=== change_dispenser_flat ===
==> change_dispenser_flat/placement.png <==
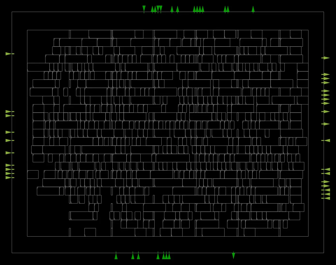

--- config.mk ---
export PLATFORM = sky130hd
export DESIGN_NAME = change_dispenser_flat
export DESIGN_NICKNAME = d
export VERILOG_FILES = /design/src/rtl/change_dispenser_pkg.sv /design/src/rtl/change_dispenser_if.sv /design/src/rtl/change_dispenser_coin_pick.sv /design/src/rtl/change_dispenser.sv /design/src/flat_wrapper.sv
export SDC_FILE = /design/constraint.sdc
export NUM_CORES = 1
export LEC_CHECK = 0
export ABC_AREA = 1
export CORE_ASPECT_RATIO = 0.75
export CORE_MARGIN = 5
export CORE_UTILIZATION = 55
export CTS_CLUSTER_SIZE = 20
export DETAILED_ROUTE_END_ITERATION = 6
export GPL_TIMING_DRIVEN = 0
export PLACE_DENSITY = 0.86
export SLEW_MARGIN = 10
export SYNTH_ARGS = -nofsm -noshare
export SYNTH_HDL_FRONTEND = slang
export SYNTH_SLANG_ARGS = --single-unit
--- constraint.sdc ---
create_clock -name I_CLK -period 2.6 [get_ports I_CLK]
set_input_delay 0.52 -clock I_CLK [delete_from_list [all_inputs] [get_ports I_CLK]]
set_output_delay 0.52 -clock I_CLK [all_outputs]
set_load 0.03 [all_outputs]
--- src/rtl/change_dispenser_pkg.sv ---
// Shared types and constants for the vending payout path (package vending_pkg).
// Coin codes, denomination values and the dispenser state encoding.
package vending_pkg;

   localparam int unsigned CENT_W    = 16;
   localparam int unsigned NUM_COINS = 6;

   typedef enum logic [2:0] {
      COIN_1   = 3'd0,
      COIN_5   = 3'd1,
      COIN_10  = 3'd2,
      COIN_25  = 3'd3,
      COIN_100 = 3'd4,
      COIN_500 = 3'd5
   } coin_e;

   localparam logic [CENT_W-1:0] COIN_VALUE [NUM_COINS] =
      '{16'd1, 16'd5, 16'd10, 16'd25, 16'd100, 16'd500};

   typedef enum logic [2:0] {
      ST_IDLE     = 3'd0,
      ST_SELECT   = 3'd1,
      ST_FIRE     = 3'd2,
      ST_WAIT_ACK = 3'd3,
      ST_DONE     = 3'd4
   } state_e;

   // Face value of a coin code; unused codes map to zero.
   function automatic logic [CENT_W-1:0] coin_value(input coin_e c);
      case (c)
         COIN_1:   return 16'd1;
         COIN_5:   return 16'd5;
         COIN_10:  return 16'd10;
         COIN_25:  return 16'd25;
         COIN_100: return 16'd100;
         COIN_500: return 16'd500;
         default:  return 16'd0;
      endcase
   endfunction

endpackage

--- src/rtl/change_dispenser_if.sv ---
// Payout bus between the vending FSM / hoppers and the change dispenser.
// O_COIN_TOTAL exists only when COIN_COUNT_EN is defined.
interface change_dispenser_if;
   import vending_pkg::*;

   logic [CENT_W-1:0]    I_CHANGE;
   logic                 I_CHANGE_VALID;
   logic [NUM_COINS-1:0] I_HOPPER_EMPTY;
   logic                 I_COIN_ACK;
   logic [2:0]           O_COIN_SEL;
   logic                 O_COIN_FIRE;
   logic                 O_BUSY;
   logic                 O_DONE;
   logic [CENT_W-1:0]    O_SHORT;
   logic                 O_ERROR;
   logic                 O_DROP;
`ifdef COIN_COUNT_EN
   logic [CENT_W-1:0]    O_COIN_TOTAL;
`endif

   modport master (
      output I_CHANGE, I_CHANGE_VALID, I_HOPPER_EMPTY, I_COIN_ACK,
      input  O_COIN_SEL, O_COIN_FIRE, O_BUSY, O_DONE, O_SHORT, O_ERROR, O_DROP
`ifdef COIN_COUNT_EN
      , input O_COIN_TOTAL
`endif
   );

   modport slave (
      input  I_CHANGE, I_CHANGE_VALID, I_HOPPER_EMPTY, I_COIN_ACK,
      output O_COIN_SEL, O_COIN_FIRE, O_BUSY, O_DONE, O_SHORT, O_ERROR, O_DROP
`ifdef COIN_COUNT_EN
      , output O_COIN_TOTAL
`endif
   );

endinterface

--- src/rtl/change_dispenser_coin_pick.sv ---
// Greedy coin selector: largest denomination that fits the remainder and whose
// hopper is neither reported empty nor marked jammed in this payout.
module coin_pick
   import vending_pkg::*;
(
   input  logic [CENT_W-1:0]    remaining,
   input  logic [NUM_COINS-1:0] empty_mask,
   input  logic [NUM_COINS-1:0] jam_mask,
   output logic                 valid_c,
   output coin_e                code_c
);

   // Ascending scan so the last qualifying (largest) coin wins.
   always_comb begin
      valid_c = 1'b0;
      code_c  = COIN_1;
      for (int i = 0; i < NUM_COINS; i++) begin
         if ((COIN_VALUE[i] <= remaining) && !empty_mask[i] && !jam_mask[i]) begin
            valid_c = 1'b1;
            code_c  = coin_e'(3'(i));
         end
      end
   end

endmodule

--- src/rtl/change_dispenser.sv ---
// Change payout FSM: captures an amount, fires hoppers largest-coin-first,
// handles ack/timeout/empty, reports shortfall. Define COIN_COUNT_EN for O_COIN_TOTAL.
module change_dispenser
   import vending_pkg::*;
#(
   parameter int unsigned PULSE_CYCLES = 4,
   parameter int unsigned ACK_TIMEOUT  = 64
)(
   input logic              I_CLK,
   input logic              I_RESET,
   change_dispenser_if.slave bus
);

   localparam int unsigned PULSE_W = (PULSE_CYCLES > 1) ? $clog2(PULSE_CYCLES) : 1;
   localparam int unsigned WAIT_W  = (ACK_TIMEOUT  > 1) ? $clog2(ACK_TIMEOUT)  : 1;

   state_e               state_q, state_d;
   logic [CENT_W-1:0]    rem_q, rem_d;
   logic [NUM_COINS-1:0] jam_q, jam_d;
   coin_e                sel_q, sel_d;
   logic [PULSE_W-1:0]   pulse_q, pulse_d;
   logic [WAIT_W-1:0]    wait_q, wait_d;
   logic                 ack_seen_q, ack_seen_d;
   logic [CENT_W-1:0]    short_q, short_d;
   logic                 error_d;
   logic                 credit_c;
   logic                 fire_q, busy_q, done_q, error_q, drop_q;
   logic                 pick_valid_c;
   coin_e                pick_code_c;

   coin_pick u_pick (
      .remaining  (rem_q),
      .empty_mask (bus.I_HOPPER_EMPTY),
      .jam_mask   (jam_q),
      .valid_c    (pick_valid_c),
      .code_c     (pick_code_c)
   );

   // Next-state and datapath updates.
   always_comb begin
      state_d    = state_q;
      rem_d      = rem_q;
      jam_d      = jam_q;
      sel_d      = sel_q;
      pulse_d    = pulse_q;
      wait_d     = wait_q;
      ack_seen_d = ack_seen_q;
      short_d    = short_q;
      error_d    = 1'b0;
      credit_c   = 1'b0;
      case (state_q)
         ST_IDLE: begin
            if (bus.I_CHANGE_VALID) begin
               rem_d   = bus.I_CHANGE;
               jam_d   = '0;
               short_d = '0;
               state_d = ST_SELECT;
            end
         end
         ST_SELECT: begin
            if ((rem_q == '0) || !pick_valid_c) begin
               short_d = rem_q;
               error_d = (rem_q != '0);
               state_d = ST_DONE;
            end else begin
               sel_d      = pick_code_c;
               pulse_d    = '0;
               ack_seen_d = 1'b0;
               state_d    = ST_FIRE;
            end
         end
         ST_FIRE: begin
            if (bus.I_COIN_ACK) ack_seen_d = 1'b1;
            if (pulse_q == PULSE_W'(PULSE_CYCLES - 1)) begin
               wait_d  = '0;
               state_d = ST_WAIT_ACK;
            end else begin
               pulse_d = pulse_q + PULSE_W'(1);
            end
         end
         ST_WAIT_ACK: begin
            // An ack caught during the pulse is credited here, once.
            if (ack_seen_q || bus.I_COIN_ACK) begin
               credit_c = 1'b1;
               rem_d    = rem_q - coin_value(sel_q);
               state_d  = ST_SELECT;
            end else if (wait_q == WAIT_W'(ACK_TIMEOUT - 1)) begin
               jam_d[sel_q] = 1'b1;
               state_d      = ST_SELECT;
            end else begin
               wait_d = wait_q + WAIT_W'(1);
            end
         end
         ST_DONE:  state_d = ST_IDLE;
         default:  state_d = ST_IDLE;
      endcase
   end

   always_ff @(posedge I_CLK) begin
      if (I_RESET) begin
         state_q    <= ST_IDLE;
         rem_q      <= '0;
         jam_q      <= '0;
         sel_q      <= COIN_1;
         pulse_q    <= '0;
         wait_q     <= '0;
         ack_seen_q <= 1'b0;
         short_q    <= '0;
         fire_q     <= 1'b0;
         busy_q     <= 1'b0;
         done_q     <= 1'b0;
         error_q    <= 1'b0;
         drop_q     <= 1'b0;
      end else begin
         state_q    <= state_d;
         rem_q      <= rem_d;
         jam_q      <= jam_d;
         sel_q      <= sel_d;
         pulse_q    <= pulse_d;
         wait_q     <= wait_d;
         ack_seen_q <= ack_seen_d;
         short_q    <= short_d;
         fire_q     <= (state_d == ST_FIRE);
         busy_q     <= (state_d != ST_IDLE);
         done_q     <= (state_d == ST_DONE);
         error_q    <= error_d;
         drop_q     <= bus.I_CHANGE_VALID && (state_q != ST_IDLE);
      end
   end

   assign bus.O_COIN_SEL  = sel_q;
   assign bus.O_COIN_FIRE = fire_q;
   assign bus.O_BUSY      = busy_q;
   assign bus.O_DONE      = done_q;
   assign bus.O_SHORT     = short_q;
   assign bus.O_ERROR     = error_q;
   assign bus.O_DROP      = drop_q;

`ifdef COIN_COUNT_EN
   logic [CENT_W-1:0] total_q;

   // Saturating count of credited coins since reset.
   always_ff @(posedge I_CLK) begin
      if (I_RESET) begin
         total_q <= '0;
      end else if (credit_c && (total_q != 16'hFFFF)) begin
         total_q <= total_q + 16'd1;
      end
   end

   assign bus.O_COIN_TOTAL = total_q;
`endif

endmodule

--- src/flat_wrapper.sv ---
// flat-port wrapper written by rule: the top's interface ports become plain ports
module change_dispenser_flat import vending_pkg::*;
#(
   parameter int unsigned PULSE_CYCLES = 4,
   parameter int unsigned ACK_TIMEOUT  = 64
)
  (I_CLK, I_RESET, bus_I_CHANGE, bus_I_CHANGE_VALID, bus_I_HOPPER_EMPTY, bus_I_COIN_ACK, bus_O_COIN_SEL, bus_O_COIN_FIRE, bus_O_BUSY, bus_O_DONE, bus_O_SHORT, bus_O_ERROR, bus_O_DROP);
  change_dispenser_if bus_i ();
  input logic I_CLK;
  input logic I_RESET;
  input wire logic [$bits(bus_i.I_CHANGE)-1:0] bus_I_CHANGE;
  input wire logic [$bits(bus_i.I_CHANGE_VALID)-1:0] bus_I_CHANGE_VALID;
  input wire logic [$bits(bus_i.I_HOPPER_EMPTY)-1:0] bus_I_HOPPER_EMPTY;
  input wire logic [$bits(bus_i.I_COIN_ACK)-1:0] bus_I_COIN_ACK;
  output wire logic [$bits(bus_i.O_COIN_SEL)-1:0] bus_O_COIN_SEL;
  output wire logic [$bits(bus_i.O_COIN_FIRE)-1:0] bus_O_COIN_FIRE;
  output wire logic [$bits(bus_i.O_BUSY)-1:0] bus_O_BUSY;
  output wire logic [$bits(bus_i.O_DONE)-1:0] bus_O_DONE;
  output wire logic [$bits(bus_i.O_SHORT)-1:0] bus_O_SHORT;
  output wire logic [$bits(bus_i.O_ERROR)-1:0] bus_O_ERROR;
  output wire logic [$bits(bus_i.O_DROP)-1:0] bus_O_DROP;
  assign bus_i.I_CHANGE = bus_I_CHANGE;
  assign bus_i.I_CHANGE_VALID = bus_I_CHANGE_VALID;
  assign bus_i.I_HOPPER_EMPTY = bus_I_HOPPER_EMPTY;
  assign bus_i.I_COIN_ACK = bus_I_COIN_ACK;
  assign bus_O_COIN_SEL = bus_i.O_COIN_SEL;
  assign bus_O_COIN_FIRE = bus_i.O_COIN_FIRE;
  assign bus_O_BUSY = bus_i.O_BUSY;
  assign bus_O_DONE = bus_i.O_DONE;
  assign bus_O_SHORT = bus_i.O_SHORT;
  assign bus_O_ERROR = bus_i.O_ERROR;
  assign bus_O_DROP = bus_i.O_DROP;
  change_dispenser #(.PULSE_CYCLES(PULSE_CYCLES), .ACK_TIMEOUT(ACK_TIMEOUT)) u_core (.I_CLK(I_CLK), .I_RESET(I_RESET), .bus(bus_i));
endmodule
=== rr_arb16 ===
===== config.mk =====
export PLATFORM = sky130hd
export DESIGN_NAME = rr_arb16
export DESIGN_NICKNAME = d
export VERILOG_FILES = /design/src/rtl/rr_arb16.sv
export SDC_FILE = /design/constraint.sdc
export NUM_CORES = 1
export LEC_CHECK = 0
export CORE_ASPECT_RATIO = 1.75
export CORE_MARGIN = 1.5
export CORE_UTILIZATION = 45
export CTS_CLUSTER_DIAMETER = 40
export DETAILED_ROUTE_END_ITERATION = 8
export PLACE_DENSITY = 0.66
export SLEW_MARGIN = 10
export SYNTH_ARGS = -nofsm -noshare
export SYNTH_HDL_FRONTEND = slang
export SYNTH_SLANG_ARGS = --single-unit

===== constraint.sdc =====
create_clock -name clk -period 5.2 [get_ports clk]
set_input_delay 1.04 -clock clk [delete_from_list [all_inputs] [get_ports clk]]
set_output_delay 1.04 -clock clk [all_outputs]
set_load 0.01 [all_outputs]

===== src/rtl/rr_arb16.sv =====
`default_nettype none
// ============================================================================
// Module  : rr_arb16
// Brief   : Round-robin arbiter for 16 requesters sharing one decoded resource,
//           with active-low enable and a per-tenure hold-cycle limit.
// Revision: 1.0 - initial release
// ============================================================================
module rr_arb16 #(
    parameter int N_REQ    = 16,
    parameter int MAX_HOLD = 8
) (
    input  logic             clk,
    input  logic             reset,
    input  logic             Enable,
    input  logic [N_REQ-1:0] req,
    input  logic             done,
    output logic [3:0]       W,
    output logic [0:N_REQ-1] Y,
    output logic             valid,
    output logic             timeout
);

    localparam logic [7:0] c_hold_last = 8'(MAX_HOLD - 1);

    typedef enum logic [0:0] {
        S_IDLE  = 1'b0,
        S_GRANT = 1'b1
    } state_t;

    state_t             r_state;
    logic [3:0]         r_ptr;
    logic [7:0]         r_hold;
    logic [3:0]         r_w;
    logic [0:N_REQ-1]   r_y;
    logic               r_valid;
    logic               r_timeout;

    logic               w_found;
    logic [3:0]         w_pick;
    logic [3:0]         w_idx;
    logic [0:N_REQ-1]   w_onehot;
    logic               w_withdraw;
    logic               w_hold_exp;
    logic               w_release;
    logic               w_advance;

    // Scan starting at the priority pointer; 4-bit index arithmetic wraps for free.
    always_comb begin
        w_found = 1'b0;
        w_pick  = '0;
        w_idx   = '0;
        for (int k = 0; k < N_REQ; k++) begin
            w_idx = r_ptr + 4'(k);
            if (!w_found && req[w_idx]) begin
                w_found = 1'b1;
                w_pick  = w_idx;
            end
        end
    end

    always_comb begin
        w_onehot         = '0;
        w_onehot[w_pick] = 1'b1;
    end

    assign w_withdraw = !req[r_w];
    assign w_hold_exp = (r_hold == c_hold_last);
    assign w_advance  = done || w_withdraw || w_hold_exp;
    assign w_release  = w_advance || Enable;

    always_ff @(posedge clk or posedge reset) begin
        if (reset) begin
            r_state   <= S_IDLE;
            r_ptr     <= '0;
            r_hold    <= '0;
            r_w       <= '0;
            r_y       <= '0;
            r_valid   <= 1'b0;
            r_timeout <= 1'b0;
        end else begin
            r_timeout <= 1'b0;
            case (r_state)
                S_IDLE: begin
                    if (!Enable && w_found) begin
                        r_w     <= w_pick;
                        r_y     <= w_onehot;
                        r_valid <= 1'b1;
                        r_hold  <= '0;
                        r_state <= S_GRANT;
                    end
                end
                S_GRANT: begin
                    r_hold <= r_hold + 8'd1;
                    if (w_release) begin
                        r_y       <= '0;
                        r_valid   <= 1'b0;
                        r_state   <= S_IDLE;
                        // A pure disable leaves priority where it was.
                        if (w_advance)
                            r_ptr <= r_w + 4'd1;
                        r_timeout <= w_hold_exp && !done && !w_withdraw && !Enable;
                    end
                end
                default: r_state <= S_IDLE;
            endcase
        end
    end

    assign W       = r_w;
    assign Y       = r_y;
    assign valid   = r_valid;
    assign timeout = r_timeout;

endmodule
`default_nettype wire


=== cm_ucie_d2d_alsm_bringup_seq ===
## config.mk

```make
export PLATFORM = sky130hd
export DESIGN_NAME = cm_ucie_d2d_alsm_bringup_seq
export DESIGN_NICKNAME = d
export VERILOG_FILES = /design/src/rtl/cm_ucie_d2d_alsm_bringup_seq.sv
export SDC_FILE = /design/constraint.sdc
export NUM_CORES = 1
export LEC_CHECK = 0
export CORE_MARGIN = 2
export CORE_UTILIZATION = 38
export CTS_BUF_LIST = sky130_fd_sc_hd__clkbuf_8
export DETAILED_ROUTE_END_ITERATION = 12
export PLACE_DENSITY = 0.6
export SLEW_MARGIN = 25
export SYNTH_ARGS = -nofsm -noshare
export SYNTH_HDL_FRONTEND = slang
export SYNTH_SLANG_ARGS = --single-unit
```

## constraint.sdc

```tcl
create_clock -name clk_i -period 2.2 [get_ports clk_i]
set_input_delay 0.22 -clock clk_i [delete_from_list [all_inputs] [get_ports clk_i]]
set_output_delay 0.22 -clock clk_i [all_outputs]
set_load 0.1 [all_outputs]
```

## src/rtl/cm_ucie_d2d_alsm_bringup_seq.sv

```systemverilog
// ---------------------------------------------------------------------------
// cm_ucie_d2d_alsm_bringup_seq
//
// Adapter bringup sequencer for the UCIe D2D RX adapter link state machine.
// A rising edge on bringup_start_i (with RDI ACTIVE) runs a two-phase
// sideband exchange with the remote die:
//   1. ADV_CAP request, wait for the ADV_CAP response
//   2. ACTIVE_REQ request, wait for the ACTIVE_RSP response
// Each phase is re-sent on timeout up to MAX_RETRY times. Success gives a
// one-cycle bringup_done_o pulse; running out of retries parks the FSM in
// ERROR with bringup_err_o high until the next start edge.
//
// Sideband request handshake: sb_req_vld_o is raised in a SEND state and
// holds, together with sb_req_msg_o, until a cycle where sb_req_rdy_i is
// also high; that cycle is the transfer. vld may drop without a transfer
// only when RDI leaves ACTIVE (abort) or on reset. Responses are single
// cycle pulses on sb_rsp_vld_i; they are only consumed in a WAIT state.
//
// Ports
//   clk_i            clock
//   rstn_i           synchronous active-low reset
//   swrst_i          synchronous active-high soft reset (same effect)
//   rdi_state_sts_i  RDI state, 4'b0001 = ACTIVE
//   bringup_start_i  bringup request from the ALSM core (edge triggered)
//   bringup_done_o   single-cycle success pulse
//   bringup_err_o    error flag, high while in ERROR
//   sb_req_vld_o     sideband request valid
//   sb_req_rdy_i     sideband request ready
//   sb_req_msg_o     2'b00 ADV_CAP, 2'b01 ACTIVE_REQ
//   sb_rsp_vld_i     sideband response valid
//   sb_rsp_msg_i     2'b00 ADV_CAP, 2'b01 ACTIVE_RSP
//   state_o          current FSM state (debug)
// ---------------------------------------------------------------------------
module cm_ucie_d2d_alsm_bringup_seq #(
  parameter int TIMEOUT_CYCLES = 1024,
  parameter int MAX_RETRY      = 3
) (
  input  logic       clk_i,
  input  logic       rstn_i,
  input  logic       swrst_i,
  input  logic [3:0] rdi_state_sts_i,
  input  logic       bringup_start_i,
  output logic       bringup_done_o,
  output logic       bringup_err_o,
  output logic       sb_req_vld_o,
  input  logic       sb_req_rdy_i,
  output logic [1:0] sb_req_msg_o,
  input  logic       sb_rsp_vld_i,
  input  logic [1:0] sb_rsp_msg_i,
  output logic [2:0] state_o
);

  localparam int TW = (TIMEOUT_CYCLES > 1) ? $clog2(TIMEOUT_CYCLES) : 1;
  localparam int RW = (MAX_RETRY > 0) ? $clog2(MAX_RETRY + 1) : 1;
  localparam logic [TW-1:0] TIMER_LAST = TW'(TIMEOUT_CYCLES - 1);
  localparam logic [RW-1:0] RETRY_MAX  = RW'(MAX_RETRY);

  localparam logic [3:0] RDI_ACTIVE = 4'b0001;
  localparam logic [1:0] MSG_CAP    = 2'b00;
  localparam logic [1:0] MSG_ACT    = 2'b01;

  typedef enum logic [2:0] {
    IDLE     = 3'd0,
    SEND_CAP = 3'd1,
    WAIT_CAP = 3'd2,
    SEND_ACT = 3'd3,
    WAIT_ACT = 3'd4,
    DONE     = 3'd5,
    ERROR    = 3'd6
  } state_t;

  state_t          state_q;
  logic            start_q;
  logic [TW-1:0]   timer_q;
  logic [RW-1:0]   retry_q;

  logic            start_evt;
  logic            rdi_active;
  logic [1:0]      exp_rsp_msg;
  logic            rsp_hit;

  // start_q resets to 0 so a start held high through reset still counts
  // as an edge on the first cycle out of reset.
  assign start_evt   = bringup_start_i & ~start_q;
  assign rdi_active  = (rdi_state_sts_i == RDI_ACTIVE);
  assign exp_rsp_msg = (state_q == WAIT_ACT) ? MSG_ACT : MSG_CAP;
  assign rsp_hit     = sb_rsp_vld_i && (sb_rsp_msg_i == exp_rsp_msg);

  always_ff @(posedge clk_i) begin
    if (!rstn_i || swrst_i) begin
      state_q <= IDLE;
      start_q <= 1'b0;
      timer_q <= '0;
      retry_q <= '0;
    end else begin
      start_q <= bringup_start_i;
      case (state_q)
        IDLE, ERROR: begin
          if (start_evt && rdi_active) begin
            state_q <= SEND_CAP;
            retry_q <= '0;
          end
        end
        SEND_CAP, SEND_ACT: begin
          // Abort wins over the handshake: vld drops even if rdy is high.
          if (!rdi_active) begin
            state_q <= IDLE;
          end else if (sb_req_rdy_i) begin
            state_q <= (state_q == SEND_CAP) ? WAIT_CAP : WAIT_ACT;
            timer_q <= '0;
          end
        end
        WAIT_CAP, WAIT_ACT: begin
          // Order encodes priority: abort, then response, then timeout.
          // A response on the timeout cycle is therefore accepted.
          if (!rdi_active) begin
            state_q <= IDLE;
          end else if (rsp_hit) begin
            state_q <= (state_q == WAIT_CAP) ? SEND_ACT : DONE;
            retry_q <= '0;
          end else if (timer_q == TIMER_LAST) begin
            if (retry_q < RETRY_MAX) begin
              retry_q <= retry_q + RW'(1);
              state_q <= (state_q == WAIT_CAP) ? SEND_CAP : SEND_ACT;
            end else begin
              state_q <= ERROR;
            end
          end else begin
            timer_q <= timer_q + TW'(1);
          end
        end
        DONE: begin
          state_q <= IDLE;
        end
        default: begin
          state_q <= IDLE;
        end
      endcase
    end
  end

  // Moore decode: every output is a function of the state register only.
  assign sb_req_vld_o   = (state_q == SEND_CAP) || (state_q == SEND_ACT);
  assign sb_req_msg_o   = (state_q == SEND_ACT) ? MSG_ACT : MSG_CAP;
  assign bringup_done_o = (state_q == DONE);
  assign bringup_err_o  = (state_q == ERROR);
  assign state_o        = state_q;

endmodule

```

=== pipe_ctrl ===
## config.mk

```make
export PLATFORM = sky130hd
export DESIGN_NAME = pipe_ctrl
export DESIGN_NICKNAME = d
export VERILOG_FILES = /design/src/rtl/pipe_ctrl.sv
export SDC_FILE = /design/constraint.sdc
export NUM_CORES = 1
export LEC_CHECK = 0
export ABC_AREA = 0
export ABC_CLOCK_PERIOD_IN_PS = 3900
export CORE_MARGIN = 2
export CORE_UTILIZATION = 40
export DETAILED_ROUTE_END_ITERATION = 12
export HOLD_SLACK_MARGIN = 0.15
export MAX_ROUTING_LAYER = met4
export PLACE_DENSITY = 0.79
export SYNTH_ARGS = -nofsm -noshare
export SYNTH_HDL_FRONTEND = slang
export SYNTH_SLANG_ARGS = --single-unit
```

## constraint.sdc

```tcl
create_clock -name clk -period 3.9 [get_ports clk]
set_input_delay 0.78 -clock clk [delete_from_list [all_inputs] [get_ports clk]]
set_output_delay 0.78 -clock clk [all_outputs]
set_load 0.005 [all_outputs]
```

## src/rtl/pipe_ctrl.sv

```systemverilog
// Pipeline hazard/stall controller: load-use and RAW interlocks, branch flush, memory waits, halt drain.
// Define PIPE_CTRL_FWD_EN when the datapath forwards results, so only load-use hazards stall.
module pipe_ctrl (
    input  logic       clk,
    input  logic       rst_n,
    input  logic       idex_memread,
    input  logic       idex_wreg,
    input  logic [2:0] idex_rd,
    input  logic [2:0] exmem_rd,
    input  logic       exmem_wreg,
    input  logic [2:0] ifid_rs,
    input  logic [2:0] ifid_rt,
    input  logic       ifid_use_rs,
    input  logic       ifid_use_rt,
    input  logic       br_taken,
    input  logic       id_halt,
    input  logic       id_err,
    input  logic       imem_stall,
    input  logic       dmem_stall,
    input  logic       dmem_done,
    output logic       pc_we,
    output logic       ifid_we,
    output logic       idex_bubble,
    output logic       ifid_flush,
    output logic       mem_hold,
    output logic       halted,
    output logic       err_out,
    output logic [1:0] state
);

    typedef enum logic [1:0] {
        RUN   = 2'b00,
        MWAIT = 2'b01,
        DRAIN = 2'b10,
        HALT  = 2'b11
    } state_t;

    state_t     st;
    logic [1:0] cnt;
    logic       br_lat;
    logic       hazard;
    logic       br_any;

    function automatic logic src_match(input logic [2:0] rd,
                                       input logic [2:0] rs, input logic use_rs,
                                       input logic [2:0] rt, input logic use_rt);
        return (use_rs && (rs == rd)) || (use_rt && (rt == rd));
    endfunction

`ifdef PIPE_CTRL_FWD_EN
    logic unused_fwd;
    assign unused_fwd = ^{exmem_rd, exmem_wreg};
    assign hazard = idex_memread && idex_wreg &&
                    src_match(idex_rd, ifid_rs, ifid_use_rs, ifid_rt, ifid_use_rt);
`else
    // No forwarding: any pending write to a source register interlocks, r0 included.
    logic unused_fwd;
    assign unused_fwd = idex_memread;
    assign hazard = (idex_wreg  && src_match(idex_rd,  ifid_rs, ifid_use_rs, ifid_rt, ifid_use_rt)) ||
                    (exmem_wreg && src_match(exmem_rd, ifid_rs, ifid_use_rs, ifid_rt, ifid_use_rt));
`endif

    // A branch resolved while memory was busy is replayed on the first RUN cycle.
    assign br_any = br_taken || br_lat;

    always_ff @(posedge clk or negedge rst_n) begin
        if (!rst_n) begin
            st      <= RUN;
            cnt     <= 2'd0;
            br_lat  <= 1'b0;
            err_out <= 1'b0;
        end else begin
            case (st)
                RUN: begin
                    if (dmem_stall) begin
                        st     <= MWAIT;
                        br_lat <= br_any;
                    end else if (br_any) begin
                        br_lat <= 1'b0;
                    end else if (!imem_stall && !hazard && (id_halt || id_err)) begin
                        st  <= DRAIN;
                        cnt <= 2'd3;
                        if (id_err) err_out <= 1'b1;
                    end
                end
                MWAIT: begin
                    if (br_taken)  br_lat <= 1'b1;
                    if (dmem_done) st     <= RUN;
                end
                DRAIN: begin
                    if (!dmem_stall) begin
                        if (cnt <= 2'd1) begin
                            st  <= HALT;
                            cnt <= 2'd0;
                        end else begin
                            cnt <= cnt - 2'd1;
                        end
                    end
                end
                default: ;
            endcase
        end
    end

    assign state  = st;
    assign halted = (st == HALT);

    always_comb begin
        pc_we       = 1'b1;
        ifid_we     = 1'b1;
        idex_bubble = 1'b0;
        ifid_flush  = 1'b0;
        mem_hold    = 1'b0;
        if (rst_n) begin
            case (st)
                RUN: begin
                    if (dmem_stall) begin
                        pc_we    = 1'b0;
                        ifid_we  = 1'b0;
                        mem_hold = 1'b1;
                    end else if (br_any) begin
                        idex_bubble = 1'b1;
                        ifid_flush  = 1'b1;
                    end else if (imem_stall || hazard || id_halt || id_err) begin
                        pc_we       = 1'b0;
                        ifid_we     = 1'b0;
                        idex_bubble = 1'b1;
                    end
                end
                MWAIT: begin
                    pc_we    = 1'b0;
                    ifid_we  = 1'b0;
                    mem_hold = 1'b1;
                end
                DRAIN: begin
                    pc_we       = 1'b0;
                    ifid_we     = 1'b0;
                    idex_bubble = 1'b1;
                    mem_hold    = dmem_stall;
                end
                default: begin
                    pc_we       = 1'b0;
                    ifid_we     = 1'b0;
                    idex_bubble = 1'b1;
                end
            endcase
        end
    end

endmodule
```

==> change_dispenser_flat/power_grid.png <==
The bar under the picture is 20 um long. Pins as bars on the die edge. Tap cells in gray.
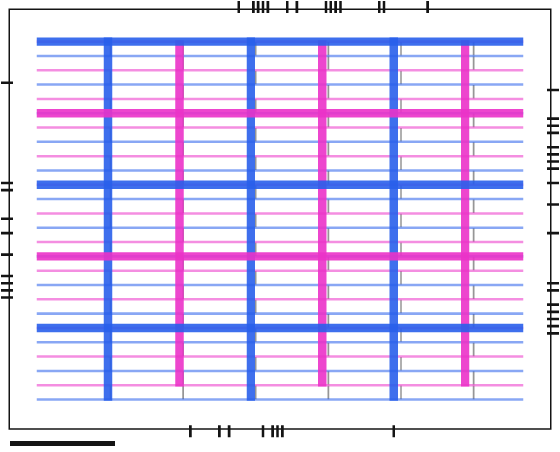
legend:
  blue:
    net: VSS
  magenta:
    net: VDD
tap cells: 81
met4 straps: 6
met5 straps: 5
signal pins: 50
floorplan core area: 6290 um2
Chip Height: 79.5 um

==> change_dispenser_flat/io_fan.png <==
The bar under the picture is 20 um long.
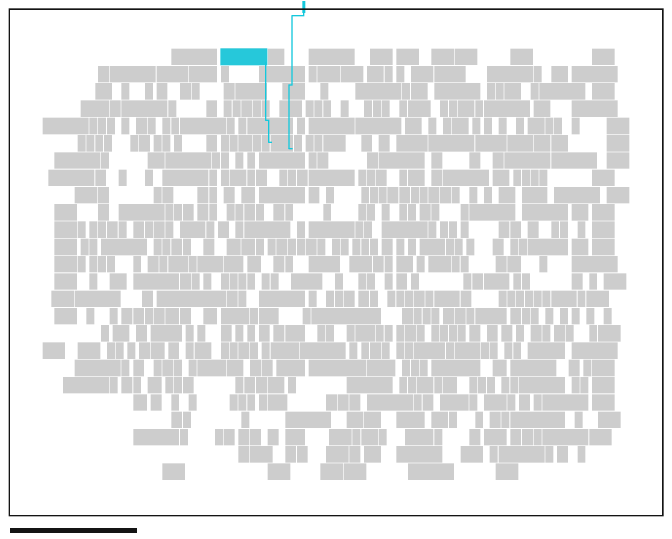
legend:
  cyan:
    port: `bus_O_COIN_FIRE`
    direction: output
    edge: north
    end_cells: 1
    wire: 37.9 um
number of buffers inserted by port buffering: 48
I/O pin cnt: 50

## Picture notes: change_dispenser_flat/placement.png
final cell count without fillers: 694
number of tapcells: 81

==> flow_metrics.py, change_dispenser_flat <==
# Metrics from the implementation run
metrics = {
    "yosys": {
        "yosysTopAreaCell": "sky130_fd_sc_hd__dfxtp_1",
        "warnings_synthesis": 0,
        "netlist-cell-type-count": 32,
        "chip_area_yosys_um2": 3540,
        "synth-main-ff-cell": "sky130_fd_sc_hd__dfxtp_1",
        "yosysCellCount": 549,
    },
    "final_timing": {
        "setup_violations": 0,
        "min_period_over_period": 0.950,
        "postLayoutSetupSlackWorst_ns": 0.130,
    },
    "worst_setup_path": {
        "worst_setup_path_start_kind": "register",
        "critical_path_data_arrival_time_ns": 2.67,
        "worst-setup-path-type": "register to register",
    },
    "detailed_routing": {
        "routed_vias": 3868,
        "drtAntennaViolNets": 0,
    },
    "final_layout": {
        "drive_gt1_frac": 0.0962,
    },
    "clock_tree": {
        "clock_latency_ns": 0.34,
        "cts_num_sinks": 58,
        "tritoncts.num_buffers": 9,
        "cts_hold_buf": 0,
        "cts_root_buffer": "sky130_fd_sc_hd__clkbuf_8",
    },
    "worst_hold_path": {
        "worst_hold_path_stage_count": 2,
        "min_delay_worst_endpoint": "u_core.jam_q[5]",
    },
    "outcome": {
        "run_status": "completed",
    },
    "floorplan": {
        "die_w_um": 103,
    },
    "global_route": {
        "grt_first_pass_wirelength_um": 16900,
    },
}
[change_dispenser_flat: cell type report]
class                      instances  area, um2  share of cell area
multi-input combinational        410       2100               0.478
sequential                        58       1170               0.266
timing repair buffer              48        480               0.109
inverter                          64        240              0.0547
clock buffer                      11        141              0.0322
tap                               81        101              0.0231
buffer                            17       86.3              0.0197
clock inverter                     5       77.6              0.0177
[change_dispenser_flat: kinds of logic (layout without fill, tap and decap cells)]
logic type,Yosys count,count (layout),synth area share
compound gates,90,90,0.145
simple gates,306,306,0.385
buf+inv,81,145,0.0923
fa+ha+maj,12,12,0.0446
flops,58,58,0.328
xor+xnor,2,2,0.00495
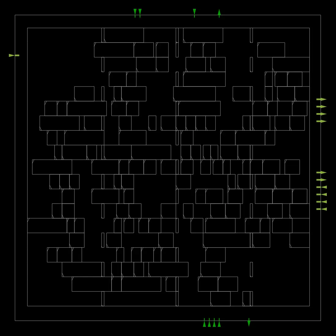
(cm_ucie_d2d_alsm_bringup_seq/placement.png)
total number of sequential cells: 16
floorplan core area: 2710 um2
number of tapcells: 31
fraction of area in registers: 0.243

==> cm_ucie_d2d_alsm_bringup_seq/io_fan.png <==
The bar under the picture is 20 um long.
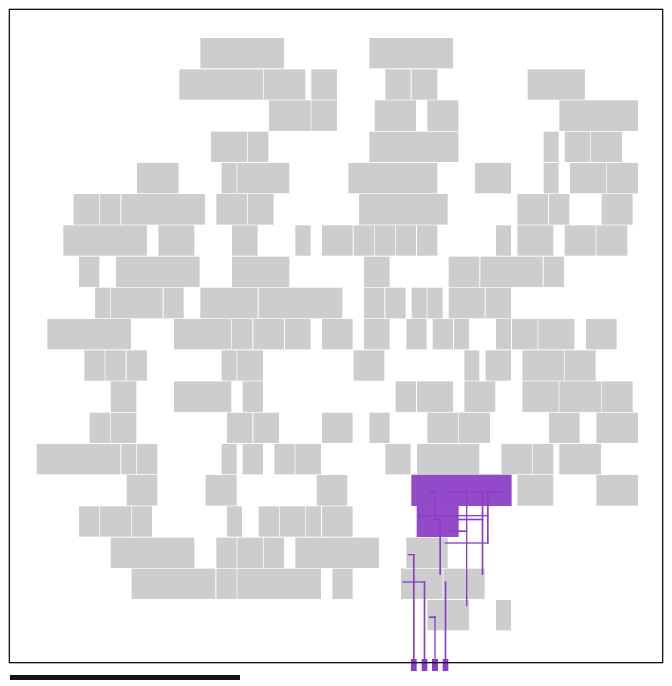
legend:
  purple:
    port: `rdi_state_sts_i`
    direction: input
    edge: south
    end_cells: 2
    wire: 75.9 um
I/O pin cnt: 20
number of buffers inserted by port buffering: 18

==> flow_metrics.py, cm_ucie_d2d_alsm_bringup_seq <==
# Metrics from the implementation run
metrics = {
    "detailed_routing": {
        "postRouteWirelength_um": 2360,
        "dr.max_layer_used": "met4",
        "drtIter0Drc": 64,
    },
    "yosys": {
        "post_synth_most_frequent_cells": "16 x sky130_fd_sc_hd__dfxtp_1, 13 x sky130_fd_sc_hd__a21oi_1, 9 x sky130_fd_sc_hd__nand2_1, 9 x sky130_fd_sc_hd__o21ai_0",
        "ys_seq_elements": 16,
        "topCellsByArea": "sky130_fd_sc_hd__dfxtp_1 30%, sky130_fd_sc_hd__a21oi_1 6.1%, sky130_fd_sc_hd__o21ai_0 4.3%",
        "xor_share": 0.00826,
        "ys_sh_aoi": 0.251,
    },
    "global_route": {
        "gr-usage-met1": 0.204,
        "track_usage": 0.161,
        "grt_pass1_vias": 985,
    },
    "final_timing": {
        "tightestPinTransition_ns": 0.533,
        "min_period_over_period": 0.897,
        "maxSlewViolCount": 0,
        "setup_violations": 0,
    },
    "final_layout": {
        "layout.core_utilization": 0.492,
        "signal_buffer_area_fraction": 0.145,
        "non_clock_inverter_count": 2,
        "most_used_cells_in_the_layout_excluding_fill_and_tap_cells": "13 x sky130_fd_sc_hd__a21oi_1, 13 x sky130_fd_sc_hd__dfxtp_1, 11 x sky130_fd_sc_hd__clkdlybuf4s50_1, 11 x sky130_fd_sc_hd__buf_4",
        "area.growth.synth_to_final_pct": 25.7,
    },
    "worst_setup_path": {
        "crit_path_end_kind": "register",
        "cp_top_family": "simple AND/OR/NAND/NOR gates",
        "worstSetupStartpoint": "timer_q[0]",
        "worst-path-max-fanout": 13,
    },
    "floorplan": {
        "die_w_um": 56.8,
        "die_h_um": 56.8,
    },
    "outcome": {
        "run_status": "completed",
    },
    "clock_tree": {
        "cts_tree": "built",
    },
}
[cm_ucie_d2d_alsm_bringup_seq: per-stage QoR]
step	hold WS [ns]	worst slack (ns)
after CTS	0.484	0.192
after detailed placement	0.475	0.0676
after global routing	0.500	0.0150
after floorplan	0.342	-0.116
after global placement	0.459	0.0964
final	0.481	0.227
[cm_ucie_d2d_alsm_bringup_seq: path summary, 6_finish.rpt]
path                     end  slack, ns  cells after the start
setup reg to reg  timer_q[9]       0.23                      7
setup / recovery  timer_q[9]       0.23                      7
hold reg to reg   timer_q[5]       0.48                      2
hold / removal    timer_q[5]       0.48                      2
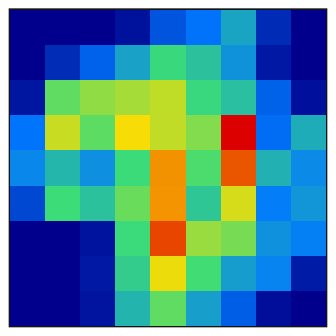
(pipe_ctrl/metal_density.png)
9 x 9 tiles, from dark blue (low) to red (high), scaled to the fullest tile. Values are wire area over tile area, all layers added.
tiles over half the peak: 28%
nearly empty tiles: 16%
fullest tile: 0.42
densest ninth of the die: center
mean over tiles: 0.14
overall routed net length: 1900 um
routed vias: 743
Wirelength per Cell: 13.8 um

==> flow_metrics.py, pipe_ctrl <==
# Metrics from the implementation run
metrics = {
    "final_timing": {
        "postLayoutSetupSlackWorst_ns": 0.337,
        "fin_setup_tns_ns": 0,
        "unrepaired_setup_endpoints_after_global_routing": "no",
        "final_worst_hold_slack_ns": 0.489,
        "maxSlewViolCount": 0,
    },
    "global_route": {
        "maximum_number_of_pins_on_one_net_before_global_route_repair": 10,
        "grt_antenna_before_repair": 0,
        "globalRouteMet2Util": 0.319,
    },
    "worst_setup_path": {
        "worst-path-max-fanout": 4,
        "max_stage_delay_ns": 0.50,
        "crit_path_end_kind": "primary output",
        "timing.critical_path.required_ns": 3.12,
        "crit_path_top_delay_cell": "sky130_fd_sc_hd__clkdlybuf4s50_1",
        "timing.critical_path.cells": "clkdlybuf4s50_1 -> xor2_1 -> nor4_1 -> nor3_1 -> nand3_2 -> o221a_1 -> clkdlybuf4s50_1",
    },
    "final_layout": {
        "drive_gt1_frac": 0.0496,
        "layout.core_utilization": 0.626,
        "comb-cell-share": 0.489,
        "fillerInstances": 157,
        "clock_network_contribution_to_total_cell_area": 0.0213,
        "nets_final": 152,
        "area.combinational_um2": 517,
        "area.growth.synth_to_final_pct": 50.9,
        "final_cell_count_without_fillers": 138,
    },
    "detailed_routing": {
        "drt_first_pass_iters": 4,
    },
    "clock_tree": {
        "postCtsSetupBuffers": 0,
    },
    "floorplan": {
        "num_io_pins": 34,
        "fp.dieArea_um2": 2100,
    },
    "outcome": {
        "run_status": "completed",
    },
    "run": {
        "drv_cap": 0,
    },
    "placement": {
        "port_buffers": 32,
    },
    "yosys": {
        "synth-main-ff-cell": "sky130_fd_sc_hd__dfrtp_1",
    },
}
==> pipe_ctrl: path summary, 6_finish.rpt <==
check / startpoint / end / slack (ns) / depth (start not counted)
max: ifid_rs[2] / idex_bubble / 0.34 / 7
min: err_out / err_out / 0.49 / 1
max reg2reg: state[0] / state[1] / 2.07 / 7
min reg2reg: err_out / err_out / 0.49 / 1
max in group asynchronous: rst_n / cnt[0] / 2.82 / 1
min in group asynchronous: rst_n / state[1] / 0.80 / 1
==> pipe_ctrl: routing by layer <==
layer,vias to the layer above,part of all wire
li1,383,-
met1,339,0.46
met2,14,0.48
met3,7,0.038
met4,0,0.022
met5,-,0
==> rr_arb16/io_fan.png <==
The bar under the picture is 20 um long.
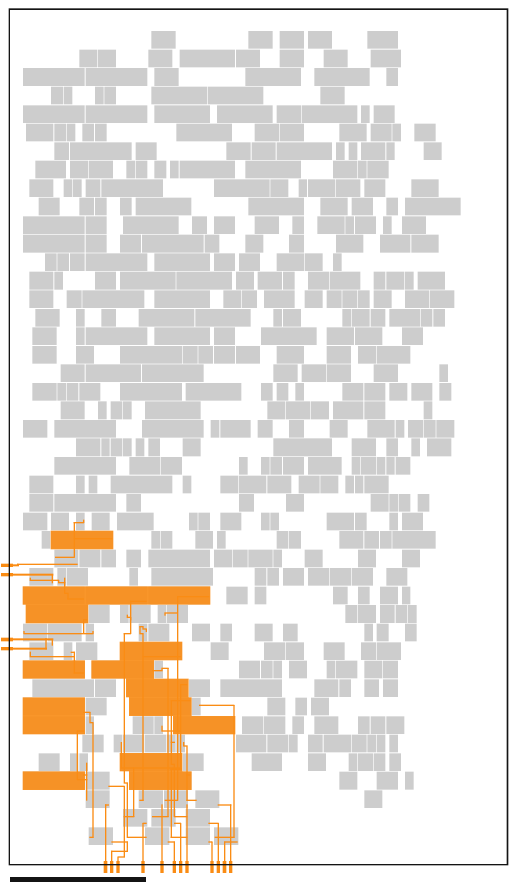
legend:
  orange:
    port: `Y`
    direction: output
    edge: 12 south, 4 west
    end_cells: 16
    wire: 459 um
number of buffers inserted by port buffering: 41
I/O pin cnt: 42

==> flow_metrics.py, rr_arb16 <==
# Metrics from the implementation run
metrics = {
    "clock_tree": {
        "clock_latency_ns": 0.29,
        "cts.path.max_buffers": 2,
        "cts.clk_slew.worst_paths_ns": 0.06,
        "cts_hold_buf": 0,
        "cts_root_buffer": "sky130_fd_sc_hd__clkbuf_16",
        "cts_num_sinks": 35,
        "cts.htree.levels": 2,
    },
    "worst_setup_path": {
        "critical_path.endpoint": "Y[11]",
        "timing.critical_path.cells": "clkinv_1 -> ha_1 -> mux4_2 -> mux4_2 -> or3b_1 -> nor4b_4 -> nand3_2 -> a32oi_1 -> nand2_1 -> o41ai_1",
        "timing.critical_path.required_ns": 5.37,
        "setup.reg_to_reg.worst_slack_ns": 0.33,
    },
    "final_layout": {
        "fillerInstances": 764,
        "clock_network_contribution_to_total_cell_area": 0.0337,
        "comb-cell-share": 0.613,
        "nets_final": 480,
        "most_used_cells_in_the_layout_excluding_fill_and_tap_cells": "44 x sky130_fd_sc_hd__nand2_1, 41 x sky130_fd_sc_hd__clkdlybuf4s50_1, 35 x sky130_fd_sc_hd__dfrtp_1, 27 x sky130_fd_sc_hd__mux4_2, 26 x sky130_fd_sc_hd__nor2_1",
        "stdcell_area_um2": 4600,
        "final.clkbuf_count": 6,
        "non_clock_buffer_count": 61,
        "seqAreaFraction": 0.190,
    },
    "outcome": {
        "run_status": "completed",
    },
    "final_timing": {
        "setup_violations": 0,
        "timing.clock.skew_ns": 0.00687,
        "period_needed_ns": 4.87,
        "final_hold_viol_count": 0,
        "postLayoutSetupSlackWorst_ns": 0.327,
        "min_period_over_period": 0.937,
    },
    "yosys": {
        "synth-adder-area-share": 0.0292,
        "count_of_mapped_cells_out_of_synthesis": 404,
        "yosysTopAreaCell": "sky130_fd_sc_hd__dfrtp_1",
        "yosysCellCount": 404,
        "topCellsByArea": "sky130_fd_sc_hd__dfrtp_1 23%, sky130_fd_sc_hd__mux4_2 16%, sky130_fd_sc_hd__mux2i_1 5.7%",
    },
    "placement": {
        "placedInstanceArea_um2": 4440,
        "gp_congestion": 1.02,
    },
    "detailed_routing": {
        "vias_per_cell": 6.65,
        "remaining_drc_errors": 0,
        "postRouteWirelength_um": 12600,
        "drtAntennaViolNets": 0,
    },
    "floorplan": {
        "std_cell_rows": 44,
    },
    "run": {
        "drv_cap": 0,
    },
    "worst_hold_path": {
        "hp-start": "Y[2]",
    },
}
## rr_arb16: layer usage
metal / part of all wire / wire, um / global-route usage / vias to the layer above
met1: 0.35 / 4380 / 0.312 / 1840
met4: 0.077 / 966 / 0.212 / 0
met3: 0.047 / 587 / 0.0346 / 65
met2: 0.53 / 6620 / 0.485 / 170
met5: 0 / 0 / 0 / -
li1: - / - / - / 1697

==> layout pictures side by side <==
Cells colored by class.
Fill, decap, tap and diode cells in gray.
image #1
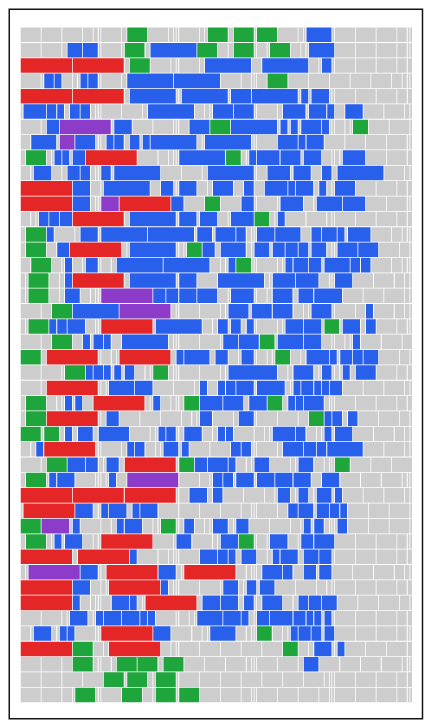
image #2
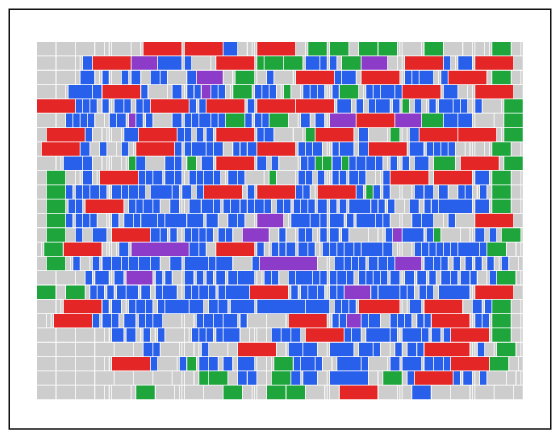
image #3
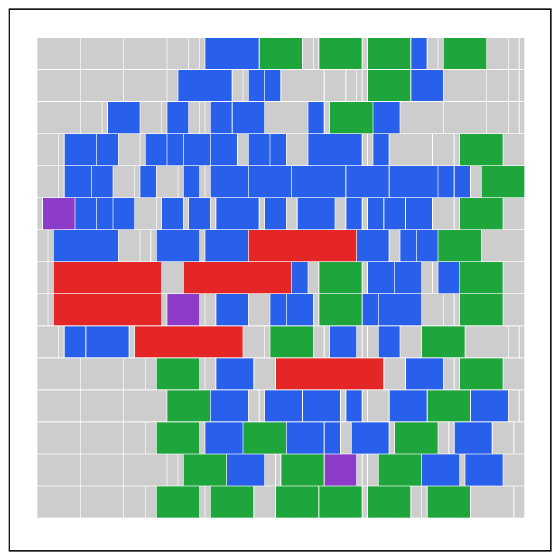
image #4
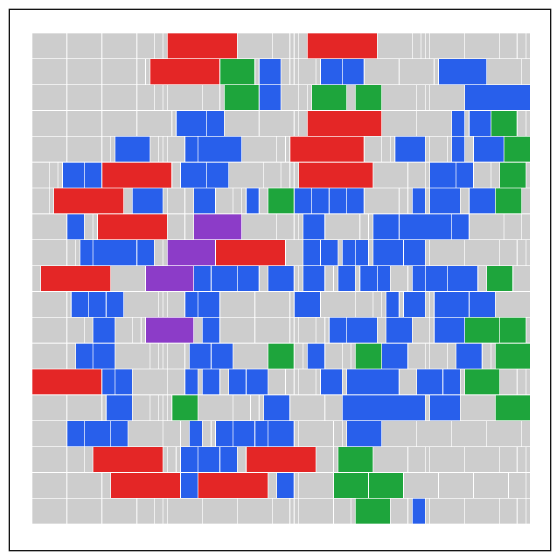
The one with the fewest sequential cells is image #3.
The one with the fewest cells is image #3.
image #2: change_dispenser_flat
image #3: pipe_ctrl
image #1: rr_arb16
image #4: cm_ucie_d2d_alsm_bringup_seq

Key to image #1:
legend:
  blue:
    class: combinational and other logic
    cells: 348
    share_of_their_area: 64%
  red:
    class: flops
    cells: 35
    share_of_their_area: 20%
  green:
    class: other buffers and delay cells
    cells: 61
    share_of_their_area: 13%
  purple:
    class: clock drivers and dummy loads
    cells: 8
    share_of_their_area: 3.5%


=== mips_mem_wb_pipe_flat ===
==> mips_mem_wb_pipe_flat/metal_density.png <==
24 x 24 tiles, from dark blue (low) to red (high), scaled to the fullest tile. Values are wire area over tile area, all layers added.
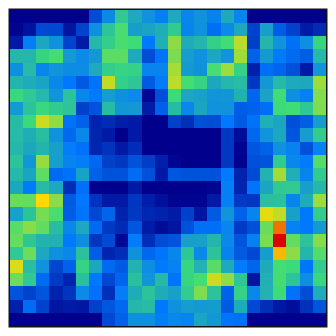

### config.mk
export PLATFORM = sky130hd
export DESIGN_NAME = mips_mem_wb_pipe_flat
export DESIGN_NICKNAME = d
export VERILOG_FILES = /design/src/rtl/mips_mem_wb_pipe_if.sv /design/src/rtl/mips_mem_wb_pipe.sv /design/src/flat_wrapper.sv
export SDC_FILE = /design/constraint.sdc
export NUM_CORES = 1
export LEC_CHECK = 0
export CAP_MARGIN = 20
export CORE_MARGIN = 3
export CORE_UTILIZATION = 35
export CTS_CLUSTER_DIAMETER = 80
export CTS_CLUSTER_SIZE = 16
export DETAILED_ROUTE_END_ITERATION = 8
export PLACE_DENSITY = 0.87
export SYNTH_ARGS = -nofsm -noshare
export SYNTH_HDL_FRONTEND = slang
export SYNTH_SLANG_ARGS = --single-unit
### constraint.sdc
create_clock -name clk -period 1.1 [get_ports clk]
set_clock_uncertainty 0.1 [all_clocks]
set_input_delay 0.165 -clock clk [delete_from_list [all_inputs] [get_ports clk]]
set_output_delay 0.165 -clock clk [all_outputs]
set_load 0.05 [all_outputs]
### src/rtl/mips_mem_wb_pipe_if.sv
// Data-memory bus between the MEM stage (master) and the data memory (slave).
// MemRead/MemWrite are requests held until MemReady; MemRData is valid with MemReady.
interface mips_mem_wb_pipe_if #(
  parameter int DATA_W = 32
);
  logic [DATA_W-1:0] MemAddr;
  logic [DATA_W-1:0] MemWData;
  logic              MemRead;
  logic              MemWrite;
  logic [DATA_W-1:0] MemRData;
  logic              MemReady;

  modport master (
    output MemAddr, MemWData, MemRead, MemWrite,
    input  MemRData, MemReady
  );

  modport slave (
    input  MemAddr, MemWData, MemRead, MemWrite,
    output MemRData, MemReady
  );
endinterface

### src/rtl/mips_mem_wb_pipe.sv
// EX/MEM and MEM/WB pipeline registers around the data-memory access stage.
// Define MEM_STALL_EN to honour MemReady and stall EX with a RUN/WAIT FSM;
// without it every access completes in one cycle and StallEX is tied low.
module mips_mem_wb_pipe #(
  parameter int DATA_W = 32,
  parameter int REG_W  = 5
) (
  input  logic                 clk,
  input  logic                 rst_n,
  input  logic                 ValidEX,
  input  logic                 FlushEX,
  input  logic                 RegWriteEX,
  input  logic                 MemtoRegEX,
  input  logic                 MemReadEX,
  input  logic                 MemWriteEX,
  input  logic [REG_W-1:0]     WriteRegEX,
  input  logic [DATA_W-1:0]    ALUResultEX,
  input  logic [DATA_W-1:0]    WriteDataEX,
  mips_mem_wb_pipe_if.master   mem,
  output logic                 RegWriteMEM,
  output logic [REG_W-1:0]     WriteRegMEM,
  output logic [DATA_W-1:0]    ALUResultMEM,
  output logic                 RegWriteWB,
  output logic [REG_W-1:0]     WriteRegWB,
  output logic [DATA_W-1:0]    ResultWB,
  output logic                 StallEX
);

  typedef struct packed {
    logic              valid;
    logic              reg_write;
    logic              mem_to_reg;
    logic              mem_read;
    logic              mem_write;
    logic [REG_W-1:0]  write_reg;
    logic [DATA_W-1:0] alu_result;
    logic [DATA_W-1:0] write_data;
  } ex_mem_t;

  typedef struct packed {
    logic              valid;
    logic              reg_write;
    logic [REG_W-1:0]  write_reg;
    logic [DATA_W-1:0] result;
  } mem_wb_t;

  ex_mem_t ex_mem_q, ex_mem_d;
  mem_wb_t mem_wb_q, mem_wb_d;
  logic    mem_req;
  logic    stall_ex;

  // Qualified memory requests and bus outputs, straight from the EX/MEM register
  assign mem.MemRead  = ex_mem_q.valid & ex_mem_q.mem_read;
  assign mem.MemWrite = ex_mem_q.valid & ex_mem_q.mem_write;
  assign mem.MemAddr  = ex_mem_q.alu_result;
  assign mem.MemWData = ex_mem_q.write_data;
  assign mem_req      = mem.MemRead | mem.MemWrite;

`ifdef MEM_STALL_EN
  typedef enum logic {S_RUN = 1'b0, S_WAIT = 1'b1} state_t;
  state_t state_q, state_d;

  // FSM state register
  always_ff @(posedge clk) begin
    // NOTE: sequential state uses non-blocking assignments so every flop samples pre-edge values.
    if (!rst_n) state_q <= S_RUN;
    else        state_q <= state_d;
  end

  // Next-state and stall: stall whenever a request is outstanding without MemReady
  always_comb begin
    // NOTE: defaults first so no path leaves a combinational output unassigned (no latch).
    state_d  = state_q;
    stall_ex = mem_req & ~mem.MemReady;
    case (state_q)
      S_RUN:   if (mem_req && !mem.MemReady) state_d = S_WAIT;
      S_WAIT:  if (mem.MemReady)             state_d = S_RUN;
      default: state_d = S_RUN;
    endcase
  end
`else
  // Single-cycle memory: MemReady is not consulted and EX never stalls
  logic unused_mem_ready;
  assign unused_mem_ready = mem.MemReady;
  assign stall_ex         = 1'b0;
`endif

  assign StallEX = stall_ex;

  // EX/MEM next value: hold while stalled, otherwise load (flush makes a bubble)
  always_comb begin
    ex_mem_d = ex_mem_q;
    if (!stall_ex) begin
      ex_mem_d.valid      = ValidEX & ~FlushEX;
      ex_mem_d.reg_write  = RegWriteEX;
      ex_mem_d.mem_to_reg = MemtoRegEX;
      ex_mem_d.mem_read   = MemReadEX;
      ex_mem_d.mem_write  = MemWriteEX;
      ex_mem_d.write_reg  = WriteRegEX;
      ex_mem_d.alu_result = ALUResultEX;
      ex_mem_d.write_data = WriteDataEX;
    end
  end

  // MEM/WB next value: bubble while stalled, otherwise the completed MEM result
  always_comb begin
    mem_wb_d.valid     = ex_mem_q.valid & ~stall_ex;
    mem_wb_d.reg_write = ex_mem_q.reg_write;
    mem_wb_d.write_reg = ex_mem_q.write_reg;
    mem_wb_d.result    = ex_mem_q.mem_to_reg ? mem.MemRData : ex_mem_q.alu_result;
  end

  // Pipeline registers with synchronous reset
  always_ff @(posedge clk) begin
    if (!rst_n) begin
      ex_mem_q <= '0;
      mem_wb_q <= '0;
    end else begin
      ex_mem_q <= ex_mem_d;
      mem_wb_q <= mem_wb_d;
    end
  end

  assign RegWriteMEM  = ex_mem_q.valid & ex_mem_q.reg_write;
  assign WriteRegMEM  = ex_mem_q.write_reg;
  assign ALUResultMEM = ex_mem_q.alu_result;
  assign RegWriteWB   = mem_wb_q.valid & mem_wb_q.reg_write;
  assign WriteRegWB   = mem_wb_q.write_reg;
  assign ResultWB     = mem_wb_q.result;

endmodule

### src/flat_wrapper.sv
// flat-port wrapper written by rule: the top's interface ports become plain ports
module mips_mem_wb_pipe_flat 
#(
  parameter int DATA_W = 32,
  parameter int REG_W  = 5
)
  (clk, rst_n, ValidEX, FlushEX, RegWriteEX, MemtoRegEX, MemReadEX, MemWriteEX, WriteRegEX, ALUResultEX, WriteDataEX, RegWriteMEM, WriteRegMEM, ALUResultMEM, RegWriteWB, WriteRegWB, ResultWB, StallEX, mem_MemAddr, mem_MemWData, mem_MemRead, mem_MemWrite, mem_MemRData, mem_MemReady);
  mips_mem_wb_pipe_if #(.DATA_W(DATA_W)) mem_i ();
  input  logic clk;
  input  logic rst_n;
  input  logic ValidEX;
  input  logic FlushEX;
  input  logic RegWriteEX;
  input  logic MemtoRegEX;
  input  logic MemReadEX;
  input  logic MemWriteEX;
  input  logic [REG_W-1:0] WriteRegEX;
  input  logic [DATA_W-1:0] ALUResultEX;
  input  logic [DATA_W-1:0] WriteDataEX;
  output logic RegWriteMEM;
  output logic [REG_W-1:0] WriteRegMEM;
  output logic [DATA_W-1:0] ALUResultMEM;
  output logic RegWriteWB;
  output logic [REG_W-1:0] WriteRegWB;
  output logic [DATA_W-1:0] ResultWB;
  output logic StallEX;
  output wire logic [$bits(mem_i.MemAddr)-1:0] mem_MemAddr;
  output wire logic [$bits(mem_i.MemWData)-1:0] mem_MemWData;
  output wire logic [$bits(mem_i.MemRead)-1:0] mem_MemRead;
  output wire logic [$bits(mem_i.MemWrite)-1:0] mem_MemWrite;
  input wire logic [$bits(mem_i.MemRData)-1:0] mem_MemRData;
  input wire logic [$bits(mem_i.MemReady)-1:0] mem_MemReady;
  assign mem_MemAddr = mem_i.MemAddr;
  assign mem_MemWData = mem_i.MemWData;
  assign mem_MemRead = mem_i.MemRead;
  assign mem_MemWrite = mem_i.MemWrite;
  assign mem_i.MemRData = mem_MemRData;
  assign mem_i.MemReady = mem_MemReady;
  mips_mem_wb_pipe #(.DATA_W(DATA_W), .REG_W(REG_W)) u_core (.clk(clk), .rst_n(rst_n), .ValidEX(ValidEX), .FlushEX(FlushEX), .RegWriteEX(RegWriteEX), .MemtoRegEX(MemtoRegEX), .MemReadEX(MemReadEX), .MemWriteEX(MemWriteEX), .WriteRegEX(WriteRegEX), .ALUResultEX(ALUResultEX), .WriteDataEX(WriteDataEX), .mem(mem_i), .RegWriteMEM(RegWriteMEM), .WriteRegMEM(WriteRegMEM), .ALUResultMEM(ALUResultMEM), .RegWriteWB(RegWriteWB), .WriteRegWB(WriteRegWB), .ResultWB(ResultWB), .StallEX(StallEX));
endmodule
=== mem_access_master ===
### src/rtl/mem_access_master.sv
// Load/store initiator for a single-port data memory with 1-cycle read latency; sub-word stores
// use read-modify-write. Optional macro MEM_RANGE_CHECK_EN flags out-of-range upper address bits.
`timescale 1ns/1ps
module mem_access_master #(
   parameter int unsigned DEPTH_W = 4,
   parameter int unsigned XLEN    = 32
) (
   input  logic            clk_i,
   input  logic            rst_i,
   input  logic            req_valid_i,
   output logic            req_ready_o,
   input  logic            req_we_i,
   input  logic [1:0]      req_size_i,
   input  logic            req_unsigned_i,
   input  logic [XLEN-1:0] req_addr_i,
   input  logic [XLEN-1:0] req_wdata_i,
   output logic            rsp_valid_o,
   output logic [XLEN-1:0] rsp_rdata_o,
   output logic            rsp_err_o,
   output logic [XLEN-1:0] mem_addr_o,
   output logic            mem_rd_o,
   output logic            mem_wr_o,
   output logic [XLEN-1:0] mem_wdata_o,
   input  logic [XLEN-1:0] mem_rdata_i
);

   // Byte-address bits that actually reach the memory.
   localparam int unsigned AW = DEPTH_W + 2;

   typedef enum logic [2:0] {StIdle, StRdIssue, StRdWait, StWr, StResp} state_e;

   state_e          state_q, state_d;
   logic            we_q, we_d;
   logic [1:0]      size_q, size_d;
   logic            uns_q, uns_d;
   logic [AW-1:0]   addr_q, addr_d;
   logic [XLEN-1:0] wdata_q, wdata_d;
   logic [XLEN-1:0] rsp_rdata_q, rsp_rdata_d;
   logic            rsp_err_q, rsp_err_d;

   logic            addr_hi_nz;
   logic            range_err;
   logic            align_err;
   logic            req_err;
   logic [7:0]      byte_sel;
   logic [15:0]     half_sel;
   logic [XLEN-1:0] load_data;
   logic [XLEN-1:0] merged;
   logic [XLEN-1:0] word_idx;

   assign addr_hi_nz = |req_addr_i[XLEN-1:AW];

`ifdef MEM_RANGE_CHECK_EN
   assign range_err = addr_hi_nz;
`else
   // Upper bits alias modulo the memory size.
   logic unused_addr_hi;
   assign unused_addr_hi = addr_hi_nz;
   assign range_err      = 1'b0;
`endif

   always_comb begin
      align_err = 1'b0;
      case (req_size_i)
         2'b00:   align_err = 1'b0;
         2'b01:   align_err = req_addr_i[0];
         2'b10:   align_err = |req_addr_i[1:0];
         default: align_err = 1'b1;
      endcase
   end

   assign req_err  = align_err | range_err;
   assign word_idx = XLEN'(addr_q[AW-1:2]);

   // Lane extraction and merge, little-endian lanes within the word.
   always_comb begin
      byte_sel  = mem_rdata_i[{addr_q[1:0], 3'b000} +: 8];
      half_sel  = mem_rdata_i[{addr_q[1], 4'b0000} +: 16];
      load_data = mem_rdata_i;
      merged    = mem_rdata_i;
      case (size_q)
         2'b00: begin
            load_data = {{(XLEN-8){~uns_q & byte_sel[7]}}, byte_sel};
            merged[{addr_q[1:0], 3'b000} +: 8] = wdata_q[7:0];
         end
         2'b01: begin
            load_data = {{(XLEN-16){~uns_q & half_sel[15]}}, half_sel};
            merged[{addr_q[1], 4'b0000} +: 16] = wdata_q[15:0];
         end
         default: begin
            load_data = mem_rdata_i;
            merged    = wdata_q;
         end
      endcase
   end

   always_comb begin
      state_d     = state_q;
      we_d        = we_q;
      size_d      = size_q;
      uns_d       = uns_q;
      addr_d      = addr_q;
      wdata_d     = wdata_q;
      rsp_rdata_d = rsp_rdata_q;
      rsp_err_d   = rsp_err_q;
      unique case (state_q)
         StIdle: begin
            if (req_valid_i) begin
               we_d        = req_we_i;
               size_d      = req_size_i;
               uns_d       = req_unsigned_i;
               addr_d      = req_addr_i[AW-1:0];
               wdata_d     = req_wdata_i;
               rsp_rdata_d = '0;
               rsp_err_d   = req_err;
               if (req_err) begin
                  state_d = StResp;
               end else if (req_we_i && req_size_i == 2'b10) begin
                  state_d = StWr;
               end else begin
                  state_d = StRdIssue;
               end
            end
         end
         StRdIssue: state_d = StRdWait;
         StRdWait: begin
            if (we_q) begin
               wdata_d = merged;
               state_d = StWr;
            end else begin
               rsp_rdata_d = load_data;
               state_d     = StResp;
            end
         end
         StWr:   state_d = StResp;
         StResp: state_d = StIdle;
         default: state_d = StIdle;
      endcase
   end

   always_ff @(posedge clk_i or posedge rst_i) begin
      if (rst_i) begin
         state_q     <= StIdle;
         we_q        <= 1'b0;
         size_q      <= 2'b00;
         uns_q       <= 1'b0;
         addr_q      <= '0;
         wdata_q     <= '0;
         rsp_rdata_q <= '0;
         rsp_err_q   <= 1'b0;
      end else begin
         state_q     <= state_d;
         we_q        <= we_d;
         size_q      <= size_d;
         uns_q       <= uns_d;
         addr_q      <= addr_d;
         wdata_q     <= wdata_d;
         rsp_rdata_q <= rsp_rdata_d;
         rsp_err_q   <= rsp_err_d;
      end
   end

   // Strobes decode straight from the state flop so reset drops them at once.
   always_comb begin
      req_ready_o = (state_q == StIdle);
      mem_rd_o    = (state_q == StRdIssue);
      mem_wr_o    = (state_q == StWr);
      rsp_valid_o = (state_q == StResp);
      mem_addr_o  = (mem_rd_o || mem_wr_o) ? word_idx : '0;
      mem_wdata_o = mem_wr_o ? wdata_q : '0;
      rsp_rdata_o = rsp_rdata_q;
      rsp_err_o   = rsp_err_q;
   end

endmodule

### config.mk
export PLATFORM = sky130hd
export DESIGN_NAME = mem_access_master
export DESIGN_NICKNAME = d
export VERILOG_FILES = /design/src/rtl/mem_access_master.sv
export SDC_FILE = /design/constraint.sdc
export NUM_CORES = 1
export LEC_CHECK = 0
export CAP_MARGIN = 15
export CORE_UTILIZATION = 40
export DETAILED_ROUTE_END_ITERATION = 6
export PLACE_DENSITY_LB_ADDON = 0.05
export SLEW_MARGIN = 40
export SYNTH_ARGS = -nofsm -noshare
export SYNTH_HDL_FRONTEND = slang
export SYNTH_SLANG_ARGS = --single-unit
### constraint.sdc
create_clock -name clk_i -period 3 [get_ports clk_i]
set_input_delay 0.75 -clock clk_i [delete_from_list [all_inputs] [get_ports clk_i]]
set_output_delay 0.75 -clock clk_i [all_outputs]
set_load 0.01 [all_outputs]
=== lfsr_pattern_gen ===
File: config.mk
export PLATFORM = sky130hd
export DESIGN_NAME = lfsr_pattern_gen
export DESIGN_NICKNAME = d
export VERILOG_FILES = /design/src/rtl/lfsr_pattern_gen.sv
export SDC_FILE = /design/constraint.sdc
export NUM_CORES = 1
export LEC_CHECK = 0
export CORE_ASPECT_RATIO = 0.6
export CORE_UTILIZATION = 58
export CTS_BUF_LIST = sky130_fd_sc_hd__clkbuf_16
export CTS_CLUSTER_DIAMETER = 80
export DETAILED_ROUTE_END_ITERATION = 7
export PLACE_DENSITY = 0.91
export SLEW_MARGIN = 20
export SYNTH_ARGS = -nofsm -noshare
export SYNTH_HDL_FRONTEND = slang
export SYNTH_SLANG_ARGS = --single-unit
File: constraint.sdc
create_clock -name clk -period 4.88 [get_ports clk]
set_input_delay 0.976 -clock clk [delete_from_list [all_inputs] [get_ports clk]]
set_output_delay 0.976 -clock clk [all_outputs]
set_load 0.1 [all_outputs]
File: src/rtl/lfsr_pattern_gen.sv
// ---------------------------------------------------------------------------
// lfsr_pattern_gen
//
// LED pattern generator. A WIDTH-bit Fibonacci LFSR with a programmable tap
// mask advances either on a divided tick (while enabled) or on a single-step
// request. Its state is mapped onto the LED bus through a display mode (raw,
// bar graph, sparkle or hold), with optional inversion. The seed can be
// reloaded at runtime, and a wrap flag pulses when the sequence comes back to
// the current seed.
//
// Parameters
//   WIDTH     LFSR and LED bus width, 4..16
//   DIV_BITS  tick divider width, >= 8
//   TAPS      feedback tap mask (bit i set = lfsr[i] feeds the XOR)
//   SEED      reset seed, must be non-zero
//
// Ports
//   clk       system clock
//   rst_n     asynchronous reset, active-low
//   en        run enable for divider / auto-advance
//   step      single-cycle advance request, independent of en
//   load      load seed_in into the LFSR and the seed register
//   seed_in   runtime seed (zero is replaced by 1)
//   speed     divider select, 0 = slowest, 3 = fastest
//   mode      0 raw, 1 bar graph, 2 sparkle, 3 hold
//   dir       1 = invert pattern output
//   pattern   LED drive, registered (one cycle behind the LFSR state)
//   tick_o    one-cycle pulse: an advance occurred last cycle
//   wrap      one-cycle pulse: the LFSR returned to the seed value
// ---------------------------------------------------------------------------
module lfsr_pattern_gen #(
  parameter int               WIDTH    = 10,
  parameter int               DIV_BITS = 20,
  parameter logic [WIDTH-1:0] TAPS     = WIDTH'(10'h240),
  parameter logic [WIDTH-1:0] SEED     = WIDTH'(10'h001)
) (
  input  logic             clk,
  input  logic             rst_n,
  input  logic             en,
  input  logic             step,
  input  logic             load,
  input  logic [WIDTH-1:0] seed_in,
  input  logic [1:0]       speed,
  input  logic [1:0]       mode,
  input  logic             dir,
  output logic [WIDTH-1:0] pattern,
  output logic             tick_o,
  output logic             wrap
);

  // All-ones divider value; shifting it right by 2*speed gives the terminal
  // count 2^(DIV_BITS-2*speed)-1 without any arithmetic.
  localparam logic [DIV_BITS-1:0] DIV_ONES = {DIV_BITS{1'b1}};
  localparam logic [WIDTH-1:0]    ONE_W    = WIDTH'(1'b1);
  localparam logic [WIDTH-1:0]    ZERO_W   = {WIDTH{1'b0}};

  // Even/odd parity of a word: the XOR of all its bits.
  function automatic logic parity_f(input logic [WIDTH-1:0] v);
    parity_f = ^v;
  endfunction

  // Number of set bits in a word (WIDTH <= 16, so 5 bits are enough).
  function automatic logic [4:0] popcount_f(input logic [WIDTH-1:0] v);
    logic [4:0] cnt;
    cnt = 5'd0;
    for (int i = 0; i < WIDTH; i++) begin
      cnt = cnt + 5'(v[i]);
    end
    popcount_f = cnt;
  endfunction

  // Thermometer code with popcount(v) low bits set. Setting bit i whenever
  // the count exceeds i gives (1 << n) - 1 and saturates to all-ones for free.
  function automatic logic [WIDTH-1:0] bar_f(input logic [WIDTH-1:0] v);
    logic [4:0]       cnt;
    logic [WIDTH-1:0] bar;
    cnt = popcount_f(v);
    for (int i = 0; i < WIDTH; i++) begin
      bar[i] = (int'(cnt) > i);
    end
    bar_f = bar;
  endfunction

  logic [WIDTH-1:0]    lfsr_r;
  logic [WIDTH-1:0]    prev_r;
  logic [WIDTH-1:0]    seed_r;
  logic [DIV_BITS-1:0] div_r;

  logic [DIV_BITS-1:0] tc_val_s;
  logic                tc_s;
  logic                adv_s;
  logic [WIDTH-1:0]    shift_s;
  logic [WIDTH-1:0]    nxt_s;
  logic [WIDTH-1:0]    seed_v_s;
  logic [WIDTH-1:0]    disp_s;
  logic [WIDTH-1:0]    pat_nxt_s;

  // Divider terminal count and advance request.
  always_comb begin
    tc_val_s = DIV_ONES >> {speed, 1'b0};
    tc_s     = (div_r == tc_val_s);
    adv_s    = (en & tc_s) | step;
  end

  // LFSR next state with lock-up guard, and sanitised runtime seed.
  always_comb begin
    shift_s = {lfsr_r[WIDTH-2:0], parity_f(lfsr_r & TAPS)};
    if (shift_s == ZERO_W) begin
      nxt_s = ONE_W;
    end else begin
      nxt_s = shift_s;
    end
    if (seed_in == ZERO_W) begin
      seed_v_s = ONE_W;
    end else begin
      seed_v_s = seed_in;
    end
  end

  // Display mapping; hold mode keeps the already-inverted registered value.
  always_comb begin
    disp_s    = lfsr_r;
    pat_nxt_s = pattern;
    case (mode)
      2'd0: disp_s = lfsr_r;
      2'd1: disp_s = bar_f(lfsr_r);
      2'd2: disp_s = lfsr_r & prev_r;
      default: disp_s = lfsr_r;
    endcase
    if (mode == 2'd3) begin
      pat_nxt_s = pattern;
    end else if (dir) begin
      pat_nxt_s = ~disp_s;
    end else begin
      pat_nxt_s = disp_s;
    end
  end

  // LFSR, history, seed and divider state. A load wins over any advance in
  // the same cycle and also restarts the divider.
  always_ff @(posedge clk or negedge rst_n) begin
    if (!rst_n) begin
      lfsr_r <= SEED;
      prev_r <= ZERO_W;
      seed_r <= SEED;
      div_r  <= {DIV_BITS{1'b0}};
    end else if (load) begin
      lfsr_r <= seed_v_s;
      prev_r <= ZERO_W;
      seed_r <= seed_v_s;
      div_r  <= {DIV_BITS{1'b0}};
    end else begin
      if (adv_s) begin
        prev_r <= lfsr_r;
        lfsr_r <= nxt_s;
      end
      // After a speed change the count may already be past the new terminal
      // value; it then simply rolls over at DIV_BITS.
      if (en) begin
        if (tc_s) begin
          div_r <= {DIV_BITS{1'b0}};
        end else begin
          div_r <= div_r + DIV_BITS'(1);
        end
      end
    end
  end

  // Registered outputs: LED pattern and event pulses.
  always_ff @(posedge clk or negedge rst_n) begin
    if (!rst_n) begin
      pattern <= ZERO_W;
      tick_o  <= 1'b0;
      wrap    <= 1'b0;
    end else begin
      pattern <= pat_nxt_s;
      tick_o  <= adv_s & ~load;
      wrap    <= adv_s & ~load & (nxt_s == seed_r);
    end
  end

endmodule
=== mmb_burst_splitter ===
[config.mk]
export PLATFORM = sky130hd
export DESIGN_NAME = mmb_burst_splitter
export DESIGN_NICKNAME = d
export VERILOG_FILES = /design/src/rtl/mmb_pkg.sv /design/src/rtl/mmb_burst_splitter.sv
export SDC_FILE = /design/constraint.sdc
export NUM_CORES = 1
export LEC_CHECK = 0
export ABC_AREA = 1
export CAP_MARGIN = 30
export CORE_MARGIN = 2
export CORE_UTILIZATION = 45
export DETAILED_ROUTE_END_ITERATION = 6
export GPL_ROUTABILITY_DRIVEN = 0
export PLACE_DENSITY_LB_ADDON = 0.25
export SYNTH_ARGS = -nofsm -noshare
export SYNTH_HDL_FRONTEND = slang
export SYNTH_SLANG_ARGS = --single-unit
[constraint.sdc]
create_clock -name clk -period 4.2 [get_ports clk]
set_clock_uncertainty 0.05 [all_clocks]
set_input_delay 0.63 -clock clk [delete_from_list [all_inputs] [get_ports clk]]
set_output_delay 0.63 -clock clk [all_outputs]
set_load 0.02 [all_outputs]
[src/rtl/mmb_pkg.sv]
// Shared types for the MemoryMapped burst path.
// Holds the burst-splitter FSM state encoding.
package mmb_pkg;

    typedef enum logic [1:0] {
        StIdle  = 2'd0,
        StWrite = 2'd1,
        StRead  = 2'd2
    } split_state_t;

endpackage

[src/rtl/mmb_burst_splitter.sv]
// Splits upstream bursts longer than MAXBCNT into back-to-back downstream sub-bursts
// with advancing word addresses; read data passes straight through in order.
module mmb_burst_splitter
    import mmb_pkg::*;
#(
    parameter int unsigned AWIDTH  = 8,
    parameter int unsigned DWIDTH  = 8,
    parameter int unsigned SBWIDTH = 6,
    parameter int unsigned MBWIDTH = 4,
    parameter int unsigned MAXBCNT = 8
) (
    input  logic               clk,
    input  logic               reset,
    input  logic [AWIDTH-1:0]  s_addr,
    input  logic [SBWIDTH-1:0] s_bcnt,
    input  logic               s_wreq,
    input  logic [DWIDTH-1:0]  s_wdat,
    input  logic               s_rreq,
    output logic [DWIDTH-1:0]  s_rdat,
    output logic               s_rval,
    output logic               s_busy,
    output logic [AWIDTH-1:0]  m_addr,
    output logic [MBWIDTH-1:0] m_bcnt,
    output logic               m_wreq,
    output logic [DWIDTH-1:0]  m_wdat,
    output logic               m_rreq,
    input  logic [DWIDTH-1:0]  m_rdat,
    input  logic               m_rval,
    input  logic               m_busy
);

    localparam logic [SBWIDTH-1:0] MaxS = SBWIDTH'(MAXBCNT);
    localparam logic [AWIDTH-1:0]  MaxA = AWIDTH'(MAXBCNT);

    split_state_t       state_q, state_d;
    logic [AWIDTH-1:0]  nxt_addr_q, nxt_addr_d;
    logic [SBWIDTH-1:0] tot_left_q, tot_left_d;
    logic [MBWIDTH-1:0] chk_left_q, chk_left_d;

    function automatic logic [MBWIDTH-1:0] len(input logic [SBWIDTH-1:0] x);
        if (x > MaxS) begin
            return MBWIDTH'(MAXBCNT);
        end
        return MBWIDTH'(x);
    endfunction

    assign s_rdat = m_rdat;
    assign s_rval = m_rval;
    assign m_wdat = s_wdat;

    always_comb begin
        state_d    = state_q;
        nxt_addr_d = nxt_addr_q;
        tot_left_d = tot_left_q;
        chk_left_d = chk_left_q;
        m_addr     = s_addr;
        m_bcnt     = len(s_bcnt);
        m_wreq     = 1'b0;
        m_rreq     = 1'b0;
        s_busy     = m_busy;

        unique case (state_q)
            StIdle: begin
                m_wreq = s_wreq;
                m_rreq = s_rreq & ~s_wreq;
                if (s_wreq) begin
                    if (!m_busy && s_bcnt > SBWIDTH'(1)) begin
                        state_d    = StWrite;
                        tot_left_d = s_bcnt - SBWIDTH'(1);
                        chk_left_d = len(s_bcnt) - MBWIDTH'(1);
                        nxt_addr_d = s_addr + AWIDTH'(len(s_bcnt));
                    end
                end else if (s_rreq && s_bcnt > MaxS) begin
                    // Upstream stays stalled until the final sub-burst is taken.
                    s_busy = 1'b1;
                    if (!m_busy) begin
                        state_d    = StRead;
                        tot_left_d = s_bcnt - MaxS;
                        nxt_addr_d = s_addr + MaxA;
                    end
                end
            end
            StWrite: begin
                m_addr = nxt_addr_q;
                m_bcnt = len(tot_left_q);
                m_wreq = s_wreq;
                if (s_wreq && !m_busy) begin
                    tot_left_d = tot_left_q - SBWIDTH'(1);
                    // chk_left of zero means this beat opens the next sub-burst.
                    if (chk_left_q == '0) begin
                        chk_left_d = len(tot_left_q) - MBWIDTH'(1);
                        nxt_addr_d = nxt_addr_q + AWIDTH'(len(tot_left_q));
                    end else begin
                        chk_left_d = chk_left_q - MBWIDTH'(1);
                    end
                    if (tot_left_q == SBWIDTH'(1)) begin
                        state_d = StIdle;
                    end
                end
            end
            StRead: begin
                m_rreq = 1'b1;
                m_addr = nxt_addr_q;
                m_bcnt = len(tot_left_q);
                s_busy = m_busy | (tot_left_q > MaxS);
                if (!m_busy) begin
                    if (tot_left_q <= MaxS) begin
                        state_d = StIdle;
                    end else begin
                        tot_left_d = tot_left_q - MaxS;
                        nxt_addr_d = nxt_addr_q + MaxA;
                    end
                end
            end
            default: begin
                state_d = StIdle;
            end
        endcase

        if (!reset) begin
            m_wreq = 1'b0;
            m_rreq = 1'b0;
            s_busy = 1'b1;
        end
    end

    always_ff @(posedge clk or negedge reset) begin
        if (!reset) begin
            state_q    <= StIdle;
            nxt_addr_q <= '0;
            tot_left_q <= '0;
            chk_left_q <= '0;
        end else begin
            state_q    <= state_d;
            nxt_addr_q <= nxt_addr_d;
            tot_left_q <= tot_left_d;
            chk_left_q <= chk_left_d;
        end
    end

endmodule


==> screenshots <==
Supply network.
The bar under the picture is 20 um long. Pins as bars on the die edge. Tap cells in gray.
shot_01.png
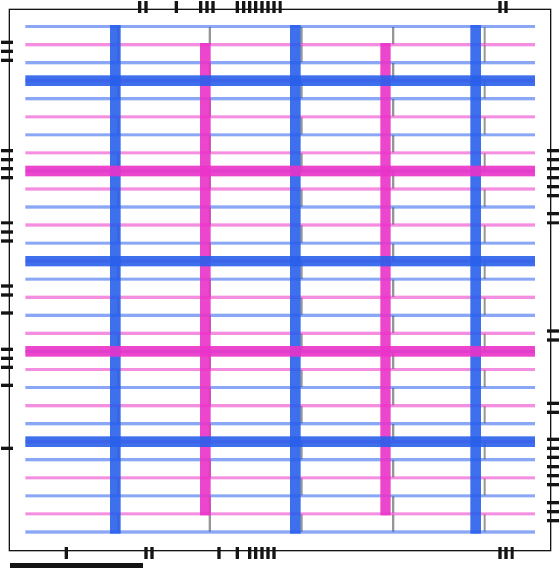
shot_02.png
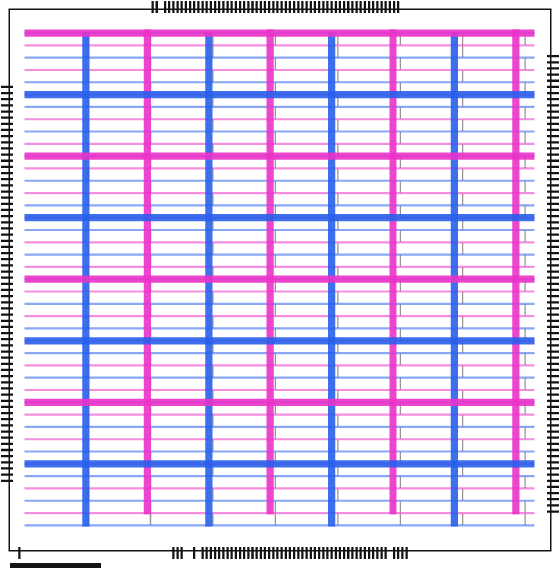
shot_03.png
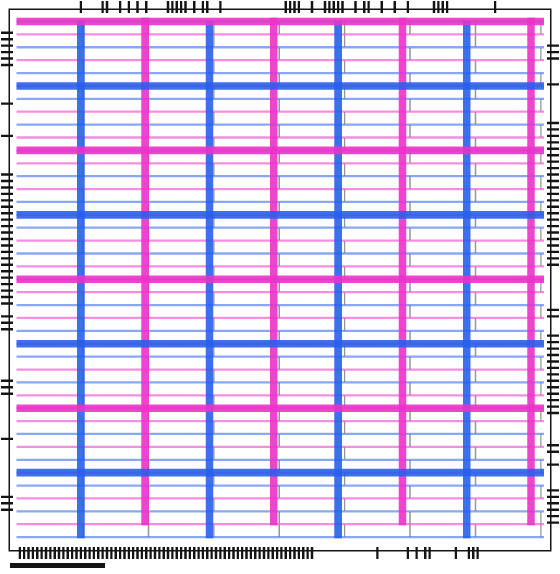
shot_04.png
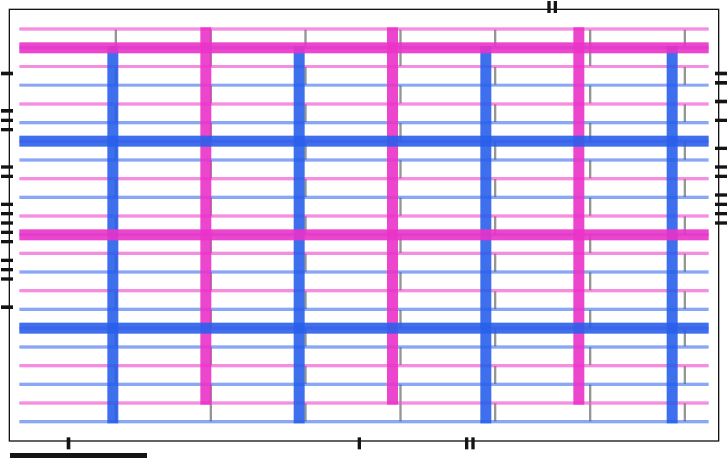
mem_access_master is shot_03.png.
mmb_burst_splitter is shot_01.png.
lfsr_pattern_gen is shot_04.png.
mips_mem_wb_pipe_flat is shot_02.png.
Of these, fewest pins: shot_04.png
Of these, most pins: shot_02.png

Key to shot_03.png:
legend:
  magenta:
    net: VDD
  blue:
    net: VSS
tap cells: 168
rows: 40
met4 straps: 8
signal pins: 204
met1 rails: 41

==> mmb_burst_splitter/io_fan.png <==
The bar under the picture is 20 um long.
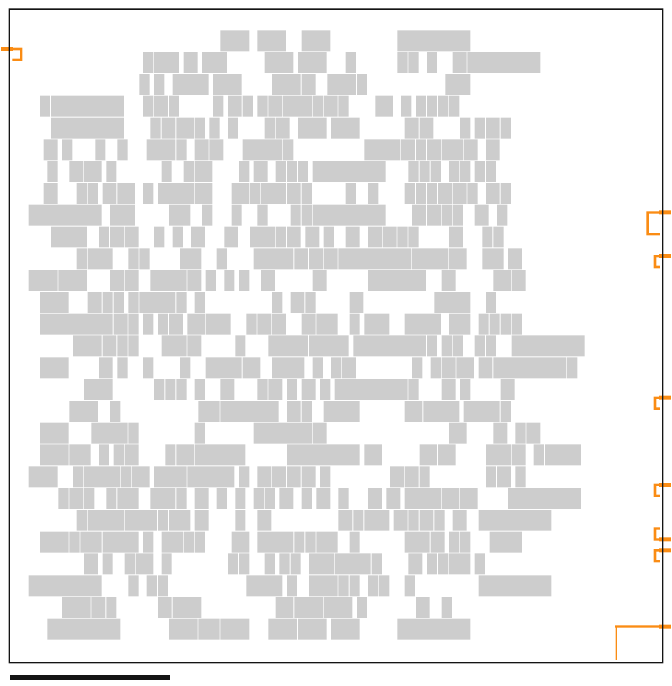
legend:
  orange:
    port: `s_rdat`
    direction: output
    edge: 7 east, 1 west
    end_cells: 0
    wire: 29.6 um
number of buffers inserted by port buffering: 33
I/O pin cnt: 68

==> flow_metrics.py, mmb_burst_splitter <==
# Metrics from the implementation run
metrics = {
    "final_timing": {
        "final_hold_viol_count": 0,
    },
    "final_layout": {
        "stdcell_area_um2": 3020,
        "final.clkbuf_count": 4,
        "layout.sequential_cells": 20,
        "final_common_cell": "sky130_fd_sc_hd__nand2_1",
        "area.growth.synth_to_final_pct": 12.2,
        "non_clock_buffer_count": 37,
    },
    "worst_setup_path": {
        "rr_worst_depth": 15,
        "timing.critical_path.cells": "clkdlybuf4s50_1 -> inv_1 -> ha_1 -> nand2_1 -> nand2_1 -> nand2_2 -> nor2_1 -> nand2_1 -> nand2_1 -> clkdlybuf4s50_1",
        "critical_path_data_arrival_time_ns": 2.66,
        "critPathMostFrequentCell": "sky130_fd_sc_hd__nand2_1",
        "r2r_end": "nxt_addr_q[4]",
        "crit_path_end_kind": "primary output",
        "worst-setup-path-type": "input port to primary output",
    },
    "clock_tree": {
        "cts_hold_buf": 0,
    },
    "power_and_ir_drop": {
        "p_switching_mw": 1.14,
        "power.share.combinational": 0.731,
    },
    "detailed_routing": {
        "remaining_drc_errors": 0,
        "dr_wl_met3_um": 363,
        "drtIter0Drc": 157,
        "vias_per_cell": 5.41,
    },
    "floorplan": {
        "taps": 75,
    },
    "global_route": {
        "globalRouteMet2Util": 0.397,
        "gr-usage-met1": 0.340,
    },
    "yosys": {
        "chip_area_yosys_um2": 2690,
    },
    "outcome": {
        "run_status": "completed",
    },
}
mmb_burst_splitter: power by group through the flow:
stage / clock network [mW] / registers (mW) / logic, mW
2_1_floorplan: 0 / 0.367 / 1.11
3_3_place_gp: 0 / 0.401 / 1.48
3_5_place_dp: 0 / 0.402 / 1.49
4_1_cts: 0.160 / 0.398 / 1.50
5_1_grt: 0.169 / 0.418 / 1.70
6_report: 0.158 / 0.400 / 1.51
mmb_burst_splitter: registers in the layout, indices dropped and copies added (netlist names):
signal      count
tot_left_q      6
nxt_addr_q      8
chk_left_q      4
state_q         2
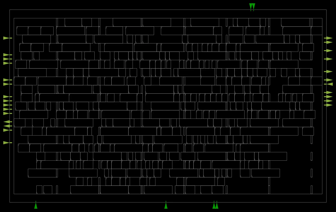
(lfsr_pattern_gen/placement.png)
final cell count without fillers: 472
post-route core utilization: 0.724
total number of sequential cells: 62
# fillers: 435
fraction of area in registers: 0.375

==> flow_metrics.py, lfsr_pattern_gen <==
# Metrics from the implementation run
metrics = {
    "yosys": {
        "ys_sh_aoi": 0.187,
        "synth_sequential_area_ratio": 0.437,
        "post_synth_most_frequent_cells": "60 x sky130_fd_sc_hd__dfrtp_1, 31 x sky130_fd_sc_hd__nor2_1, 29 x sky130_fd_sc_hd__xor2_1",
        "ys_seq_elements": 62,
        "warnings_synthesis": 0,
        "count_of_mapped_cells_out_of_synthesis": 363,
    },
    "final_layout": {
        "most_used_cells_in_the_layout_excluding_fill_and_tap_cells": "60 x sky130_fd_sc_hd__dfrtp_1, 31 x sky130_fd_sc_hd__nor2_1, 30 x sky130_fd_sc_hd__clkdlybuf4s50_1, 29 x sky130_fd_sc_hd__xor2_1, 27 x sky130_fd_sc_hd__a21oi_1",
    },
    "power_and_ir_drop": {
        "p_clk_mw": 0.555,
        "dominant_power_group": "combinational logic",
    },
    "outcome": {
        "run_status": "completed",
    },
    "detailed_routing": {
        "routed-wl-met2_um": 3810,
        "routed_vias": 2914,
        "drtIter0Drc": 257,
        "vias_per_cell": 6.17,
        "dr_wl_met3_um": 795,
        "wirelength_per_cell_um": 17.9,
    },
    "final_timing": {
        "fmax_mhz": 245,
        "postLayoutSetupSlackWorst_ns": 0.805,
    },
    "global_route": {
        "grt_antenna_before_repair": 0,
        "grt_remaining_overflow": 0,
    },
    "floorplan": {
        "taps": 80,
        "num_io_pins": 32,
    },
    "worst_setup_path": {
        "worst_setup_path_start_kind": "register",
        "timing.critical_path.required_ns": 5.07,
        "max_stage_delay_ns": 0.57,
        "critical_path.endpoint": "pattern[0]",
    },
    "clock_tree": {
        "post_cts_resize_count": 0,
    },
    "placement": {
        "gp_congestion": 0.896,
        "placedInstanceArea_um2": 3890,
    },
}
==> lfsr_pattern_gen: flip-flops by register name (all words and copies together), names as in the netlist <==
name,flops
pattern,10
seed_r,10
wrap,1
div_r,20
lfsr_r,10
prev_r,10
tick_o,1
==> lfsr_pattern_gen: layer usage <==
layer,track usage,vias to the layer above
met5,0,-
met4,0.0581,0
met3,0.101,15
li1,-,1330
met1,0.426,1398
met2,0.433,171
==> mips_mem_wb_pipe_flat/placement.png <==
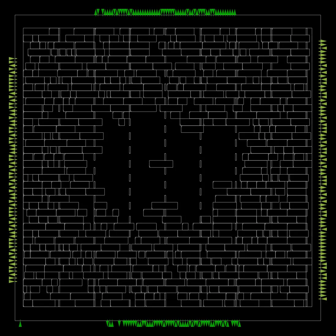
number of tapcells: 168
total number of sequential cells: 113
count of standard-cell rows: 40

About mips_mem_wb_pipe_flat/metal_density.png:
densest ninth of the die: north
fullest tile: 0.52
tiles over half the peak: 11%
all-layer global routing usage: 0.173
routed vias: 2,956
overall routed net length: 12,400 um
Wirelength per Cell: 17.1 um

==> flow_metrics.py, mips_mem_wb_pipe_flat <==
# Metrics from the implementation run
metrics = {
    "clock_tree": {
        "tritoncts.num_buffers": 17,
        "cts_root_buffer": "sky130_fd_sc_hd__clkbuf_16",
        "cts.htree.levels": 4,
        "post_cts_resize_count": 147,
    },
    "worst_setup_path": {
        "critical_path_data_arrival_time_ns": 1.02,
        "cp_top_family": "flip-flops",
    },
    "outcome": {
        "run_status": "complete, but fails checks",
        "failed_checks": "negative setup slack",
    },
    "floorplan": {
        "initCoreUtil": 0.367,
        "die_w_um": 119,
    },
    "run": {
        "drv_cap": 0,
        "tool_warnings": 29,
    },
    "detailed_routing": {
        "remaining_drc_errors": 0,
    },
    "final_timing": {
        "postLayoutSetupSlackWorst_ns": -0.182,
        "setup_violations": 164,
        "fin_setup_tns_ns": -9.50,
        "maxSlewViolCount": 0,
    },
    "yosys": {
        "netlist.top_cell.by_instances": "sky130_fd_sc_hd__buf_4",
        "chip_area_yosys_um2": 4500,
        "warnings_synthesis": 0,
    },
    "final_layout": {
        "largest_class": "buffers",
        "regArea_um2": 2480,
        "clock_network_contribution_to_total_cell_area": 0.0688,
    },
    "power_and_ir_drop": {
        "power.density_cell_area_nw_per_um2": 1510,
    },
    "global_route": {
        "gr-max-usage-layer": "met2",
    },
}
==> mips_mem_wb_pipe_flat: worst max path at each step <==
stage                                   start                   to  slack (ns)  depth (start not counted)
after floorplan           u_core.ex_mem_q[71]  u_core.ResultWB[10]        0.09                          4
after global placement    u_core.ex_mem_q[71]  u_core.ResultWB[24]        0.06                          3
after global routing      u_core.ex_mem_q[73]          RegWriteMEM       -0.25                          2
after CTS                 u_core.ex_mem_q[73]          RegWriteMEM       -0.21                          2
after detailed placement  u_core.ex_mem_q[71]  u_core.ResultWB[29]       0.007                          3
final                     u_core.ex_mem_q[73]          RegWriteMEM       -0.18                          2
==> mem_access_master/metal_density.png <==
23 x 23 tiles, from dark blue (low) to red (high), scaled to the fullest tile. Values are wire area over tile area, all layers added.
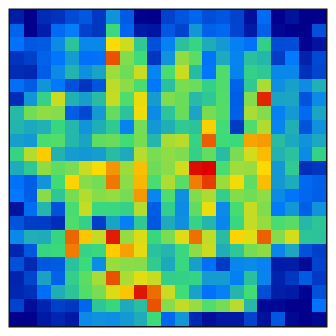
nearly empty tiles: 4.0%
densest ninth of the die: center
tiles over half the peak: 33%
mean over tiles: 0.20
fullest tile: 0.51
routed vias: 4,714
all-layer global routing usage: 0.255
overall routed net length: 16,400 um
Wirelength per Cell: 18.9 um

==> flow_metrics.py, mem_access_master <==
# Metrics from the implementation run
metrics = {
    "outcome": {
        "run_status": "completed",
    },
    "yosys": {
        "warnings_synthesis": 0,
        "topCellsByArea": "sky130_fd_sc_hd__dfrtp_1 39%, sky130_fd_sc_hd__mux2_2 4.7%, sky130_fd_sc_hd__buf_4 4.2%",
        "ys_sh_aoi": 0.238,
        "netlist.top_cell.by_instances": "sky130_fd_sc_hd__dfrtp_1",
        "xor_share": 0,
    },
    "worst_setup_path": {
        "setup.reg_to_reg.worst_slack_ns": 0.68,
        "timing.critical_path.cells": "nor2b_2 -> buf_4 -> and3_1 -> clkdlybuf4s50_1",
        "crit_path_end_kind": "primary output",
    },
    "clock_tree": {
        "cts.clk_slew.worst_paths_ns": 0.07,
        "post_cts_resize_count": 0,
        "postCtsSetupBuffers": 0,
        "cts_num_sinks": 78,
    },
    "run": {
        "drv_cap": 0,
    },
    "final_layout": {
        "comb-cell-share": 0.397,
        "clock_network_contribution_to_total_cell_area": 0.0410,
        "final_common_cell": "sky130_fd_sc_hd__clkdlybuf4s50_1",
        "multi_input_comb_cells": 423,
        "regArea_um2": 1950,
        "layout.sequential_cells": 78,
        "area.growth.synth_to_final_pct": 36.9,
        "final.clkbuf_count": 9,
    },
    "global_route": {
        "grt_pass1_vias": 4547,
        "grt_remaining_overflow": 0,
    },
    "final_timing": {
        "timing.clock.skew_ns": 0.00703,
        "tightestPinTransition_ns": 0.650,
        "final_worst_hold_slack_ns": 0.482,
    },
    "placement": {
        "place_ws_ns": 0.377,
    },
    "detailed_routing": {
        "drtAntennaViolNets": 0,
        "drt_first_pass_iters": 4,
    },
    "floorplan": {
        "std_cell_rows": 40,
    },
    "power_and_ir_drop": {
        "p_switching_mw": 2.86,
        "p_leak_nw": 3.00,
    },
    "worst_hold_path": {
        "hold_path.class": "register to register",
    },
}
mem_access_master: worst min-delay path, delay by kind of cell, from the launching register on:
kind / cells / cell delay [ns]
AND/OR/NAND/NOR: 1 / 0.05
flip-flops: 1 / 0.35
AND-OR/OR-AND: 1 / 0.05
mem_access_master: routing by layer:
layer  GRT usage  vias up  part of all wire
li1            -     2267                 -
met1       0.347     2251              0.45
met2       0.417      179              0.48
met3      0.0372       17             0.054
met4      0.0848        0             0.018
met5           0        -                 0
mem_access_master: logic make-up after synthesis:
family          after synthesis
flops                        78
simple gates                173
compound gates              176
buf+inv                      82
other cells                   1
mux                          41
fa+ha+maj                     5


==> notes/layouts.md <==
Pictures saved along the way, in no particular order.

Cells colored by class.
Fill, decap, tap and diode cells in gray.
(a)
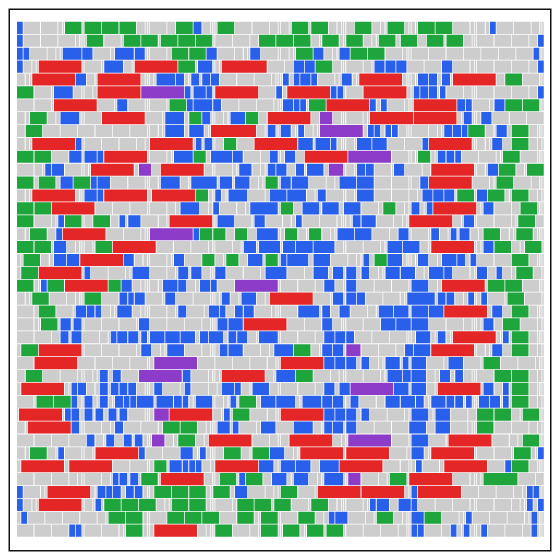
(b)
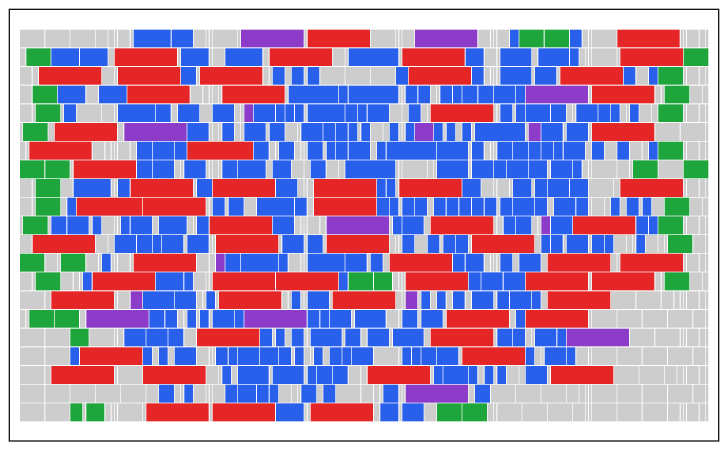
(c)
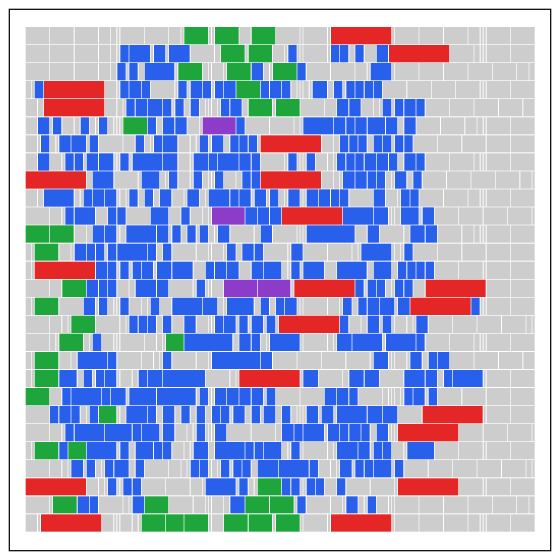
(d)
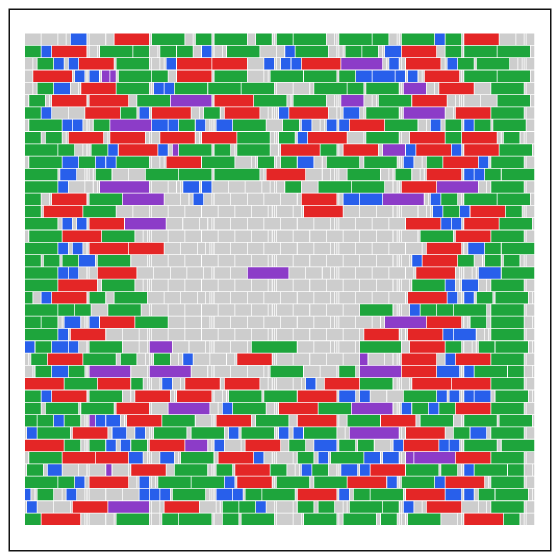
- (a) = mem_access_master
- (b) = lfsr_pattern_gen
- (d) = mips_mem_wb_pipe_flat
- (c) = mmb_burst_splitter
- most sequential cells: (d)


## Gallery

Placed standard cells.
Plate I
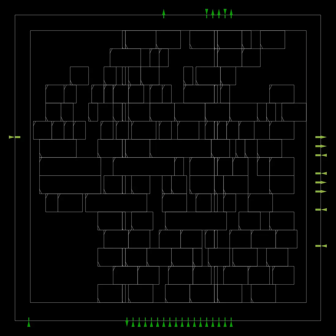
Plate II
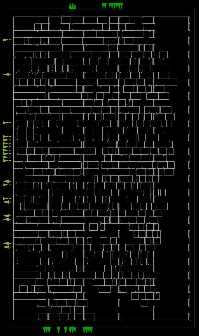
Plate III
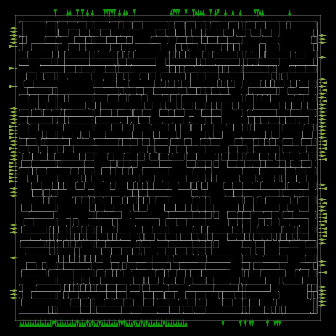
Plate IV
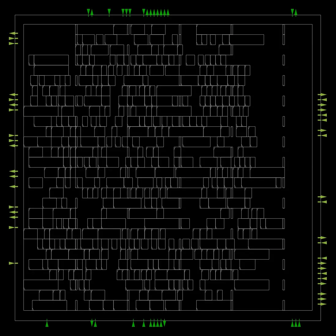
rr_arb16 is Plate II.
mem_access_master is Plate III.
mmb_burst_splitter is Plate IV.
pipe_ctrl is Plate I.
The one with the most sequential cells is Plate III.
The one with the most cells is Plate III.

Power and IR drop assume default switching activity.
